==================== spi_cmd_decoder
Fig. 1: spi_cmd_decoder, M3 wires
Bar = 20 microns. Cells faint in the background.
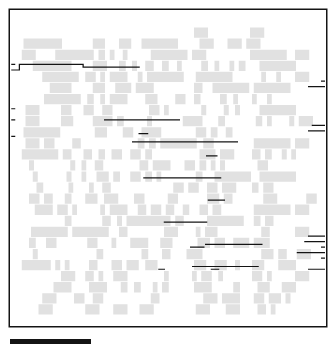

[src/rtl/spi_cmd_decoder.sv]
// Purpose: frames SPI bytes by chip-enable and decodes INC/DEC/LOAD/READ/ADD against a counter.
// Latency: count/tx_byte/tx_load registered 1 clk after the rx_valid completing a byte's action.
// Backpressure: none; rx_valid strobes are consumed or ignored, tx_load is a 1-clk strobe.
// Optional: define COUNTER_SAT_EN for saturating counter arithmetic (default build wraps).
module spi_cmd_decoder #(
  parameter int         CNT_W    = 8,
  parameter logic [7:0] ACK_BYTE = 8'hA5,
  parameter logic [7:0] NAK_BYTE = 8'h5A
) (
  input  logic             clk,
  input  logic             rst_n,
  input  logic             cs_n,
  input  logic [7:0]       rx_byte,
  input  logic             rx_valid,
  output logic [7:0]       tx_byte,
  output logic             tx_load,
  output logic [CNT_W-1:0] count,
  output logic             cmd_err
);

  localparam logic [7:0] OP_INC  = 8'h01;
  localparam logic [7:0] OP_DEC  = 8'h02;
  localparam logic [7:0] OP_LOAD = 8'h03;
  localparam logic [7:0] OP_READ = 8'h04;
  localparam logic [7:0] OP_ADD  = 8'h05;

  localparam logic [CNT_W-1:0] ONE = {{(CNT_W-1){1'b0}}, 1'b1};

  typedef enum logic [1:0] {IDLE, CMD, ARG, DONE} state_t;

  state_t           state;
  logic             cs_meta;
  logic             cs_sync;
  logic             cs_prev;
  logic             op_is_add;
  logic [CNT_W-1:0] arg_zx;
  logic [CNT_W-1:0] inc_val;
  logic [CNT_W-1:0] dec_val;
  logic [CNT_W-1:0] add_val;

`ifdef COUNTER_SAT_EN
  logic [CNT_W:0] inc_wide;
  logic [CNT_W:0] add_wide;
`endif

  // Zero-extend the received byte to counter width.
  always_comb begin
    arg_zx      = '0;
    arg_zx[7:0] = rx_byte;
  end

  // Candidate next counter values; saturating build clamps at both ends.
  always_comb begin
`ifdef COUNTER_SAT_EN
    inc_wide = {1'b0, count} + {1'b0, ONE};
    add_wide = {1'b0, count} + {1'b0, arg_zx};
    inc_val  = inc_wide[CNT_W] ? {CNT_W{1'b1}} : inc_wide[CNT_W-1:0];
    add_val  = add_wide[CNT_W] ? {CNT_W{1'b1}} : add_wide[CNT_W-1:0];
    dec_val  = (count == '0) ? '0 : count - ONE;
`else
    inc_val  = count + ONE;
    add_val  = count + arg_zx;
    dec_val  = count - ONE;
`endif
  end

  // cs_n synchroniser, framing FSM, counter and response registers.
  always_ff @(posedge clk or negedge rst_n) begin
    if (!rst_n) begin
      cs_meta   <= 1'b1;
      cs_sync   <= 1'b1;
      cs_prev   <= 1'b1;
      state     <= IDLE;
      op_is_add <= 1'b0;
      count     <= '0;
      tx_byte   <= 8'h00;
      tx_load   <= 1'b0;
      cmd_err   <= 1'b0;
    end else begin
      cs_meta <= cs_n;
      cs_sync <= cs_meta;
      cs_prev <= cs_sync;
      tx_load <= 1'b0;

      case (state)
        IDLE: begin
          if (cs_prev && !cs_sync) state <= CMD;
        end
        CMD: begin
          if (rx_valid) begin
            tx_load <= 1'b1;
            case (rx_byte)
              OP_INC: begin
                count   <= inc_val;
                tx_byte <= ACK_BYTE;
                cmd_err <= 1'b0;
                state   <= DONE;
              end
              OP_DEC: begin
                count   <= dec_val;
                tx_byte <= ACK_BYTE;
                cmd_err <= 1'b0;
                state   <= DONE;
              end
              OP_READ: begin
                tx_byte <= count[7:0];
                cmd_err <= 1'b0;
                state   <= DONE;
              end
              OP_LOAD, OP_ADD: begin
                op_is_add <= (rx_byte == OP_ADD);
                tx_byte   <= ACK_BYTE;
                cmd_err   <= 1'b0;
                state     <= ARG;
              end
              default: begin
                tx_byte <= NAK_BYTE;
                cmd_err <= 1'b1;
                state   <= DONE;
              end
            endcase
          end
        end
        ARG: begin
          if (rx_valid) begin
            tx_load <= 1'b1;
            tx_byte <= ACK_BYTE;
            count   <= op_is_add ? add_val : arg_zx;
            state   <= DONE;
          end
        end
        default: begin
          // DONE: trailing bytes in the frame are dropped.
        end
      endcase

      // Chip-enable release ends the frame after any byte this cycle is handled.
      if (state != IDLE && cs_sync) state <= IDLE;
    end
  end

endmodule

[config.mk]
export PLATFORM = sky130hd
export DESIGN_NAME = spi_cmd_decoder
export DESIGN_NICKNAME = d
export VERILOG_FILES = /design/src/rtl/spi_cmd_decoder.sv
export SDC_FILE = /design/constraint.sdc
export NUM_CORES = 1
export LEC_CHECK = 0
export CAP_MARGIN = 20
export CELL_PAD_IN_SITES_DETAIL_PLACEMENT = 1
export CELL_PAD_IN_SITES_GLOBAL_PLACEMENT = 2
export CORE_MARGIN = 2
export CORE_UTILIZATION = 35
export DETAILED_ROUTE_END_ITERATION = 12
export PLACE_DENSITY_LB_ADDON = 0.1
export SETUP_SLACK_MARGIN = 0.15
export SLEW_MARGIN = 25
export SYNTH_ARGS = -nofsm -noshare
export SYNTH_HDL_FRONTEND = slang
export SYNTH_SLANG_ARGS = --single-unit
[constraint.sdc]
create_clock -name clk -period 5.4 [get_ports clk]
set_input_delay 1.35 -clock clk [delete_from_list [all_inputs] [get_ports clk]]
set_output_delay 1.35 -clock clk [all_outputs]
set_load 0.02 [all_outputs]
==================== ram_loader
$ cat src/rtl/ram_loader_pkg.sv
// Shared definitions for the program RAM loader: loader FSM states and RAM depth.
package ram_loader_pkg;

  // Number of words in the program RAM; the loader never addresses beyond it.
  localparam int RAM_WORDS = 16;

  typedef enum logic [1:0] {
    IDLE   = 2'd0,
    ACCEPT = 2'd1,
    WRITE  = 2'd2,
    FINISH = 2'd3
  } state_t;

endpackage

$ cat src/rtl/ram_loader.sv
// Program RAM loader: accepts bytes from the host one at a time, writes them to
// consecutive RAM addresses starting at 0, keeps a running mod-2^DATA_W checksum
// and holds the CPU while a load is in progress.
module ram_loader
  import ram_loader_pkg::*;
#(
  parameter int ADDR_W = $clog2(RAM_WORDS),
  parameter int DATA_W = 8
) (
  input  logic              clk,
  input  logic              reset,
  input  logic              start,
  input  logic [ADDR_W:0]   load_len,
  input  logic              abort,
  input  logic              in_valid,
  input  logic [DATA_W-1:0] in_data,
  output logic              in_ready,
  output logic [ADDR_W-1:0] ram_addr,
  output logic [DATA_W-1:0] ram_data,
  output logic              ram_we,
  output logic              cpu_hold,
  output logic              done,
  output logic [DATA_W-1:0] checksum
);

  localparam int              DEPTH_I = 1 << ADDR_W;
  localparam logic [ADDR_W:0] DEPTH   = DEPTH_I[ADDR_W:0];
  localparam logic [ADDR_W:0] ONE     = {{ADDR_W{1'b0}}, 1'b1};

  state_t          state;
  logic [ADDR_W:0] len;
  logic [ADDR_W:0] cnt;
  logic            last;

  // A length of zero means a full RAM; anything larger than the RAM is clipped.
  function automatic logic [ADDR_W:0] sat_len(input logic [ADDR_W:0] n);
    if (n == '0 || n > DEPTH) return DEPTH;
    else                      return n;
  endfunction

  // The word being written is the last one when the next count reaches the length.
  // The counter is not advanced past the last word, so it never leaves the RAM range.
  assign last     = (cnt + ONE) == len;
  assign ram_addr = cnt[ADDR_W-1:0];

  // Loader FSM with all outputs registered alongside the state.
  always_ff @(posedge clk) begin
    if (!reset) begin
      state    <= IDLE;
      len      <= '0;
      cnt      <= '0;
      in_ready <= 1'b0;
      ram_we   <= 1'b0;
      ram_data <= '0;
      cpu_hold <= 1'b0;
      done     <= 1'b0;
      checksum <= '0;
    end else begin
      case (state)
        IDLE: begin
          // abort has no effect here, so a coincident start always wins
          if (start) begin
            len      <= sat_len(load_len);
            cnt      <= '0;
            checksum <= '0;
            in_ready <= 1'b1;
            cpu_hold <= 1'b1;
            state    <= ACCEPT;
          end
        end
        ACCEPT: begin
          if (abort) begin
            in_ready <= 1'b0;
            cpu_hold <= 1'b0;
            state    <= IDLE;
          end else if (in_valid && in_ready) begin
            ram_data <= in_data;
            ram_we   <= 1'b1;
            in_ready <= 1'b0;
            state    <= WRITE;
          end
        end
        WRITE: begin
          // the strobe raised on the handshake completes here even when aborting
          ram_we   <= 1'b0;
          checksum <= checksum + ram_data;
          if (!last) cnt <= cnt + ONE;
          if (abort) begin
            cpu_hold <= 1'b0;
            state    <= IDLE;
          end else if (last) begin
            done  <= 1'b1;
            state <= FINISH;
          end else begin
            in_ready <= 1'b1;
            state    <= ACCEPT;
          end
        end
        FINISH: begin
          done     <= 1'b0;
          cpu_hold <= 1'b0;
          state    <= IDLE;
        end
        default: begin
          in_ready <= 1'b0;
          ram_we   <= 1'b0;
          cpu_hold <= 1'b0;
          done     <= 1'b0;
          state    <= IDLE;
        end
      endcase
    end
  end

endmodule

$ cat config.mk
export PLATFORM = sky130hd
export DESIGN_NAME = ram_loader
export DESIGN_NICKNAME = d
export VERILOG_FILES = /design/src/rtl/ram_loader_pkg.sv /design/src/rtl/ram_loader.sv
export SDC_FILE = /design/constraint.sdc
export NUM_CORES = 1
export LEC_CHECK = 0
export CAP_MARGIN = 20
export CORE_MARGIN = 2
export CORE_UTILIZATION = 40
export CTS_BUF_LIST = sky130_fd_sc_hd__clkbuf_2
export DETAILED_ROUTE_END_ITERATION = 6
export PLACE_DENSITY = 0.66
export SLEW_MARGIN = 20
export SYNTH_ARGS = -nofsm -noshare
export SYNTH_HDL_FRONTEND = slang
export SYNTH_SLANG_ARGS = --single-unit
$ cat constraint.sdc
create_clock -name clk -period 2.6 [get_ports clk]
set_clock_uncertainty 0.1 [all_clocks]
set_input_delay 0.52 -clock clk [delete_from_list [all_inputs] [get_ports clk]]
set_output_delay 0.52 -clock clk [all_outputs]
set_load 0.02 [all_outputs]
==================== miner_array_ctrl
$ cat src/rtl/miner_array_ctrl.sv
// Splits one job nonce range across NUM_CORES hash cores and funnels their
// golden nonces, tagged with core index, through a round-robin arbiter into a result FIFO.
module miner_array_ctrl #(
  parameter int CORE_LOG2     = 2,
  parameter int FIFO_DEPTH    = 8,
  parameter int FLUSH_ON_WORK = 1,
  localparam int NUM_CORES    = 2 ** CORE_LOG2,
  localparam int CW           = (CORE_LOG2 > 0) ? CORE_LOG2 : 1
) (
  input  logic                    hash_clk,
  input  logic                    reset_n,
  input  logic                    new_work,
  input  logic [31:0]             nonce_min,
  input  logic [31:0]             nonce_max,
  output logic [32*NUM_CORES-1:0] core_nonce_min,
  output logic [32*NUM_CORES-1:0] core_nonce_max,
  output logic [NUM_CORES-1:0]    core_en,
  output logic                    core_reset,
  input  logic [NUM_CORES-1:0]    core_found,
  input  logic [32*NUM_CORES-1:0] core_nonce,
  output logic                    out_valid,
  input  logic                    out_ready,
  output logic [31:0]             out_nonce,
  output logic [CW-1:0]           out_core,
  output logic                    range_err,
  output logic                    overflow,
  output logic [7:0]              drop_cnt
);

  localparam int AW = $clog2(FIFO_DEPTH);
  localparam logic [AW:0] FULL_CNT = (AW+1)'(FIFO_DEPTH);

  logic [32*NUM_CORES-1:0] min_q, min_d, max_q, max_d;
  logic [NUM_CORES-1:0]    en_q, en_d;
  logic                    core_reset_q, core_reset_d;
  logic                    range_err_q, range_err_d;
  logic                    overflow_q, overflow_d;
  logic [7:0]              drop_q, drop_d;
  logic [NUM_CORES-1:0]    slot_full_q, slot_full_d;
  logic [32*NUM_CORES-1:0] slot_nonce_q, slot_nonce_d;
  logic [CW-1:0]           rr_q, rr_d;
  logic [31:0]             fifo_nonce_q [FIFO_DEPTH];
  logic [31:0]             fifo_nonce_d [FIFO_DEPTH];
  logic [CW-1:0]           fifo_core_q  [FIFO_DEPTH];
  logic [CW-1:0]           fifo_core_d  [FIFO_DEPTH];
  logic [AW-1:0]           wr_q, wr_d, rd_q, rd_d;
  logic [AW:0]             cnt_q, cnt_d;

  logic                    job_valid, flush, grant_valid, push, pop;
  logic [CW-1:0]           grant_idx;
  logic [32:0]             span, chunk;
  logic [4:0]              n_drops;
  logic [8:0]              drop_sum;

  function automatic logic [CW-1:0] rr_index(input logic [CW-1:0] base, input int k);
    return CW'((int'(base) + k) % NUM_CORES);
  endfunction

  always_comb begin
    min_d        = min_q;
    max_d        = max_q;
    en_d         = en_q;
    range_err_d  = range_err_q;
    overflow_d   = overflow_q;
    drop_d       = drop_q;
    slot_full_d  = slot_full_q;
    slot_nonce_d = slot_nonce_q;
    rr_d         = rr_q;
    fifo_nonce_d = fifo_nonce_q;
    fifo_core_d  = fifo_core_q;
    wr_d         = wr_q;
    rd_d         = rd_q;
    cnt_d        = cnt_q;
    span         = '0;
    chunk        = '0;
    grant_valid  = 1'b0;
    grant_idx    = '0;
    n_drops      = '0;
    drop_sum     = '0;

    job_valid    = new_work && (nonce_min <= nonce_max);
    flush        = job_valid && (FLUSH_ON_WORK != 0);
    core_reset_d = job_valid;
    if (new_work) range_err_d = !job_valid;

    // 33-bit span so the full 0..FFFFFFFF job yields 2^32; last core absorbs the remainder
    if (job_valid) begin
      span  = {1'b0, nonce_max} - {1'b0, nonce_min} + 33'd1;
      chunk = span >> CORE_LOG2;
      for (int i = 0; i < NUM_CORES; i++) begin
        if (chunk == '0) begin
          min_d[32*i +: 32] = nonce_min;
          max_d[32*i +: 32] = nonce_max;
          en_d[i]           = (i == 0);
        end else begin
          min_d[32*i +: 32] = nonce_min + 32'(i) * chunk[31:0];
          max_d[32*i +: 32] = (i == NUM_CORES-1) ? nonce_max
                              : nonce_min + 32'(i) * chunk[31:0] + chunk[31:0] - 32'd1;
          en_d[i]           = 1'b1;
        end
      end
    end

    for (int k = 0; k < NUM_CORES; k++) begin
      if (!grant_valid && slot_full_q[rr_index(rr_q, k)]) begin
        grant_valid = 1'b1;
        grant_idx   = rr_index(rr_q, k);
      end
    end
    push = grant_valid && (cnt_q != FULL_CNT);
    pop  = (cnt_q != '0) && out_ready;

    // A flush discards this cycle's grant and found pulses; the RR pointer is left alone
    if (flush) begin
      slot_full_d = '0;
      wr_d        = '0;
      rd_d        = '0;
      cnt_d       = '0;
    end else begin
      if (push) begin
        slot_full_d[grant_idx] = 1'b0;
        fifo_nonce_d[wr_q]     = slot_nonce_q[32*grant_idx +: 32];
        fifo_core_d[wr_q]      = grant_idx;
        wr_d                   = wr_q + 1'b1;
        rr_d                   = rr_index(grant_idx, 1);
      end
      if (pop) rd_d = rd_q + 1'b1;
      cnt_d = cnt_q + {{AW{1'b0}}, push} - {{AW{1'b0}}, pop};

      for (int i = 0; i < NUM_CORES; i++) begin
        if (core_found[i]) begin
          if (slot_full_d[i]) begin
            n_drops = n_drops + 5'd1;
          end else begin
            slot_full_d[i]           = 1'b1;
            slot_nonce_d[32*i +: 32] = core_nonce[32*i +: 32];
          end
        end
      end
      drop_sum = {1'b0, drop_q} + {4'b0, n_drops};
      drop_d   = (drop_sum > 9'd255) ? 8'hFF : drop_sum[7:0];
      if (n_drops != '0) overflow_d = 1'b1;
    end
  end

  always_ff @(posedge hash_clk or negedge reset_n) begin
    if (!reset_n) begin
      min_q        <= '0;
      max_q        <= '0;
      en_q         <= '0;
      core_reset_q <= 1'b0;
      range_err_q  <= 1'b0;
      overflow_q   <= 1'b0;
      drop_q       <= '0;
      slot_full_q  <= '0;
      slot_nonce_q <= '0;
      rr_q         <= '0;
      wr_q         <= '0;
      rd_q         <= '0;
      cnt_q        <= '0;
      for (int i = 0; i < FIFO_DEPTH; i++) begin
        fifo_nonce_q[i] <= '0;
        fifo_core_q[i]  <= '0;
      end
    end else begin
      min_q        <= min_d;
      max_q        <= max_d;
      en_q         <= en_d;
      core_reset_q <= core_reset_d;
      range_err_q  <= range_err_d;
      overflow_q   <= overflow_d;
      drop_q       <= drop_d;
      slot_full_q  <= slot_full_d;
      slot_nonce_q <= slot_nonce_d;
      rr_q         <= rr_d;
      wr_q         <= wr_d;
      rd_q         <= rd_d;
      cnt_q        <= cnt_d;
      fifo_nonce_q <= fifo_nonce_d;
      fifo_core_q  <= fifo_core_d;
    end
  end

  assign core_nonce_min = min_q;
  assign core_nonce_max = max_q;
  assign core_en        = en_q;
  assign core_reset     = core_reset_q;
  assign range_err      = range_err_q;
  assign overflow       = overflow_q;
  assign drop_cnt       = drop_q;
  assign out_valid      = (cnt_q != '0);
  assign out_nonce      = fifo_nonce_q[rd_q];
  assign out_core       = fifo_core_q[rd_q];

endmodule

$ cat config.mk
export PLATFORM = sky130hd
export DESIGN_NAME = miner_array_ctrl
export DESIGN_NICKNAME = d
export VERILOG_FILES = /design/src/rtl/miner_array_ctrl.sv
export SDC_FILE = /design/constraint.sdc
export NUM_CORES = 2
export LEC_CHECK = 0
export ABC_AREA = 1
export CORE_ASPECT_RATIO = 1.2
export CORE_MARGIN = 3
export CORE_UTILIZATION = 40
export DETAILED_ROUTE_END_ITERATION = 8
export GPL_ROUTABILITY_DRIVEN = 0
export GPL_TIMING_DRIVEN = 0
export MAX_ROUTING_LAYER = met4
export PLACE_DENSITY_LB_ADDON = 0.1
export SETUP_SLACK_MARGIN = 0.02
export SLEW_MARGIN = 0
export SYNTH_ARGS = -nofsm -noshare
export SYNTH_HDL_FRONTEND = slang
export SYNTH_SLANG_ARGS = --single-unit
$ cat constraint.sdc
create_clock -name hash_clk -period 6.4 [get_ports hash_clk]
set_input_delay 0.64 -clock hash_clk [delete_from_list [all_inputs] [get_ports hash_clk]]
set_output_delay 0.64 -clock hash_clk [all_outputs]
set_load 0.1 [all_outputs]
==================== iwriteback
[src/rtl/riscv_pkg.sv]
// Shared RV32I pipeline types used by the writeback stage.
// Holds the result-select encoding, load funct3 codes and the MEM/WB bundle.
package riscv_pkg;

  typedef enum logic [1:0] {
    RES_ALU = 2'b00,
    RES_MEM = 2'b01,
    RES_PC4 = 2'b10
  } result_src_t;

  localparam logic [2:0] F3_LB  = 3'b000;
  localparam logic [2:0] F3_LH  = 3'b001;
  localparam logic [2:0] F3_LW  = 3'b010;
  localparam logic [2:0] F3_LBU = 3'b100;
  localparam logic [2:0] F3_LHU = 3'b101;

  typedef struct packed {
    logic        valid;
    logic        regwrite;
    logic [1:0]  src;
    logic [2:0]  funct3;
    logic [31:0] alu;
    logic [31:0] rdata;
    logic [4:0]  rd;
    logic [31:0] pc4;
  } mem_wb_t;

endpackage

[src/rtl/iwriteback_load_ext.sv]
// Load data extraction and sign/zero extension for RV32I loads.
// Halfword selection ignores addr[0]; misalignment is not trapped here.
module load_ext
  import riscv_pkg::*;
(
  input  logic [2:0]  funct3_i,
  input  logic [1:0]  addr_i,
  input  logic [31:0] word_i,
  output logic [31:0] data_o
);

  logic [7:0]  byte_sel;
  logic [15:0] half_sel;

  always_comb begin
    byte_sel = word_i[7:0];
    case (addr_i)
      2'd0: byte_sel = word_i[7:0];
      2'd1: byte_sel = word_i[15:8];
      2'd2: byte_sel = word_i[23:16];
      2'd3: byte_sel = word_i[31:24];
      default: byte_sel = word_i[7:0];
    endcase
  end

  assign half_sel = addr_i[1] ? word_i[31:16]
                              : word_i[15:0];

  always_comb begin
    data_o = word_i;
    case (funct3_i)
      F3_LB:  data_o = {{24{byte_sel[7]}}, byte_sel};
      F3_LH:  data_o = {{16{half_sel[15]}}, half_sel};
      F3_LBU: data_o = {24'h0, byte_sel};
      F3_LHU: data_o = {16'h0, half_sel};
      F3_LW:  data_o = word_i;
      default: data_o = word_i;
    endcase
  end

endmodule

[src/rtl/iwriteback.sv]
// RV32I writeback stage: MEM/WB register, load extension, result mux
// and retired-instruction counter feeding the regfile write port.
module iwriteback
  import riscv_pkg::*;
#(
  parameter int DATA_W   = 32,
  parameter int RETCNT_W = 64
) (
  input  logic                clk,
  input  logic                reset,
  input  logic                StallW,
  input  logic                FlushW,
  input  logic                ValidM,
  input  logic                RegWriteM,
  input  logic [1:0]          ResultSrcM,
  input  logic [2:0]          Funct3M,
  input  logic [DATA_W-1:0]   ALUResultM,
  input  logic [DATA_W-1:0]   ReadDataM,
  input  logic [4:0]          RdM,
  input  logic [DATA_W-1:0]   PCPlus4M,
  output logic                RegWriteW,
  output logic [4:0]          RdW,
  output logic [DATA_W-1:0]   ResultW,
  output logic                ValidW,
  output logic [RETCNT_W-1:0] InstRetW
);

  mem_wb_t             wb_q;
  mem_wb_t             wb_d;
  logic [RETCNT_W-1:0] ret_q;
  logic [RETCNT_W-1:0] ret_d;
  logic [31:0]         ld_data;

  always_comb begin
    wb_d          = '0;
    wb_d.valid    = ValidM;
    wb_d.regwrite = RegWriteM;
    wb_d.src      = ResultSrcM;
    wb_d.funct3   = Funct3M;
    wb_d.alu      = ALUResultM;
    wb_d.rdata    = ReadDataM;
    wb_d.rd       = RdM;
    wb_d.pc4      = PCPlus4M;
  end

  // Flush forces every field to zero so W never shows stale data.
  always_ff @(posedge clk) begin
    if (!reset) begin
      wb_q <= '0;
    end else if (FlushW) begin
      wb_q <= '0;
    end else if (!StallW) begin
      wb_q <= wb_d;
    end
  end

  always_comb begin
    ret_d = ret_q;
    if (wb_q.valid && !StallW) begin
      ret_d = ret_q + RETCNT_W'(1);
    end
  end

  always_ff @(posedge clk) begin
    if (!reset) begin
      ret_q <= '0;
    end else begin
      ret_q <= ret_d;
    end
  end

  load_ext u_load_ext (
    .funct3_i (wb_q.funct3),
    .addr_i   (wb_q.alu[1:0]),
    .word_i   (wb_q.rdata),
    .data_o   (ld_data)
  );

  always_comb begin
    RegWriteW = wb_q.regwrite & wb_q.valid
              & (wb_q.rd != 5'd0);
    RdW       = wb_q.rd;
    ValidW    = wb_q.valid;
    InstRetW  = ret_q;
    case (wb_q.src)
      RES_ALU: ResultW = wb_q.alu;
      RES_MEM: ResultW = ld_data;
      RES_PC4: ResultW = wb_q.pc4;
      default: ResultW = wb_q.alu;
    endcase
  end

endmodule

[config.mk]
export PLATFORM = sky130hd
export DESIGN_NAME = iwriteback
export DESIGN_NICKNAME = d
export VERILOG_FILES = /design/src/rtl/riscv_pkg.sv /design/src/rtl/iwriteback_load_ext.sv /design/src/rtl/iwriteback.sv
export SDC_FILE = /design/constraint.sdc
export NUM_CORES = 1
export LEC_CHECK = 0
export CAP_MARGIN = 20
export CORE_MARGIN = 2
export CORE_UTILIZATION = 30
export DETAILED_ROUTE_END_ITERATION = 10
export PLACE_DENSITY = 0.63
export REMOVE_ABC_BUFFERS = 1
export SYNTH_ARGS = -nofsm -noshare
export SYNTH_HDL_FRONTEND = slang
export SYNTH_SLANG_ARGS = --single-unit
[constraint.sdc]
create_clock -name clk -period 2.4 [get_ports clk]
set_input_delay 0.72 -clock clk [delete_from_list [all_inputs] [get_ports clk]]
set_output_delay 0.72 -clock clk [all_outputs]
set_load 0.005 [all_outputs]
Fig. 2: miner_array_ctrl, signal wires on met4
Supply wires on this layer in grey. Cells faint in the background.
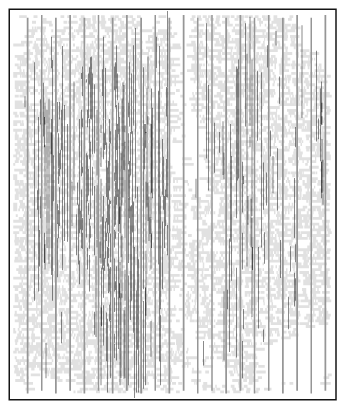
- longest straight run: 301 microns
- main direction: vertical

==> deck_impl_summary.md, miner_array_ctrl <==
Flow Results at a Glance

Setup path
  – Flop2flop setup slack: 450 ps
  – Critical path endpoint: core_nonce_max[92]
  – Sort of element at the end of the critical path: register
  – Largest fanout on the critical path: 5
  – Beginning of the worst register-to-register path: rr_q[0]
  – Critical Path Stages: 29

Routing
  – Total met3 wirelength after detailed routing: about 13 mm
  – Iteration-0 DRC count of the detailed router: 3835
  – Average wire length per cell after detail routing: approximately 25 microns

Run status
  – Status: finished clean

Clock tree
  – Insertion delay of the later-clocked pin in the worst-skew pair: around 700 ps
  – TritonCTS Sinks: about 680
  – Bufs on Longest Clock Path: 3
  – Number of H-tree branching levels: 3

Hold path
  – Hold depth: 3

Synth
  – Most popular library cell in the synthesized design by count: sky130_fd_sc_hd__nand2_1
  – Top cell type's share of synthesized area: between 30% and 40%
  – Top cells by count: sky130_fd_sc_hd__nand2_1, sky130_fd_sc_hd__dfrtp_1, sky130_fd_sc_hd__nor2_1
  – XOR Share, Synth: under 10%
  – # Cells Yosys: between 5000 and 6000

Global routing
  – Number of global-route vias before repair: 44675
  – Met2 Resource Use GR: ~58%
  – M1 GR Usage: between 30% and 40%

Finish
  – Number of nets in the layout: roughly 6900
  – # fillers: about 11000
## miner_array_ctrl: layout make-up
type,instances,area (sq um),share of cell area (%)
diodes,2,5.005,0.008829
plain buffers,229,1062,1.874
clock buffers,114,2321,4.094
clock inverters,23,335.3,0.5915
inverters,588,2211,3.900
multi-input cells,4153,26040,45.93
flip-flops and latches,682,17070,30.11
well taps,1485,1858,3.278
repair buffers,585,5792,10.22
## miner_array_ctrl: through the flow
stage / hold slack (ps) / cells / util, % / setup slack [ps]
after floorplan: 344.4 / 5653 / - / 377.6
after global placement: 457.8 / 7643 / 46.83 / -28240
after detailed placement: 455.6 / 7650 / 47.00 / -2639
after CTS: 454.4 / 7822 / 50.39 / 21.53
after global routing: 319.4 / 7860 / 51.45 / -129.4
final: 310.1 / 7861 / 51.46 / 161.7
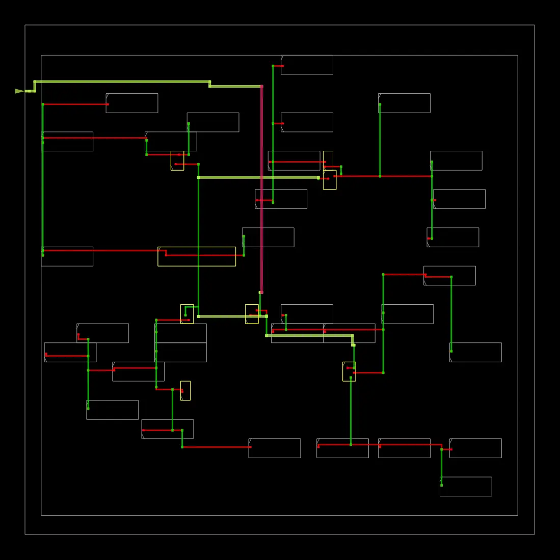
Fig. 3. Clock nets (ram_loader).
number of buffers created by CTS: 5
insertion delay of the later-clocked pin in the worst-skew pair: 360 ps
TritonCTS Sinks: 32
sequential cells: 32

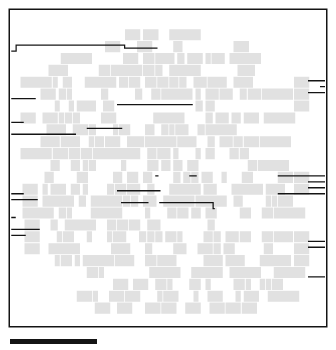
Fig. 4. M3 wires (ram_loader).
Bar = 20 microns. Cells faint in the background.
- main direction: horizontal
- longest straight run: 24.8 microns
- wire length on this layer: 178 microns
total number of vias: 1562
met3 GRT Util: 4.722%

==> deck_impl_summary.md, ram_loader <==
Flow Results at a Glance

Synth
  – Sequential fraction of the synthesis area: between 30% and 40%
  – #FFs+latches synth: 32
  – Yosys simple share: a little under a quarter
  – Number of unique standard cell types used by synthesis: 47
  – Share of synthesized area spent on multiplexers: 2.213%
  – Syn nets: ~240

Setup path
  – Sort of element at the end of the critical path: primary output
  – Slowest cell on the critical path: sky130_fd_sc_hd__clkdlybuf4s50_1

Floorplan
  – Top Ports: 42
  – Core Footprint: about 0.0044 sq mm
  – Die outline width: 72.29 microns

Job
  – OpenROAD warning count: 30

Clock tree
  – CTS tree: yes

Timing
  – Post-route setup TNS: 0 ps
  – Final worst setup slack: about 440 ps
  – Number of setup violations in the final report: 0

Run status
  – Status: finished clean

Global routing
  – Number of global-route vias before repair: around 1500
  – Maximum number of pins on one net before global-route repair: 16
ram_loader: layer usage:
layer	vias up	GRT usage, %	part of all wire, %
met5	-	0	0
met4	0	5.660	0.75
met3	2	4.722	4.6
met2	31	23.96	46
met1	704	21.26	49
li1	825	-	-
ram_loader: metrics by stage:
| stage | cell area, sq um | instances |
|---|---|---|
| after CTS | 2377 | 304 |
| after detailed placement | 2315 | 296 |
| final | 2377 | 304 |
| after floorplan | 1866 | 210 |
| after global routing | 2377 | 304 |
| after global placement | 2315 | 296 |
ram_loader: worst paths after layout:
kind	startpoint	endpoint	slack [ps]	depth (start not counted)
min reg2reg	ram_data[4]	ram_data[4]	400	2
max reg2reg	cnt[0]	cnt[4]	470	7
min	ram_data[4]	ram_data[4]	400	2
max	cnt[2]	ram_addr[2]	440	1
ram_loader: final cells by class:
cell class                      count  area, sq um  share of cell area [%]
Tap cell                           52        65.06                   2.737
Inverter                            5        18.77                  0.7895
Sequential cell                    32        640.6                   26.95
Clock buffer                        5        25.02                   1.053
Timing Repair Buffer               45        440.4                   18.53
Multi-Input combinational cell    162         1150                   48.37
Clock inverter                      3        37.54                   1.579
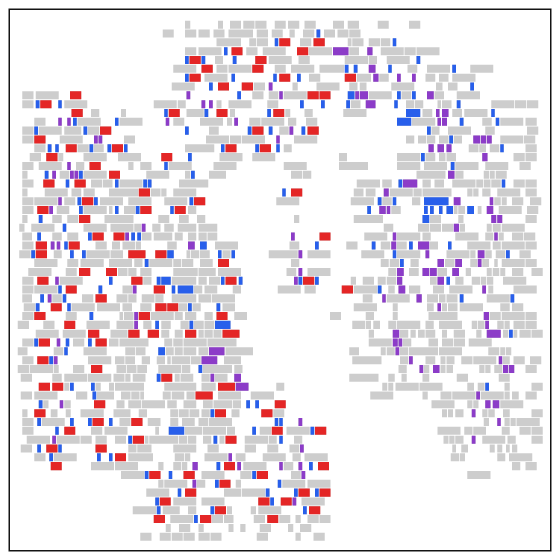
Fig. 5. Selected gate families (iwriteback).
- multiplexers: red (cells 116)
- NOR gates: blue (cells 186; where spread over the die)
- NAND gates: purple (cells 123)
post-route non-filler standard cell count: 1541
fraction of area in multi-input gates: 37.12%
most common library cell in the layout ignoring fill and taps: sky130_fd_sc_hd__clkdlybuf4s50_1

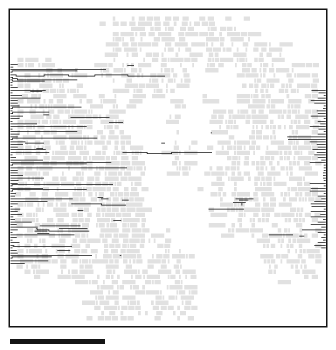
Fig. 6. M3 wires (iwriteback).
Bar = 50 microns. Cells faint in the background.
- share of all routed wire: 7.0%
- nets with wire on the layer: 159
- main direction: horizontal
- wire length on this layer: 1720 microns

==> deck_impl_summary.md, iwriteback <==
Flow Results at a Glance

Run status
  – Violated checks: negative setup slack
  – Status: finished, violations left

Floorplan
  – Die boundary height: between 150 and 200 microns

Finish
  – Fraction of standard cell area that is sequential: 29.03%
  – Number of flip-flops under the largest register name: 102
  – Number of clock buffers in the layout: 19
  – Total number of multi-input combinational cells: between 600 and 700

Routing
  – Routed wire length: 24.77 mm
  – Detailed-router iteration count before antenna repair: 5

Setup path
  – WP data required: 1680 ps
  – Delay of the slowest cell on the worst path: 370 ps

Clock tree
  – TritonCTS Sinks: 172
  – Insertion delay of the later-clocked pin in the worst-skew pair: 430 ps

Timing
  – Final worst setup slack: -420.3 ps
  – Setup skew after layout: roughly 13 ps
  – Number of setup violations in the final report: 32

Job
  – OpenROAD warning count: 28

Place
  – Final RePlAce weighted congestion: 0.7844

Synth
  – # Cells Yosys: a little over 900
==> iwriteback: routing by layer <==
layer | vias to the layer above | GRT usage [%] | routed length (microns)
li1 | 3772 | - | -
met1 | 3567 | 21.81 | 10960
met2 | 197 | 29.07 | 11940
met3 | 10 | 5.458 | 1723
met4 | 0 | 3.523 | 137
met5 | - | 0 | 0
==> iwriteback: cells by family (layout without fill, tap and decap cells) <==
family | count (synthesis) | count (layout) | share of synthesized area [%]
multiplexers | 116 | 116 | 14.74
AND-OR/OR-AND | 147 | 147 | 12.39
other | 0 | 2 | 0
flip-flops | 172 | 172 | 43.54
buffers and inverters | 74 | 372 | 3.828
AND/OR/NAND/NOR | 361 | 361 | 21.37
XOR/XNOR | 33 | 33 | 3.655
adder cells (fa/ha/maj) | 3 | 3 | 0.4747
==> iwriteback: path summary, 6_finish.rpt <==
path         depth (start not counted)            to  slack, ps    startpoint
max                                  9   ResultW[11]       -420      wb_q[70]
min                                  2  InstRetW[63]        480  InstRetW[63]
max reg2reg                          6  InstRetW[61]        240  InstRetW[20]
min reg2reg                          2  InstRetW[63]        480  InstRetW[63]
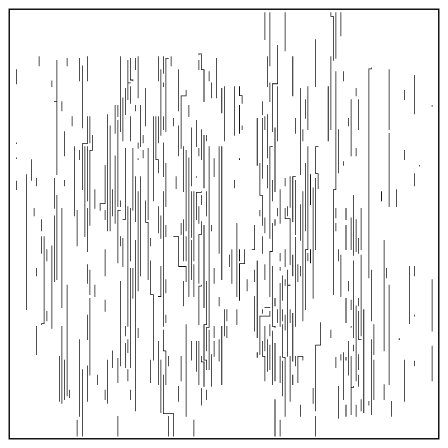
Fig. 7. Signal wires on met2 (spi_cmd_decoder).
- main direction: vertical
- nets with wire on the layer: 240
- share of all routed wire: 47%

Notes on Fig. 1 above:
- share of all routed wire: 3.3%
- longest straight run: 25.8 microns
- main direction: horizontal

==> deck_impl_summary.md, spi_cmd_decoder <==
Flow Results at a Glance

Finish
  – Layout Area Growth over Synthesis: 21.95%
  – Fraction of area in multi-input gates: around 51%
  – Final non-filler cell area: about 0.0023 sq mm
  – Sequential cells: 24

Place
  – Post-DP HPWL: between 4 and 5 mm

Clock tree
  – Insertion delay of the later-clocked pin in the worst-skew pair: between 200 and 300 ps
  – Total setup buffers inserted after CTS: 0
  – TritonCTS Sinks: 24
  – # hold bufs at CTS: 0

Global routing
  – Wire length of the first global-routing pass: a little under 10 mm

Setup path
  – WP data required: 5600 ps
  – Startpoint of the most critical setup path: rx_byte[2]

Run status
  – Status: finished clean

Timing
  – Final number of max-transition violations: 0
spi_cmd_decoder: logic make-up (layout without fill, tap and decap cells):
logic type      count (synthesis)  in the layout  synth area share [%]
simple gates                   82             82                 23.53
compound gates                 74             74                 27.42
buf+inv                        25             50                 5.801
flops                          24             24                 31.84
fa+ha+maj                      12             12                 8.306
mux                             4              4                 2.175
xor+xnor                        2              2                0.9230
spi_cmd_decoder: metrics by stage:
step                worst slack [ps]  hold slack (ps)  instances  utilization [%]
floorplan                       1720            345.2        223                -
global placement                1134            347.4        314            43.25
detailed placement              1084            352.1        314            43.25
CTS                             1369            365.6        318            44.63
global route                    1240            366.9        318            44.75
finish                          1363            364.6        318            44.75
spi_cmd_decoder: registers in the layout, indices dropped and copies added (netlist names):
| register | cells |
|---|---|
| tx_load | 1 |
| cs_meta | 1 |
| tx_byte | 8 |
| state | 2 |
| cmd_err | 1 |
| op_is_add | 1 |
| cs_prev | 1 |
| count | 8 |
| cs_sync | 1 |

==================== fifo_bit_reader
===== src/rtl/toce_pkg.sv =====
// Shared constants for the bit reader: byte width, max bits per request,
// buffer width and count width.
package toce_pkg;

  localparam int TOCE_DWIDTH = 8;
  localparam int TOCE_MAXB   = 15;
  localparam int TOCE_BUF_W  = TOCE_MAXB + TOCE_DWIDTH;
  localparam int TOCE_CNT_W  = 5;

  typedef logic [TOCE_CNT_W-1:0] cnt_t;

endpackage : toce_pkg


===== src/rtl/fifo_bit_reader.sv =====
// Pulls bytes from a FIFO into an LSB-first bit buffer and hands out
// variable-length bit fields (0..MAXB bits) on request/acknowledge.
module fifo_bit_reader
  import toce_pkg::*;
#(
  parameter int DWIDTH = TOCE_DWIDTH,
  parameter int MAXB   = TOCE_MAXB
) (
  input  logic              clk,
  input  logic              reset,
  input  logic              fifo_one_available_i,
  input  logic [DWIDTH-1:0] fifo_data_i,
  output logic              fifo_re_o,
  input  logic              req_i,
  input  logic [3:0]        bitload_i,
  input  logic              flush_i,
  output logic              ack_o,
  output logic [MAXB-1:0]   bits_o,
  output logic [4:0]        bit_count_o
);

  localparam int BUF_W = MAXB + DWIDTH;
  localparam int CNT_W = TOCE_CNT_W;

  logic [BUF_W-1:0] sbuf_q, sbuf_d;
  logic [CNT_W-1:0] cnt_q, cnt_d;
  logic             rd_pend_q;
  logic             ack_q, ack_d;
  logic [MAXB-1:0]  bits_q, bits_d;

  logic [CNT_W-1:0] look_s;
  logic             accept_s;
  logic [BUF_W-1:0] shifted_s;
  logic [CNT_W-1:0] base_s;

  // Count an in-flight byte as already present so the buffer never overflows.
  assign look_s    = cnt_q + (rd_pend_q ? CNT_W'(DWIDTH) : CNT_W'(0));
  assign fifo_re_o = fifo_one_available_i & ~flush_i & ~reset & (look_s <= CNT_W'(MAXB));
  assign accept_s  = req_i & ~ack_q & ~flush_i & (cnt_q >= CNT_W'(bitload_i));

  always_comb begin
    shifted_s = sbuf_q;
    base_s    = cnt_q;
    bits_d    = bits_q;
    ack_d     = accept_s;
    sbuf_d    = sbuf_q;
    cnt_d     = cnt_q;
    if (accept_s) begin
      shifted_s = sbuf_q >> bitload_i;
      base_s    = cnt_q - CNT_W'(bitload_i);
      bits_d    = sbuf_q[MAXB-1:0] & ~({MAXB{1'b1}} << bitload_i);
    end else begin
      shifted_s = sbuf_q;
      base_s    = cnt_q;
    end
    // Bits above cnt are always zero, so the new byte can simply be OR-ed in.
    if (flush_i) begin
      sbuf_d = '0;
      cnt_d  = CNT_W'(0);
    end else if (rd_pend_q) begin
      sbuf_d = shifted_s | (BUF_W'(fifo_data_i) << base_s);
      cnt_d  = base_s + CNT_W'(DWIDTH);
    end else begin
      sbuf_d = shifted_s;
      cnt_d  = base_s;
    end
  end

  always_ff @(posedge clk) begin
    if (reset) begin
      sbuf_q    <= '0;
      cnt_q     <= CNT_W'(0);
      rd_pend_q <= 1'b0;
      ack_q     <= 1'b0;
      bits_q    <= '0;
    end else begin
      sbuf_q    <= sbuf_d;
      cnt_q     <= cnt_d;
      rd_pend_q <= fifo_re_o;
      ack_q     <= ack_d;
      bits_q    <= bits_d;
    end
  end

  assign ack_o       = ack_q;
  assign bits_o      = bits_q;
  assign bit_count_o = cnt_q;

endmodule : fifo_bit_reader


===== config.mk =====
export PLATFORM = sky130hd
export DESIGN_NAME = fifo_bit_reader
export DESIGN_NICKNAME = d
export VERILOG_FILES = /design/src/rtl/toce_pkg.sv /design/src/rtl/fifo_bit_reader.sv
export SDC_FILE = /design/constraint.sdc
export NUM_CORES = 1
export LEC_CHECK = 0
export ABC_AREA = 1
export CAP_MARGIN = 40
export CORE_ASPECT_RATIO = 0.9
export CORE_MARGIN = 2
export CORE_UTILIZATION = 40
export CTS_CLUSTER_SIZE = 40
export DETAILED_ROUTE_END_ITERATION = 8
export GPL_ROUTABILITY_DRIVEN = 1
export GPL_TIMING_DRIVEN = 0
export PLACE_DENSITY = 0.61
export SLEW_MARGIN = 20
export SYNTH_ARGS = -nofsm -noshare
export SYNTH_HDL_FRONTEND = slang
export SYNTH_SLANG_ARGS = --single-unit

===== constraint.sdc =====
create_clock -name clk -period 3.2 [get_ports clk]
set_input_delay 0.32 -clock clk [delete_from_list [all_inputs] [get_ports clk]]
set_output_delay 0.32 -clock clk [all_outputs]
set_load 0.03 [all_outputs]

==================== queen_out_monitor_flat
===== src/rtl/queen_out_monitor_if.sv =====
// rtl/queen_out_monitor_if.sv - snooped stimulus/solution bus and verdict outputs of the 12-queens monitor
//
// Purpose: bundles everything the monitor observes and reports.
// Signals:
//   in_valid, in_valid_num, col[3:0], row[3:0], in_num[2:0] : snooped preset stimulus
//   out_valid, out[3:0]                                      : snooped solver output, one row per column beat
//   chk_done, chk_pass, chk_err[2:0], chk_col[3:0]           : verdict from the monitor
// Modports: master drives the snooped signals and reads the verdict; slave is the monitor itself.

interface queen_out_monitor_if;
    logic       in_valid;
    logic       in_valid_num;
    logic [3:0] col;
    logic [3:0] row;
    logic [2:0] in_num;
    logic       out_valid;
    logic [3:0] out;
    logic       chk_done;
    logic       chk_pass;
    logic [2:0] chk_err;
    logic [3:0] chk_col;

    modport master (
        output in_valid, in_valid_num, col, row, in_num, out_valid, out,
        input  chk_done, chk_pass, chk_err, chk_col
    );

    modport slave (
        input  in_valid, in_valid_num, col, row, in_num, out_valid, out,
        output chk_done, chk_pass, chk_err, chk_col
    );
endinterface


===== src/rtl/queen_out_monitor.sv =====
// rtl/queen_out_monitor.sv - checks a 12-queens solver's output stream against its preset stimulus
//
// Purpose: captures the preset queens of a pattern, then checks the 12 solution beats for
// out-of-range rows, repeated rows, diagonal attacks and preset violations, and reports a
// one-cycle verdict with the first error code and column.
// Ports:
//   clk   : clock, rising edge
//   rst_n : asynchronous active-low reset
//   bus   : queen_out_monitor_if.slave (snooped inputs, chk_* verdict outputs)
// Error codes: 1 row>11, 2 row repeat, 3 diagonal, 4 preset mismatch, 5 short, 6 overrun/abort, 7 bad preset.

module queen_out_monitor (
    input  logic               clk,
    input  logic               rst_n,
    queen_out_monitor_if.slave bus
);
    typedef enum logic [2:0] {IDLE, CAPTURE, WAIT, COLLECT, REPORT} state_t;

    state_t            state_q;
    state_t            state_nx;
    logic [3:0]        k_q;
    logic [3:0]        cnt_q;
    logic [2:0]        num_q;
    logic [11:0]       preset_vld_q;
    logic [11:0][3:0]  preset_row_q;
    logic [11:0]       row_used_q;
    logic [22:0]       diag_a_q;
    logic [22:0]       diag_b_q;
    logic [2:0]        err_q;
    logic [3:0]        ecol_q;
    logic              complete_q;

    logic              cap_beat;
    logic              sol_beat;
    logic              clr;
    logic              go_report;
    logic              overrun;
    logic [2:0]        new_err;
    logic [3:0]        new_col;
    logic [2:0]        fin_err;
    logic [3:0]        fin_col;
    logic              pre_err;
    logic [3:0]        pre_col;
    logic [2:0]        sol_code;

    logic              col_ok;
    logic              row_ok;
    logic              r_ok;
    logic [3:0]        cnt_eff;
    logic [2:0]        num_eff;
    logic [4:0]        da;
    logic [4:0]        db;

    assign col_ok  = (bus.col < 4'd12);
    assign row_ok  = (bus.row < 4'd12);
    assign r_ok    = (bus.out < 4'd12);
    // The first preset beat is taken in IDLE, before in_num and the beat count are latched.
    assign cnt_eff = (state_q == IDLE) ? 4'd0 : cnt_q;
    assign num_eff = (state_q == IDLE) ? bus.in_num : num_q;
    // Anti-diagonal index r+k and diagonal index r-k+11, both 0..22 for legal rows.
    assign da      = {1'b0, bus.out} + {1'b0, k_q};
    assign db      = {1'b0, bus.out} + 5'd11 - {1'b0, k_q};

    always_comb begin
        pre_err = 1'b0;
        pre_col = 4'd0;
        if (!col_ok || !row_ok || (col_ok && preset_vld_q[bus.col])) begin
            pre_err = 1'b1;
            pre_col = bus.col;
        end else if (cnt_eff >= {1'b0, num_eff}) begin
            // more preset beats than announced
            pre_err = 1'b1;
            pre_col = 4'd0;
        end
    end

    always_comb begin
        sol_code = 3'd0;
        if (!r_ok)
            sol_code = 3'd1;
        else if (row_used_q[bus.out])
            sol_code = 3'd2;
        else if (diag_a_q[da] || diag_b_q[db])
            sol_code = 3'd3;
        else if (preset_vld_q[k_q] && (preset_row_q[k_q] != bus.out))
            sol_code = 3'd4;
    end

    always_ff @(posedge clk or negedge rst_n) begin
        if (!rst_n)
            state_q <= IDLE;
        else
            state_q <= state_nx;
    end

    always_comb begin
        state_nx  = state_q;
        cap_beat  = 1'b0;
        sol_beat  = 1'b0;
        clr       = 1'b0;
        go_report = 1'b0;
        overrun   = 1'b0;
        new_err   = 3'd0;
        new_col   = 4'd0;
        case (state_q)
            IDLE: begin
                if (bus.in_valid && bus.in_valid_num) begin
                    cap_beat = 1'b1;
                    state_nx = CAPTURE;
                end
            end
            CAPTURE: begin
                if (bus.in_valid) begin
                    cap_beat = 1'b1;
                end else begin
                    if (cnt_q != {1'b0, num_q}) begin
                        new_err = 3'd7;
                        new_col = 4'd0;
                    end
                    state_nx = WAIT;
                end
            end
            WAIT, COLLECT: begin
                if (bus.in_valid) begin
                    // new stimulus while a solution is pending: abort without capturing it
                    new_err   = 3'd6;
                    new_col   = k_q;
                    go_report = 1'b1;
                end else if (bus.out_valid) begin
                    sol_beat = 1'b1;
                    state_nx = COLLECT;
                    if (k_q == 4'd11)
                        go_report = 1'b1;
                end else if (state_q == COLLECT) begin
                    new_err   = 3'd5;
                    new_col   = k_q;
                    go_report = 1'b1;
                end
            end
            REPORT: begin
                clr      = 1'b1;
                state_nx = IDLE;
                overrun  = bus.out_valid && complete_q;
            end
            default: state_nx = IDLE;
        endcase
        if (cap_beat && pre_err) begin
            new_err = 3'd7;
            new_col = pre_col;
        end
        if (sol_beat && (sol_code != 3'd0)) begin
            new_err = sol_code;
            new_col = k_q;
        end
        if (go_report)
            state_nx = REPORT;
    end

    // Only the first error of a pattern is kept; preset errors come first in time, so they win.
    assign fin_err = (err_q != 3'd0) ? err_q  : new_err;
    assign fin_col = (err_q != 3'd0) ? ecol_q : new_col;

    always_ff @(posedge clk or negedge rst_n) begin
        if (!rst_n) begin
            k_q          <= 4'd0;
            cnt_q        <= 4'd0;
            num_q        <= 3'd0;
            preset_vld_q <= '0;
            preset_row_q <= '0;
            row_used_q   <= '0;
            diag_a_q     <= '0;
            diag_b_q     <= '0;
            err_q        <= 3'd0;
            ecol_q       <= 4'd0;
            complete_q   <= 1'b0;
            bus.chk_done <= 1'b0;
            bus.chk_pass <= 1'b0;
            bus.chk_err  <= 3'd0;
            bus.chk_col  <= 4'd0;
        end else begin
            complete_q <= sol_beat && go_report;
            if (clr) begin
                k_q          <= 4'd0;
                cnt_q        <= 4'd0;
                preset_vld_q <= '0;
                row_used_q   <= '0;
                diag_a_q     <= '0;
                diag_b_q     <= '0;
                err_q        <= 3'd0;
                ecol_q       <= 4'd0;
            end else begin
                if ((err_q == 3'd0) && (new_err != 3'd0)) begin
                    err_q  <= new_err;
                    ecol_q <= new_col;
                end
                if (cap_beat) begin
                    if (state_q == IDLE)
                        num_q <= bus.in_num;
                    cnt_q <= (cnt_eff == 4'd15) ? 4'd15 : cnt_eff + 4'd1;
                    if (col_ok && row_ok) begin
                        preset_row_q[bus.col] <= bus.row;
                        preset_vld_q[bus.col] <= 1'b1;
                    end
                end
                if (sol_beat) begin
                    k_q <= k_q + 4'd1;
                    if (r_ok) begin
                        row_used_q[bus.out] <= 1'b1;
                        diag_a_q[da]        <= 1'b1;
                        diag_b_q[db]        <= 1'b1;
                    end
                end
            end

            if (go_report) begin
                bus.chk_done <= 1'b1;
                bus.chk_pass <= (fin_err == 3'd0);
                bus.chk_err  <= fin_err;
                bus.chk_col  <= (fin_err == 3'd0) ? 4'd0 : fin_col;
            end else if (overrun) begin
                bus.chk_done <= 1'b1;
                bus.chk_pass <= 1'b0;
                bus.chk_err  <= 3'd6;
                bus.chk_col  <= 4'd12;
            end else begin
                bus.chk_done <= 1'b0;
            end
        end
    end
endmodule

===== src/flat_wrapper.sv =====
// flat-port wrapper written by rule: the top's interface ports become plain ports
module queen_out_monitor_flat 
  (clk, rst_n, bus_in_valid, bus_in_valid_num, bus_col, bus_row, bus_in_num, bus_out_valid, bus_out, bus_chk_done, bus_chk_pass, bus_chk_err, bus_chk_col);
  queen_out_monitor_if bus_i ();
  input  logic clk;
  input  logic rst_n;
  input wire logic [$bits(bus_i.in_valid)-1:0] bus_in_valid;
  input wire logic [$bits(bus_i.in_valid_num)-1:0] bus_in_valid_num;
  input wire logic [$bits(bus_i.col)-1:0] bus_col;
  input wire logic [$bits(bus_i.row)-1:0] bus_row;
  input wire logic [$bits(bus_i.in_num)-1:0] bus_in_num;
  input wire logic [$bits(bus_i.out_valid)-1:0] bus_out_valid;
  input wire logic [$bits(bus_i.out)-1:0] bus_out;
  output wire logic [$bits(bus_i.chk_done)-1:0] bus_chk_done;
  output wire logic [$bits(bus_i.chk_pass)-1:0] bus_chk_pass;
  output wire logic [$bits(bus_i.chk_err)-1:0] bus_chk_err;
  output wire logic [$bits(bus_i.chk_col)-1:0] bus_chk_col;
  assign bus_i.in_valid = bus_in_valid;
  assign bus_i.in_valid_num = bus_in_valid_num;
  assign bus_i.col = bus_col;
  assign bus_i.row = bus_row;
  assign bus_i.in_num = bus_in_num;
  assign bus_i.out_valid = bus_out_valid;
  assign bus_i.out = bus_out;
  assign bus_chk_done = bus_i.chk_done;
  assign bus_chk_pass = bus_i.chk_pass;
  assign bus_chk_err = bus_i.chk_err;
  assign bus_chk_col = bus_i.chk_col;
  queen_out_monitor u_core (.clk(clk), .rst_n(rst_n), .bus(bus_i));
endmodule

===== config.mk =====
export PLATFORM = sky130hd
export DESIGN_NAME = queen_out_monitor_flat
export DESIGN_NICKNAME = d
export VERILOG_FILES = /design/src/rtl/queen_out_monitor_if.sv /design/src/rtl/queen_out_monitor.sv /design/src/flat_wrapper.sv
export SDC_FILE = /design/constraint.sdc
export NUM_CORES = 1
export LEC_CHECK = 0
export CAP_MARGIN = 25
export CORE_MARGIN = 1
export CORE_UTILIZATION = 40
export CTS_BUF_LIST = sky130_fd_sc_hd__clkbuf_4 sky130_fd_sc_hd__clkbuf_8 sky130_fd_sc_hd__clkbuf_16
export DETAILED_ROUTE_END_ITERATION = 8
export GPL_TIMING_DRIVEN = 1
export PLACE_DENSITY_LB_ADDON = 0.3
export SLEW_MARGIN = 20
export SYNTH_ARGS = -nofsm -noshare
export SYNTH_HDL_FRONTEND = slang
export SYNTH_SLANG_ARGS = --single-unit
export TNS_END_PERCENT = 10

===== constraint.sdc =====
create_clock -name clk -period 4.5 [get_ports clk]
set_input_delay 1.125 -clock clk [delete_from_list [all_inputs] [get_ports clk]]
set_output_delay 1.125 -clock clk [all_outputs]
set_load 0.1 [all_outputs]

==================== tmds_rx_channel
$ cat src/rtl/tmds_rx_channel.sv
// Single-lane TMDS receive decoder: hunts for the symbol boundary using runs of
// control tokens, then decodes 10-bit symbols into pixel bytes / control values.
module tmds_rx_channel #(
    parameter int TOKEN_RUN = 8,
    parameter int TIMEOUT   = 2047
) (
    input  logic       I_clk,
    input  logic       I_rst,
    input  logic       I_valid,
    input  logic [9:0] I_raw,
    output logic       O_valid,
    output logic       O_de,
    output logic [7:0] O_data,
    output logic [1:0] O_ctrl,
    output logic       O_locked,
    output logic [3:0] O_offset
);
    typedef enum logic {SEARCH = 1'b0, LOCKED = 1'b1} state_t;

    localparam logic [10:0] RUN_LIMIT  = 11'(TOKEN_RUN);
    localparam logic [10:0] TIME_LIMIT = 11'(TIMEOUT);

    state_t      state_reg, state_next;
    logic [9:0]  prev_reg;
    logic [3:0]  offset_reg, offset_next;
    logic [10:0] run_reg, run_next;
    logic [10:0] cnt_reg, cnt_next;
    logic [1:0]  last_c_reg, last_c_next;

    logic        s1_valid_reg;
    logic [9:0]  s1_win_reg;
    logic        s1_tok_reg;
    logic [1:0]  s1_c_reg;

    logic [19:0] hist;
    logic [4:0]  win_lsb;
    logic [9:0]  win;
    logic        win_tok;
    logic [1:0]  win_c;
    logic [10:0] run_inc;
    logic [10:0] cnt_inc;
    logic [3:0]  offset_slip;
    logic [7:0]  dec_q;
    logic [7:0]  dec_d;

    // Offset k means the symbol began k bits before the current word boundary:
    // its first k bits are the newest bits of the previous word.
    assign hist    = {I_raw, prev_reg};
    assign win_lsb = 5'd10 - {1'b0, offset_reg};
    assign win     = hist[win_lsb +: 10];

    always_comb begin
        win_tok = 1'b1;
        win_c   = 2'b00;
        case (win)
            10'h354: win_c = 2'b00;
            10'h0AB: win_c = 2'b01;
            10'h154: win_c = 2'b10;
            10'h2AB: win_c = 2'b11;
            default: win_tok = 1'b0;
        endcase
    end

    assign offset_slip = (offset_reg == 4'd9) ? 4'd0 : offset_reg + 4'd1;
    assign cnt_inc     = (cnt_reg >= TIME_LIMIT) ? TIME_LIMIT : cnt_reg + 11'd1;
    assign run_inc     = (win_tok && run_reg != 11'd0 && win_c == last_c_reg)
                       ? ((run_reg >= RUN_LIMIT) ? RUN_LIMIT : run_reg + 11'd1)
                       : {10'd0, win_tok};

    // cnt_reg is the word counter while searching and the gap counter while locked.
    always_comb begin
        state_next  = state_reg;
        offset_next = offset_reg;
        run_next    = run_reg;
        cnt_next    = cnt_reg;
        last_c_next = last_c_reg;
        if (I_valid) begin
            if (win_tok) begin
                last_c_next = win_c;
            end
            case (state_reg)
                SEARCH: begin
                    if (run_inc == RUN_LIMIT) begin
                        state_next = LOCKED;
                        run_next   = 11'd0;
                        cnt_next   = 11'd0;
                    end else if (cnt_inc == TIME_LIMIT) begin
                        offset_next = offset_slip;
                        run_next    = 11'd0;
                        cnt_next    = 11'd0;
                    end else begin
                        run_next = run_inc;
                        cnt_next = cnt_inc;
                    end
                end
                LOCKED: begin
                    if (win_tok) begin
                        cnt_next = 11'd0;
                    end else if (cnt_inc == TIME_LIMIT) begin
                        state_next  = SEARCH;
                        offset_next = offset_slip;
                        run_next    = 11'd0;
                        cnt_next    = 11'd0;
                    end else begin
                        cnt_next = cnt_inc;
                    end
                end
                default: state_next = SEARCH;
            endcase
        end
    end

    assign dec_q    = s1_win_reg[9] ? ~s1_win_reg[7:0] : s1_win_reg[7:0];
    assign dec_d[0] = dec_q[0];

    generate
        for (genvar gi = 1; gi < 8; gi++) begin : g_dec
            assign dec_d[gi] = s1_win_reg[8] ? (dec_q[gi] ^ dec_q[gi-1])
                                             : ~(dec_q[gi] ^ dec_q[gi-1]);
        end
    endgenerate

    always_ff @(posedge I_clk or posedge I_rst) begin
        if (I_rst) begin
            state_reg    <= SEARCH;
            prev_reg     <= 10'd0;
            offset_reg   <= 4'd0;
            run_reg      <= 11'd0;
            cnt_reg      <= 11'd0;
            last_c_reg   <= 2'b00;
            s1_valid_reg <= 1'b0;
            s1_win_reg   <= 10'd0;
            s1_tok_reg   <= 1'b0;
            s1_c_reg     <= 2'b00;
        end else begin
            state_reg    <= state_next;
            offset_reg   <= offset_next;
            run_reg      <= run_next;
            cnt_reg      <= cnt_next;
            last_c_reg   <= last_c_next;
            s1_valid_reg <= I_valid;
            if (I_valid) begin
                prev_reg   <= I_raw;
                s1_win_reg <= win;
                s1_tok_reg <= win_tok;
                s1_c_reg   <= win_c;
            end
        end
    end

    // Stage 2 samples state/offset after the stage-1 word updated them, so
    // lock/slip show up on the output of the word that caused them.
    always_ff @(posedge I_clk or posedge I_rst) begin
        if (I_rst) begin
            O_valid  <= 1'b0;
            O_de     <= 1'b0;
            O_data   <= 8'd0;
            O_ctrl   <= 2'b00;
            O_locked <= 1'b0;
            O_offset <= 4'd0;
        end else begin
            O_valid <= s1_valid_reg;
            if (s1_valid_reg) begin
                O_locked <= (state_reg == LOCKED);
                O_offset <= offset_reg;
                if (s1_tok_reg) begin
                    O_de   <= 1'b0;
                    O_data <= 8'd0;
                    O_ctrl <= s1_c_reg;
                end else begin
                    O_de   <= (state_reg == LOCKED);
                    O_data <= dec_d;
                end
            end
        end
    end
endmodule

$ cat config.mk
export PLATFORM = sky130hd
export DESIGN_NAME = tmds_rx_channel
export DESIGN_NICKNAME = d
export VERILOG_FILES = /design/src/rtl/tmds_rx_channel.sv
export SDC_FILE = /design/constraint.sdc
export NUM_CORES = 1
export LEC_CHECK = 0
export CAP_MARGIN = 25
export CORE_MARGIN = 3
export CORE_UTILIZATION = 40
export CTS_CLUSTER_SIZE = 25
export DETAILED_ROUTE_END_ITERATION = 8
export GPL_ROUTABILITY_DRIVEN = 1
export PLACE_DENSITY = 0.61
export SLEW_MARGIN = 20
export SYNTH_ARGS = -nofsm -noshare
export SYNTH_HDL_FRONTEND = slang
export SYNTH_SLANG_ARGS = --single-unit
export TNS_END_PERCENT = 1
$ cat constraint.sdc
create_clock -name I_clk -period 6 [get_ports I_clk]
set_input_delay 1.2 -clock I_clk [delete_from_list [all_inputs] [get_ports I_clk]]
set_output_delay 1.2 -clock I_clk [all_outputs]
set_load 0.05 [all_outputs]
==================== mc_controller_hs
<file path="src/rtl/mc_controller_hs.sv">
// Multi-cycle RV32I control FSM for the shared-memory datapath, with memory wait
// states, full branch set, LUI/AUIPC, 4-bit ALU control and illegal-instruction handling.
module mc_controller_hs #(
    parameter bit MEM_HANDSHAKE   = 1'b1,
    parameter bit SUPPORT_AUIPC   = 1'b1,
    parameter bit TRAP_ON_ILLEGAL = 1'b1
) (
    input  logic       clk,
    input  logic       rst,
    input  logic [6:0] op,
    input  logic [2:0] funct3,
    input  logic [6:0] funct7,
    input  logic       zero,
    input  logic       lt,
    input  logic       ltu,
    input  logic       mem_ready,
    output logic       PCWrite,
    output logic       AdrSrc,
    output logic       MemRead,
    output logic       MemWrite,
    output logic       IRWrite,
    output logic       RegWrite,
    output logic [1:0] ResultSrc,
    output logic [1:0] ALUSrcA,
    output logic [1:0] ALUSrcB,
    output logic [2:0] ImmSrc,
    output logic [3:0] ALUControl,
    output logic       illegal,
    output logic [3:0] state
);

    localparam logic [6:0] OP_R      = 7'b0110011;
    localparam logic [6:0] OP_I      = 7'b0010011;
    localparam logic [6:0] OP_LOAD   = 7'b0000011;
    localparam logic [6:0] OP_STORE  = 7'b0100011;
    localparam logic [6:0] OP_BRANCH = 7'b1100011;
    localparam logic [6:0] OP_JAL    = 7'b1101111;
    localparam logic [6:0] OP_JALR   = 7'b1100111;
    localparam logic [6:0] OP_LUI    = 7'b0110111;
    localparam logic [6:0] OP_AUIPC  = 7'b0010111;

    localparam logic [6:0] F7_BASE = 7'b0000000;
    localparam logic [6:0] F7_ALT  = 7'b0100000;

    localparam logic [3:0] ALU_ADD  = 4'b0000;
    localparam logic [3:0] ALU_SUB  = 4'b0001;
    localparam logic [3:0] ALU_AND  = 4'b0010;
    localparam logic [3:0] ALU_OR   = 4'b0011;
    localparam logic [3:0] ALU_XOR  = 4'b0100;
    localparam logic [3:0] ALU_SLT  = 4'b0101;
    localparam logic [3:0] ALU_SLTU = 4'b0110;
    localparam logic [3:0] ALU_SLL  = 4'b0111;
    localparam logic [3:0] ALU_SRL  = 4'b1000;
    localparam logic [3:0] ALU_SRA  = 4'b1001;

    localparam logic [2:0] IMM_I = 3'b000;
    localparam logic [2:0] IMM_S = 3'b001;
    localparam logic [2:0] IMM_B = 3'b010;
    localparam logic [2:0] IMM_J = 3'b011;
    localparam logic [2:0] IMM_U = 3'b100;

    localparam logic [1:0] SRCA_PC    = 2'b00;
    localparam logic [1:0] SRCA_OLDPC = 2'b01;
    localparam logic [1:0] SRCA_A     = 2'b10;
    localparam logic [1:0] SRCB_B     = 2'b00;
    localparam logic [1:0] SRCB_IMM   = 2'b01;
    localparam logic [1:0] SRCB_FOUR  = 2'b10;

    localparam logic [1:0] RES_ALUOUT = 2'b00;
    localparam logic [1:0] RES_DATA   = 2'b01;
    localparam logic [1:0] RES_ALURES = 2'b10;
    localparam logic [1:0] RES_IMM    = 2'b11;

    typedef enum logic [3:0] {
        S_FETCH     = 4'd0,
        S_DECODE    = 4'd1,
        S_EXEC_R    = 4'd2,
        S_EXEC_I    = 4'd3,
        S_ALU_WB    = 4'd4,
        S_MEM_ADR   = 4'd5,
        S_MEM_RD    = 4'd6,
        S_LOAD_WB   = 4'd7,
        S_MEM_WR    = 4'd8,
        S_BRANCH    = 4'd9,
        S_JAL       = 4'd10,
        S_EXEC_JALR = 4'd11,
        S_LUI_WB    = 4'd12,
        S_AUIPC     = 4'd13,
        S_TRAP      = 4'd14
    } state_t;

    state_t state_q;
    state_t state_d;
    state_t dec_next;
    logic   dec_illegal;
    logic   mem_done;
    logic   taken;
    logic   is_shift;
    logic [3:0] alu_r;
    logic [3:0] alu_i;

    // Memory handshake: MemRead/MemWrite act as the request valid and, together with
    // AdrSrc, are held steady from the first cycle of an access until a cycle in which
    // mem_ready is 1; that cycle completes the access and the FSM advances on the next
    // edge. Without the handshake every access completes in its first cycle.
    assign mem_done = MEM_HANDSHAKE ? mem_ready : 1'b1;

    assign is_shift = (funct3 == 3'b001) || (funct3 == 3'b101);

    always_comb begin
        taken = 1'b0;
        case (funct3)
            3'b000:  taken = zero;
            3'b001:  taken = ~zero;
            3'b100:  taken = lt;
            3'b101:  taken = ~lt;
            3'b110:  taken = ltu;
            3'b111:  taken = ~ltu;
            default: taken = 1'b0;
        endcase
    end

    // R-type honours funct7[5] for SUB/SRA; I-type only for SRAI, since its
    // funct7 field is immediate bits for ADDI.
    always_comb begin
        alu_r = ALU_ADD;
        alu_i = ALU_ADD;
        case (funct3)
            3'b000: begin
                alu_r = funct7[5] ? ALU_SUB : ALU_ADD;
                alu_i = ALU_ADD;
            end
            3'b001: begin
                alu_r = ALU_SLL;
                alu_i = ALU_SLL;
            end
            3'b010: begin
                alu_r = ALU_SLT;
                alu_i = ALU_SLT;
            end
            3'b011: begin
                alu_r = ALU_SLTU;
                alu_i = ALU_SLTU;
            end
            3'b100: begin
                alu_r = ALU_XOR;
                alu_i = ALU_XOR;
            end
            3'b101: begin
                alu_r = funct7[5] ? ALU_SRA : ALU_SRL;
                alu_i = funct7[5] ? ALU_SRA : ALU_SRL;
            end
            3'b110: begin
                alu_r = ALU_OR;
                alu_i = ALU_OR;
            end
            default: begin
                alu_r = ALU_AND;
                alu_i = ALU_AND;
            end
        endcase
    end

    always_comb begin
        dec_next    = S_FETCH;
        dec_illegal = 1'b0;
        case (op)
            OP_R: begin
                dec_next = S_EXEC_R;
                if ((funct7 != F7_BASE) && (funct7 != F7_ALT))
                    dec_illegal = 1'b1;
                if ((funct7 == F7_ALT) && (funct3 != 3'b000) && (funct3 != 3'b101))
                    dec_illegal = 1'b1;
            end
            OP_I: begin
                dec_next = S_EXEC_I;
                if (is_shift && (funct7 != F7_BASE) && (funct7 != F7_ALT))
                    dec_illegal = 1'b1;
            end
            OP_LOAD, OP_STORE: begin
                dec_next = S_MEM_ADR;
                if (funct3 != 3'b010)
                    dec_illegal = 1'b1;
            end
            OP_BRANCH: begin
                dec_next = S_BRANCH;
                if ((funct3 == 3'b010) || (funct3 == 3'b011))
                    dec_illegal = 1'b1;
            end
            OP_JAL: dec_next = S_JAL;
            OP_JALR: begin
                dec_next = S_EXEC_JALR;
                if (funct3 != 3'b000)
                    dec_illegal = 1'b1;
            end
            OP_LUI: dec_next = S_LUI_WB;
            OP_AUIPC: begin
                dec_next = S_AUIPC;
                if (!SUPPORT_AUIPC)
                    dec_illegal = 1'b1;
            end
            default: dec_illegal = 1'b1;
        endcase
        if (dec_illegal)
            dec_next = TRAP_ON_ILLEGAL ? S_TRAP : S_FETCH;
    end

    always_ff @(posedge clk or posedge rst) begin
        if (rst)
            state_q <= S_FETCH;
        else
            state_q <= state_d;
    end

    always_comb begin
        state_d    = state_q;
        PCWrite    = 1'b0;
        AdrSrc     = 1'b0;
        MemRead    = 1'b0;
        MemWrite   = 1'b0;
        IRWrite    = 1'b0;
        RegWrite   = 1'b0;
        ResultSrc  = RES_ALUOUT;
        ALUSrcA    = SRCA_PC;
        ALUSrcB    = SRCB_B;
        ImmSrc     = IMM_I;
        ALUControl = ALU_ADD;
        illegal    = 1'b0;
        case (state_q)
            S_FETCH: begin
                MemRead   = 1'b1;
                ALUSrcA   = SRCA_PC;
                ALUSrcB   = SRCB_FOUR;
                ResultSrc = RES_ALURES;
                if (mem_done) begin
                    IRWrite = 1'b1;
                    PCWrite = 1'b1;
                    state_d = S_DECODE;
                end
            end
            S_DECODE: begin
                ALUSrcA = SRCA_OLDPC;
                ALUSrcB = SRCB_IMM;
                ImmSrc  = (op == OP_JAL) ? IMM_J : IMM_B;
                illegal = dec_illegal;
                state_d = dec_next;
            end
            S_EXEC_R: begin
                ALUSrcA    = SRCA_A;
                ALUSrcB    = SRCB_B;
                ALUControl = alu_r;
                state_d    = S_ALU_WB;
            end
            S_EXEC_I: begin
                ALUSrcA    = SRCA_A;
                ALUSrcB    = SRCB_IMM;
                ImmSrc     = IMM_I;
                ALUControl = alu_i;
                state_d    = S_ALU_WB;
            end
            S_ALU_WB: begin
                ResultSrc = RES_ALUOUT;
                RegWrite  = 1'b1;
                state_d   = S_FETCH;
            end
            S_MEM_ADR: begin
                ALUSrcA = SRCA_A;
                ALUSrcB = SRCB_IMM;
                ImmSrc  = (op == OP_STORE) ? IMM_S : IMM_I;
                state_d = (op == OP_STORE) ? S_MEM_WR : S_MEM_RD;
            end
            S_MEM_RD: begin
                AdrSrc  = 1'b1;
                MemRead = 1'b1;
                if (mem_done)
                    state_d = S_LOAD_WB;
            end
            S_LOAD_WB: begin
                ResultSrc = RES_DATA;
                RegWrite  = 1'b1;
                state_d   = S_FETCH;
            end
            S_MEM_WR: begin
                AdrSrc   = 1'b1;
                MemWrite = 1'b1;
                if (mem_done)
                    state_d = S_FETCH;
            end
            S_BRANCH: begin
                ALUSrcA    = SRCA_A;
                ALUSrcB    = SRCB_B;
                ALUControl = ALU_SUB;
                ResultSrc  = RES_ALUOUT;
                PCWrite    = taken;
                state_d    = S_FETCH;
            end
            S_JAL: begin
                // PC <- ALUOut (target); ALU meanwhile forms OldPC + 4 for the link write.
                ALUSrcA   = SRCA_OLDPC;
                ALUSrcB   = SRCB_FOUR;
                ResultSrc = RES_ALUOUT;
                PCWrite   = 1'b1;
                state_d   = S_ALU_WB;
            end
            S_EXEC_JALR: begin
                ALUSrcA = SRCA_A;
                ALUSrcB = SRCB_IMM;
                ImmSrc  = IMM_I;
                state_d = S_JAL;
            end
            S_LUI_WB: begin
                ImmSrc    = IMM_U;
                ResultSrc = RES_IMM;
                RegWrite  = 1'b1;
                state_d   = S_FETCH;
            end
            S_AUIPC: begin
                ALUSrcA = SRCA_OLDPC;
                ALUSrcB = SRCB_IMM;
                ImmSrc  = IMM_U;
                state_d = S_ALU_WB;
            end
            S_TRAP: begin
                illegal = 1'b1;
                state_d = S_TRAP;
            end
            default: state_d = S_FETCH;
        endcase
    end

    assign state = state_q;

endmodule

</file>
<file path="config.mk">
export PLATFORM = sky130hd
export DESIGN_NAME = mc_controller_hs
export DESIGN_NICKNAME = d
export VERILOG_FILES = /design/src/rtl/mc_controller_hs.sv
export SDC_FILE = /design/constraint.sdc
export NUM_CORES = 1
export LEC_CHECK = 0
export CELL_PAD_IN_SITES_DETAIL_PLACEMENT = 1
export CELL_PAD_IN_SITES_GLOBAL_PLACEMENT = 2
export CORE_ASPECT_RATIO = 1.2
export CORE_MARGIN = 4
export CORE_UTILIZATION = 21
export DETAILED_ROUTE_END_ITERATION = 6
export PLACE_DENSITY = 0.9
export SETUP_SLACK_MARGIN = 0.05
export SLEW_MARGIN = 20
export SYNTH_ARGS = -nofsm -noshare
export SYNTH_HDL_FRONTEND = slang
export SYNTH_SLANG_ARGS = --single-unit
</file>
<file path="constraint.sdc">
create_clock -name clk -period 3.4 [get_ports clk]
set_input_delay 0.68 -clock clk [delete_from_list [all_inputs] [get_ports clk]]
set_output_delay 0.68 -clock clk [all_outputs]
set_load 0.05 [all_outputs]
</file>
Fig. 8: queen_out_monitor_flat, M3 wires
Bar = 50 microns. Cells faint in the background.
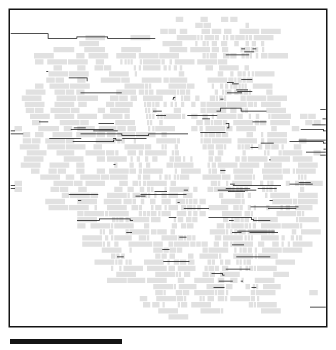
- share of all routed wire: 4.2%
- wire length on this layer: 783 microns
- main direction: horizontal

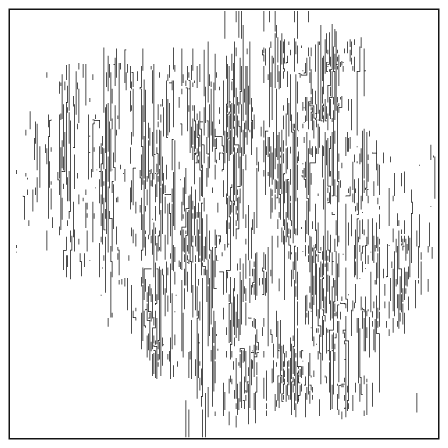
Fig. 9. Signal wires on met2 (queen_out_monitor_flat).
- main direction: vertical
- wire length on this layer: 9090 microns

==> deck_impl_summary.md, queen_out_monitor_flat <==
Flow Results at a Glance

Setup path
  – Beginning of the worst register-to-register path: u_core.k_q[2]
  – Flop2flop setup slack: 910 ps
  – Largest fanout on the critical path: 6
  – Startpoint of the most critical setup path: bus_out[1]
  – WP data required: around 4800 ps

Synth
  – Syn nets: about 750
  – Most popular library cell in the synthesized design by count: sky130_fd_sc_hd__dfrtp_1
  – Flip-flops with a built-in enable: 0

Floorplan
  – Die boundary height: roughly 140 microns
  – Die outline width: 141.5 microns

Timing
  – Final hold violations: 0
  – Upper clock frequency limit: 0.2376 GHz
  – Share of the cycle needed by the critical path after routing: between 90% and 100%

Routing
  – Total number of vias: between 5000 and 6000
  – Average wire length per cell after detail routing: 18.09 microns
  – Total met3 wirelength after detailed routing: about 780 microns
  – Iteration-0 DRC count of the detailed router: roughly 550

Clock tree
  – Total setup buffers inserted after CTS: 0
  – Post-CTS resize count: 0
  – Insertion delay of the later-clocked pin in the worst-skew pair: 440 ps

Global routing
  – M1 GR Usage: 26.51%
  – Met3 GRT Util: 4.421%
  – Initial antenna violation count: 0
  – Combined global-route utilization of all metal layers: 19.93%

Finish
  – Final standard cell utilization of the core: between 40% and 50%

Hold path
  – Endpoint of the worst hold-timing path: u_core.bus.chk_err[0]
  – Hold depth: 2

Power and ir drop
  – P_seq: between 2 and 2.5 mW

Run status
  – Status: finished clean
## queen_out_monitor_flat: cell type report
cell class                 count  area [sq um]
sequential                   149          3729
inverter                      21         78.83
multi-input combinational    498          3807
timing repair buffer          66         591.8
tap                          260         325.3
clock buffer                  18         439.2
clock inverter                14         156.4
fill                        1741          9766
## queen_out_monitor_flat: placed cells by master, fill, tap and decap left out, drive strengths merged, types with 10 or more instances in the layout
cell           Yosys  routed
a21oi             49      49
a31oi             24      24
a41oi             15      15
buf               12      39
clkbuf            27      18
clkdlybuf4s50      0      27
dfrtp            149     149
ha                16      16
inv               21      30
mux2              50      50
mux2i             12      12
mux4              31      31
nand2             32      32
nand2b            10      10
nand3             16      16
nor2             117     117
nor3              14      14
o21ai             15      15
## queen_out_monitor_flat: flip-flops by register name (all words and copies together) (netlist names), 4 cells and up
signal	cells
u_core.preset_vld_q	12
u_core.preset_row_q	48
u_core.cnt_q	4
u_core.row_used_q	12
u_core.ecol_q	4
u_core.diag_a_q	23
u_core.k_q	4
u_core.diag_b_q	23
u_core.bus.chk_col	4
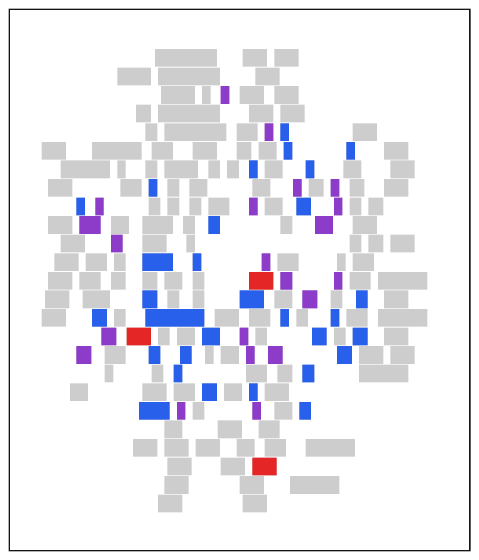
Fig. 10. Selected gate families (mc_controller_hs).
- NOR gates: blue (cells 30)
- multiplexers: red (cells 3)
- NAND gates: purple (cells 21)
fraction of area in multi-input gates: 46.89%
post-route non-filler standard cell count: 235
most common library cell in the layout ignoring fill and taps: sky130_fd_sc_hd__clkdlybuf4s50_1

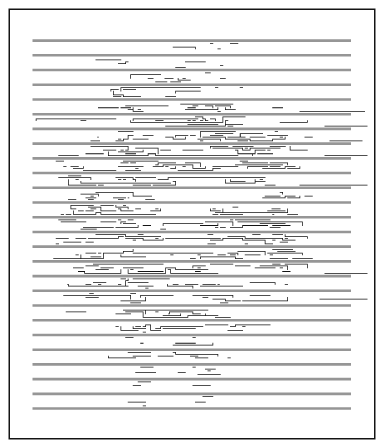
Fig. 11. Signal wires on met1 (mc_controller_hs).
Supply wires on this layer in grey.
- nets with wire on the layer: 171
- share of all routed wire: 40%
- wire length on this layer: 1370 microns

==> deck_impl_summary.md, mc_controller_hs <==
Flow Results at a Glance

Run status
  – Status: finished clean

Finish
  – Flop area: approximately 100 sq um
  – Area of the multi-input gates: 725.7 sq um
  – Count of plain and timing-repair buffers: 54
  – Portion of the layout cell area used by clock cells: 2.668%

Floorplan
  – Row count: 25

Setup path
  – Critical path endpoint: illegal
  – WP data required: between 2000 and 3000 ps
  – Crit path launch type: primary input

Clock tree
  – Insertion delay of the later-clocked pin in the worst-skew pair: between 200 and 250 ps
  – Clock transition at the registers of the reported paths: ~30 ps
  – Number of H-tree branching levels: 1

Routing
  – Top sig layer: met4
  – Via-to-Cell Ratio: 4.957

Timing
  – Number of setup violations in the final report: 0
  – Clock period minus final worst setup slack: 3197 ps
  – Worst Max-Slew Pin Slew: approximately 580 ps

Synth
  – Area figure in the yosys stat output: 884.6 sq um
  – Yosys warning tally: 0
  – Most frequently used flop master after synthesis: sky130_fd_sc_hd__dfrtp_1

Place
  – Number of port buffers: approximately 46
-- mc_controller_hs: metrics by stage --
stage          power, mW  utilization [%]  cells  worst slack, ps  cell area [sq um]
2_1_floorplan     0.8008                -    135            81.92              884.6
3_3_place_gp       1.178            37.41    232            160.0               1498
3_5_place_dp       1.194            37.41    232            101.9               1498
4_1_cts            1.294            38.44    235            87.18               1539
5_1_grt            1.355            38.66    235            60.56               1548
6_report           1.286            38.66    235            203.2               1548
-- mc_controller_hs: cells by family after synthesis --
logic type                Yosys count  synth area share, %
AOI/OAI and AO/OA                  41                28.29
xor gates and xnor gates            6                5.941
buffers and inverters              17                7.637
DFF                                 4                11.32
muxes                               3                3.395
and+or+nand+nor                    64                43.43
-- mc_controller_hs: worst max-delay path, stage by stage --
cell and delay, ps:
sky130_fd_sc_hd__clkdlybuf4s50_1 400, sky130_fd_sc_hd__or4_1 560, sky130_fd_sc_hd__nor4_2 280, sky130_fd_sc_hd__nor4b_4 110
sky130_fd_sc_hd__a31oi_1 220, sky130_fd_sc_hd__o21ai_2 100, sky130_fd_sc_hd__buf_12 160
-- mc_controller_hs: where the power goes --
part	internal, mW	switching, mW
registers	0.0670	0.0596
clock network	0.0751	0.0208
logic	0.387	0.676
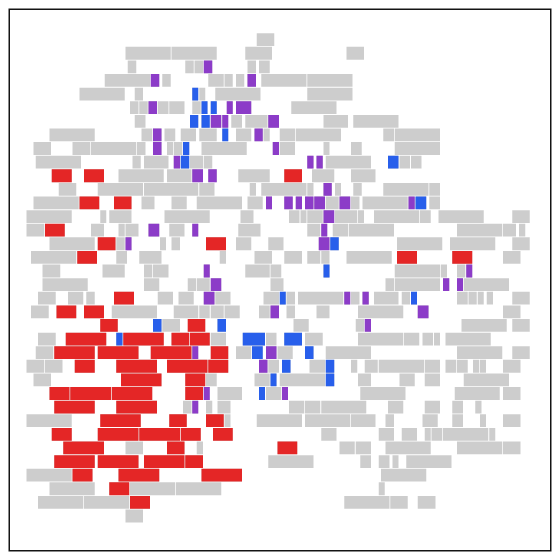
Fig. 12. Selected gate families (tmds_rx_channel).
- NOR gates: blue (cells 26)
- multiplexers: red (cells 56)
- NAND gates: purple (cells 49)

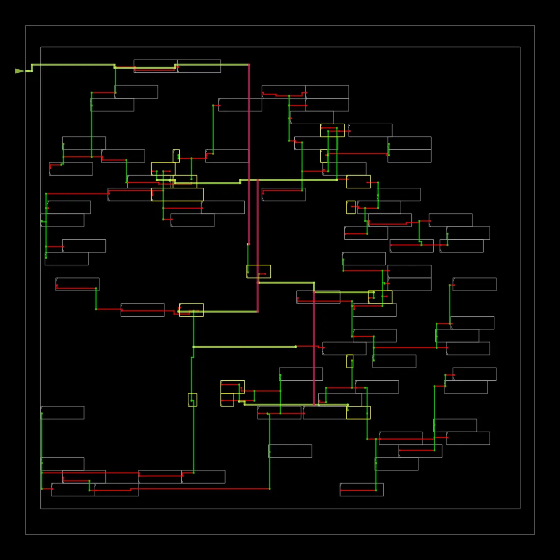
Fig. 13. Clock nets (tmds_rx_channel).
P_clk: 0.370 mW
sequential cells: 70
insertion delay of the later-clocked pin in the worst-skew pair: 360 ps

==> deck_impl_summary.md, tmds_rx_channel <==
Flow Results at a Glance

Synth
  – Proportion of synthesized flip-flops having asynchronous set or reset: 100.0%
  – Top cells by count: sky130_fd_sc_hd__dfrtp_1, sky130_fd_sc_hd__inv_1, sky130_fd_sc_hd__mux2_2, sky130_fd_sc_hd__nand2_1, sky130_fd_sc_hd__mux4_2

Timing
  – RSZ-0062 raised after global routing: no
  – Final worst setup slack: around 1600 ps
  – Setup skew after layout: 20.16 ps
  – Upper clock frequency limit: around 0.23 GHz

Clock tree
  – Post-CTS resize count: 0
  – Number of H-tree branching levels: 3
  – TritonCTS Sinks: ~70
  – Clock transition at the registers of the reported paths: 70 ps

Run status
  – Status: finished clean

Setup path
  – Worst Path Arrival: 4610 ps
  – Crit path launch type: register
  – Largest fanout on the critical path: 21
  – Slowest cell on the critical path: sky130_fd_sc_hd__ha_1

Power and ir drop
  – Ratio of total power to cell area: 228.4 mW/mm^2
  – Leakage power summed over all cells: 2.035 nW

Floorplan
  – Die boundary height: 107.9 microns

Place
  – Number of cells in the design after placement: ~520
  – Pre-CTS setup slack: 1339 ps

Hold path
  – Hold Crit Class: register to register

Finish
  – Dominant class by area: multi-input combinational cells
  – Final non-filler cell area: roughly 0.0047 sq mm
  – Final standard cell utilization of the core: roughly 47%

Routing
  – Via-to-Cell Ratio: around 5.6
  – Average wire length per cell after detail routing: 16.30 microns
  – Top sig layer: met4

Global routing
  – Maximum number of pins on one net before global-route repair: just over 70
==> tmds_rx_channel: cells by family (layout without fill, tap and decap cells) <==
family,Yosys count,after routing,share of synthesized area [%]
AOI/OAI and AO/OA,85,85,14.48
xor gates and xnor gates,17,17,3.583
adders and majority gates,6,6,1.807
buffers and inverters,47,75,4.908
DFF,70,70,42.16
muxes,56,56,20.51
and+or+nand+nor,97,97,12.56
==> tmds_rx_channel: worst paths after layout <==
check	start	end	slack, ps	cells after the start
setup reg to reg	offset_reg[1]	offset_reg[2]	1620	8
max in group asynchronous	I_rst	prev_reg[8]	4000	3
hold / removal	run_reg[4]	run_reg[4]	490	1
min in group asynchronous	I_rst	s1_win_reg[8]	1440	3
setup / recovery	offset_reg[1]	offset_reg[2]	1620	8
hold reg to reg	run_reg[4]	run_reg[4]	490	1
==> tmds_rx_channel: power by group through the flow <==
stage	sequential [mW]	clock, mW	combinational [mW]
2_1_floorplan	0.559	0	0.104
3_3_place_gp	0.551	0	0.159
3_5_place_dp	0.552	0	0.163
4_1_cts	0.544	0.384	0.163
5_1_grt	0.551	0.406	0.179
6_report	0.544	0.370	0.162
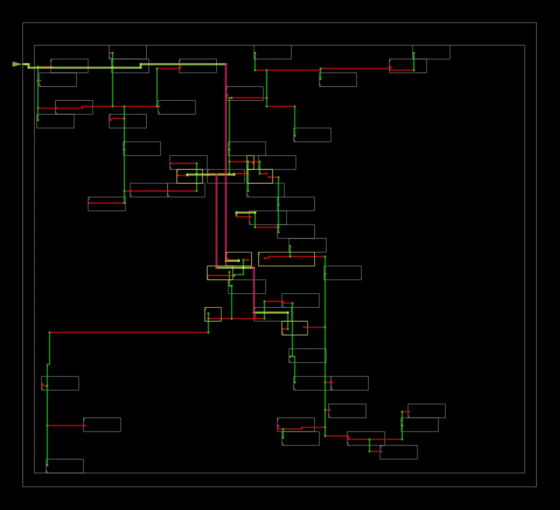
Fig. 14. Clock nets (fifo_bit_reader).
setup skew after layout: 9.950 ps
P_clk: 0.439 mW
number of clock buffers in the layout: 6
TritonCTS Sinks: 45

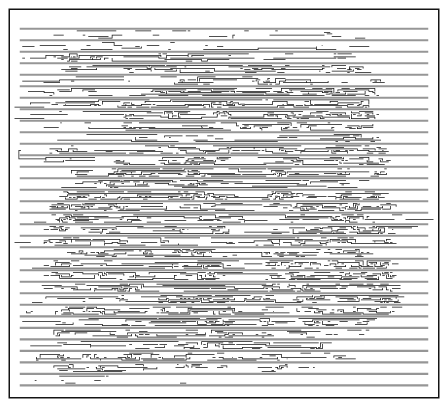
Fig. 15. Signal wires on met1 (fifo_bit_reader).
Supply wires on this layer in grey.
- share of all routed wire: 47%
- nets with wire on the layer: 583
- wire length on this layer: 5760 microns
- longest straight run: 39.1 microns
- main direction: horizontal

==> deck_impl_summary.md, fifo_bit_reader <==
Flow Results at a Glance

Run status
  – Status: finished clean

Hold path
  – Hold Crit Class: register to register
  – Hold depth: 2

Synth
  – # Cells Yosys: ~550
  – Top cell type's share of synthesized area: between 20% and 30%
  – Most popular library cell in the synthesized design by count: sky130_fd_sc_hd__nand2_1
  – Most frequently used flop master after synthesis: sky130_fd_sc_hd__dfxtp_1

Place
  – Pre-CTS setup slack: -346.4 ps

Clock tree
  – Number of buffers created by CTS: 5
  – Number of H-tree branching levels: 2

Timing
  – Post-route setup TNS: 0 ps
  – Final hold violations: 0
  – Clock period minus final worst setup slack: roughly 2800 ps
  – Upper clock frequency limit: roughly 0.35 GHz
  – Number of setup violations in the final report: 0

Floorplan
  – Core Footprint: between 0.008 and 0.009 sq mm

Routing
  – Total met3 wirelength after detailed routing: 1.066 mm
  – Via-to-Cell Ratio: slightly below 6
  – Routed wire length: around 12 mm

Finish
  – Post-route non-filler standard cell count: 692
  – Number of nets in the layout: 615

Power and ir drop
  – Ratio of total power to cell area: 327.7 mW/mm^2

Global routing
  – Combined global-route utilization of all metal layers: between 20% and 30%
  – Number of global-route vias before repair: around 3600
  – Wire length of the first global-routing pass: 19.28 mm
  – Met3 GRT Util: 3.233%
==> fifo_bit_reader: sequential cells by signal, indices dropped and copies added (netlist names) <==
signal and flops:
ack_o 1, rd_pend_q 1, sbuf_q 23, bit_count_o 5, bits_o 15
==> fifo_bit_reader: worst register-to-register path: cells and delay by family (launching register included) <==
family          cells  cell delay, ps
simple gates        8             890
buf+inv             4             280
compound gates      3             460
fa+ha+maj           2             520
flops               1             330
==> fifo_bit_reader: path summary, 6_finish.rpt <==
kind | start | to | slack [ps]
worst max register to register | bit_count_o[0] | sbuf_q[16] | 650
worst min-delay path | bits_o[6] | bits_o[6] | 490
worst min register to register | bits_o[6] | bits_o[6] | 490
worst max-delay path | bitload_i[3] | sbuf_q[16] | 380
==> fifo_bit_reader: cell type report <==
| cell class | instances | share of cell area, % |
|---|---|---|
| clock buffer | 6 | 1.820 |
| sequential | 45 | 22.60 |
| clock inverter | 2 | 0.9730 |
| buffer | 31 | 3.986 |
| multi-input combinational | 429 | 54.49 |
| inverter | 45 | 4.237 |
| tap | 99 | 3.107 |
| timing repair buffer | 35 | 8.788 |


==> gallery <==
Signal wires on met2.
shot_01.png
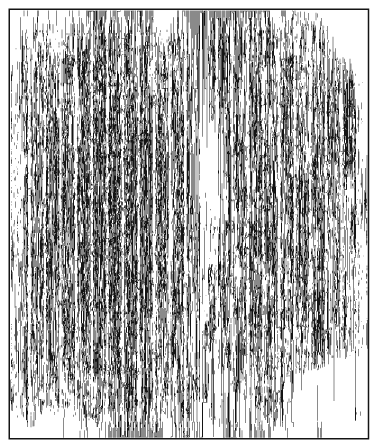
shot_02.png
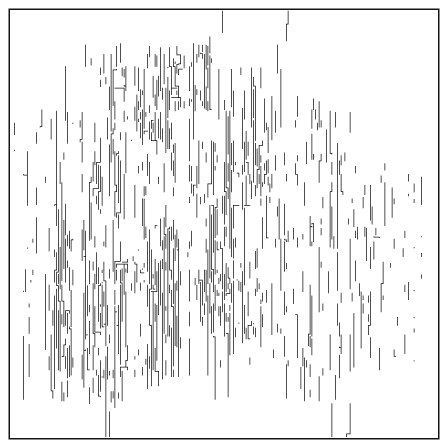
shot_03.png
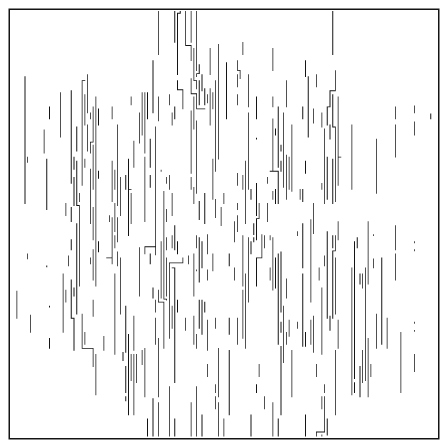
shot_04.png
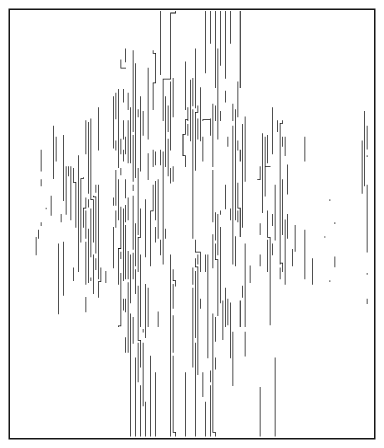
shot_05.png
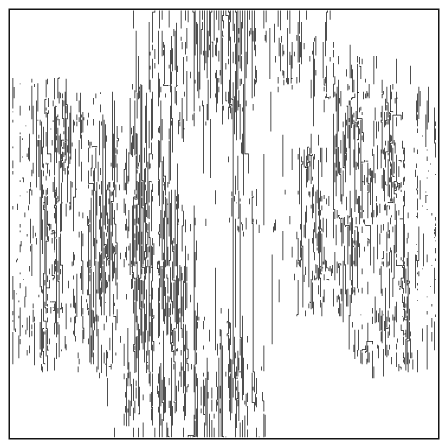
shot_06.png
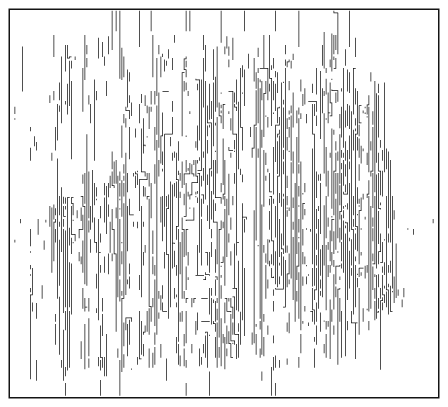
shot_01.png: miner_array_ctrl
shot_02.png: tmds_rx_channel
shot_04.png: mc_controller_hs
shot_06.png: fifo_bit_reader
shot_05.png: iwriteback
shot_03.png: ram_loader

Key to shot_04.png:
- longest straight run: 33.5 microns
- wire length on this layer: 1860 microns
- main direction: vertical
- share of all routed wire: 54%
- nets with wire on the layer: 186


## Gallery

Selected gate families.
image #1
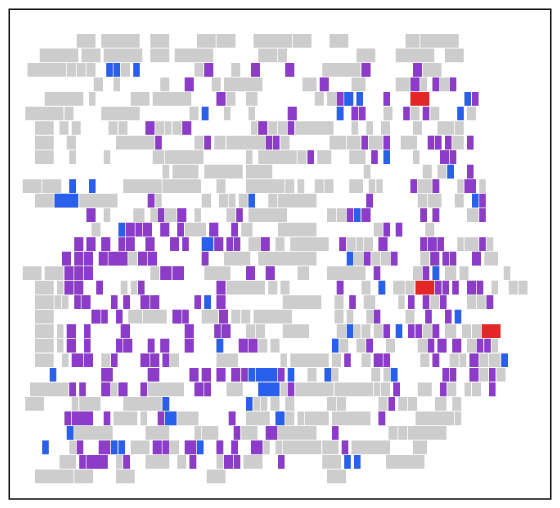
image #2
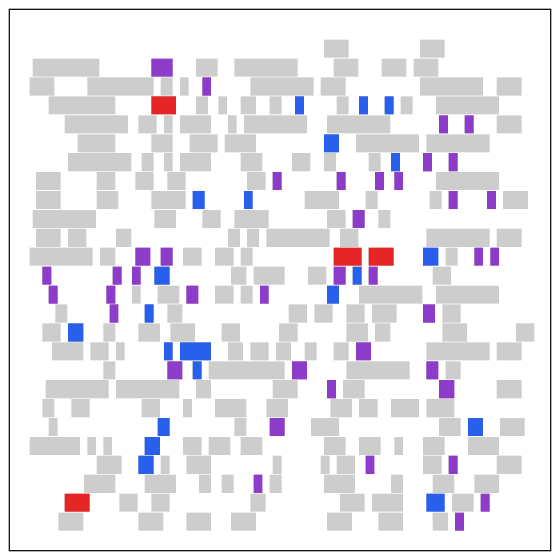
image #3
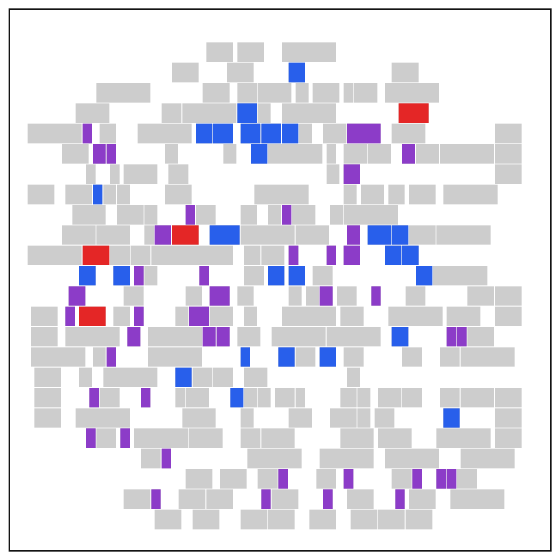
image #1 -> fifo_bit_reader
image #3 -> ram_loader
image #2 -> spi_cmd_decoder

Key to image #1:
- NOR gates: blue (cells 47; where spread over the die)
- NAND gates: purple (cells 221)
- multiplexers: red (cells 3)

Power is estimated from default activity; no workload was simulated.
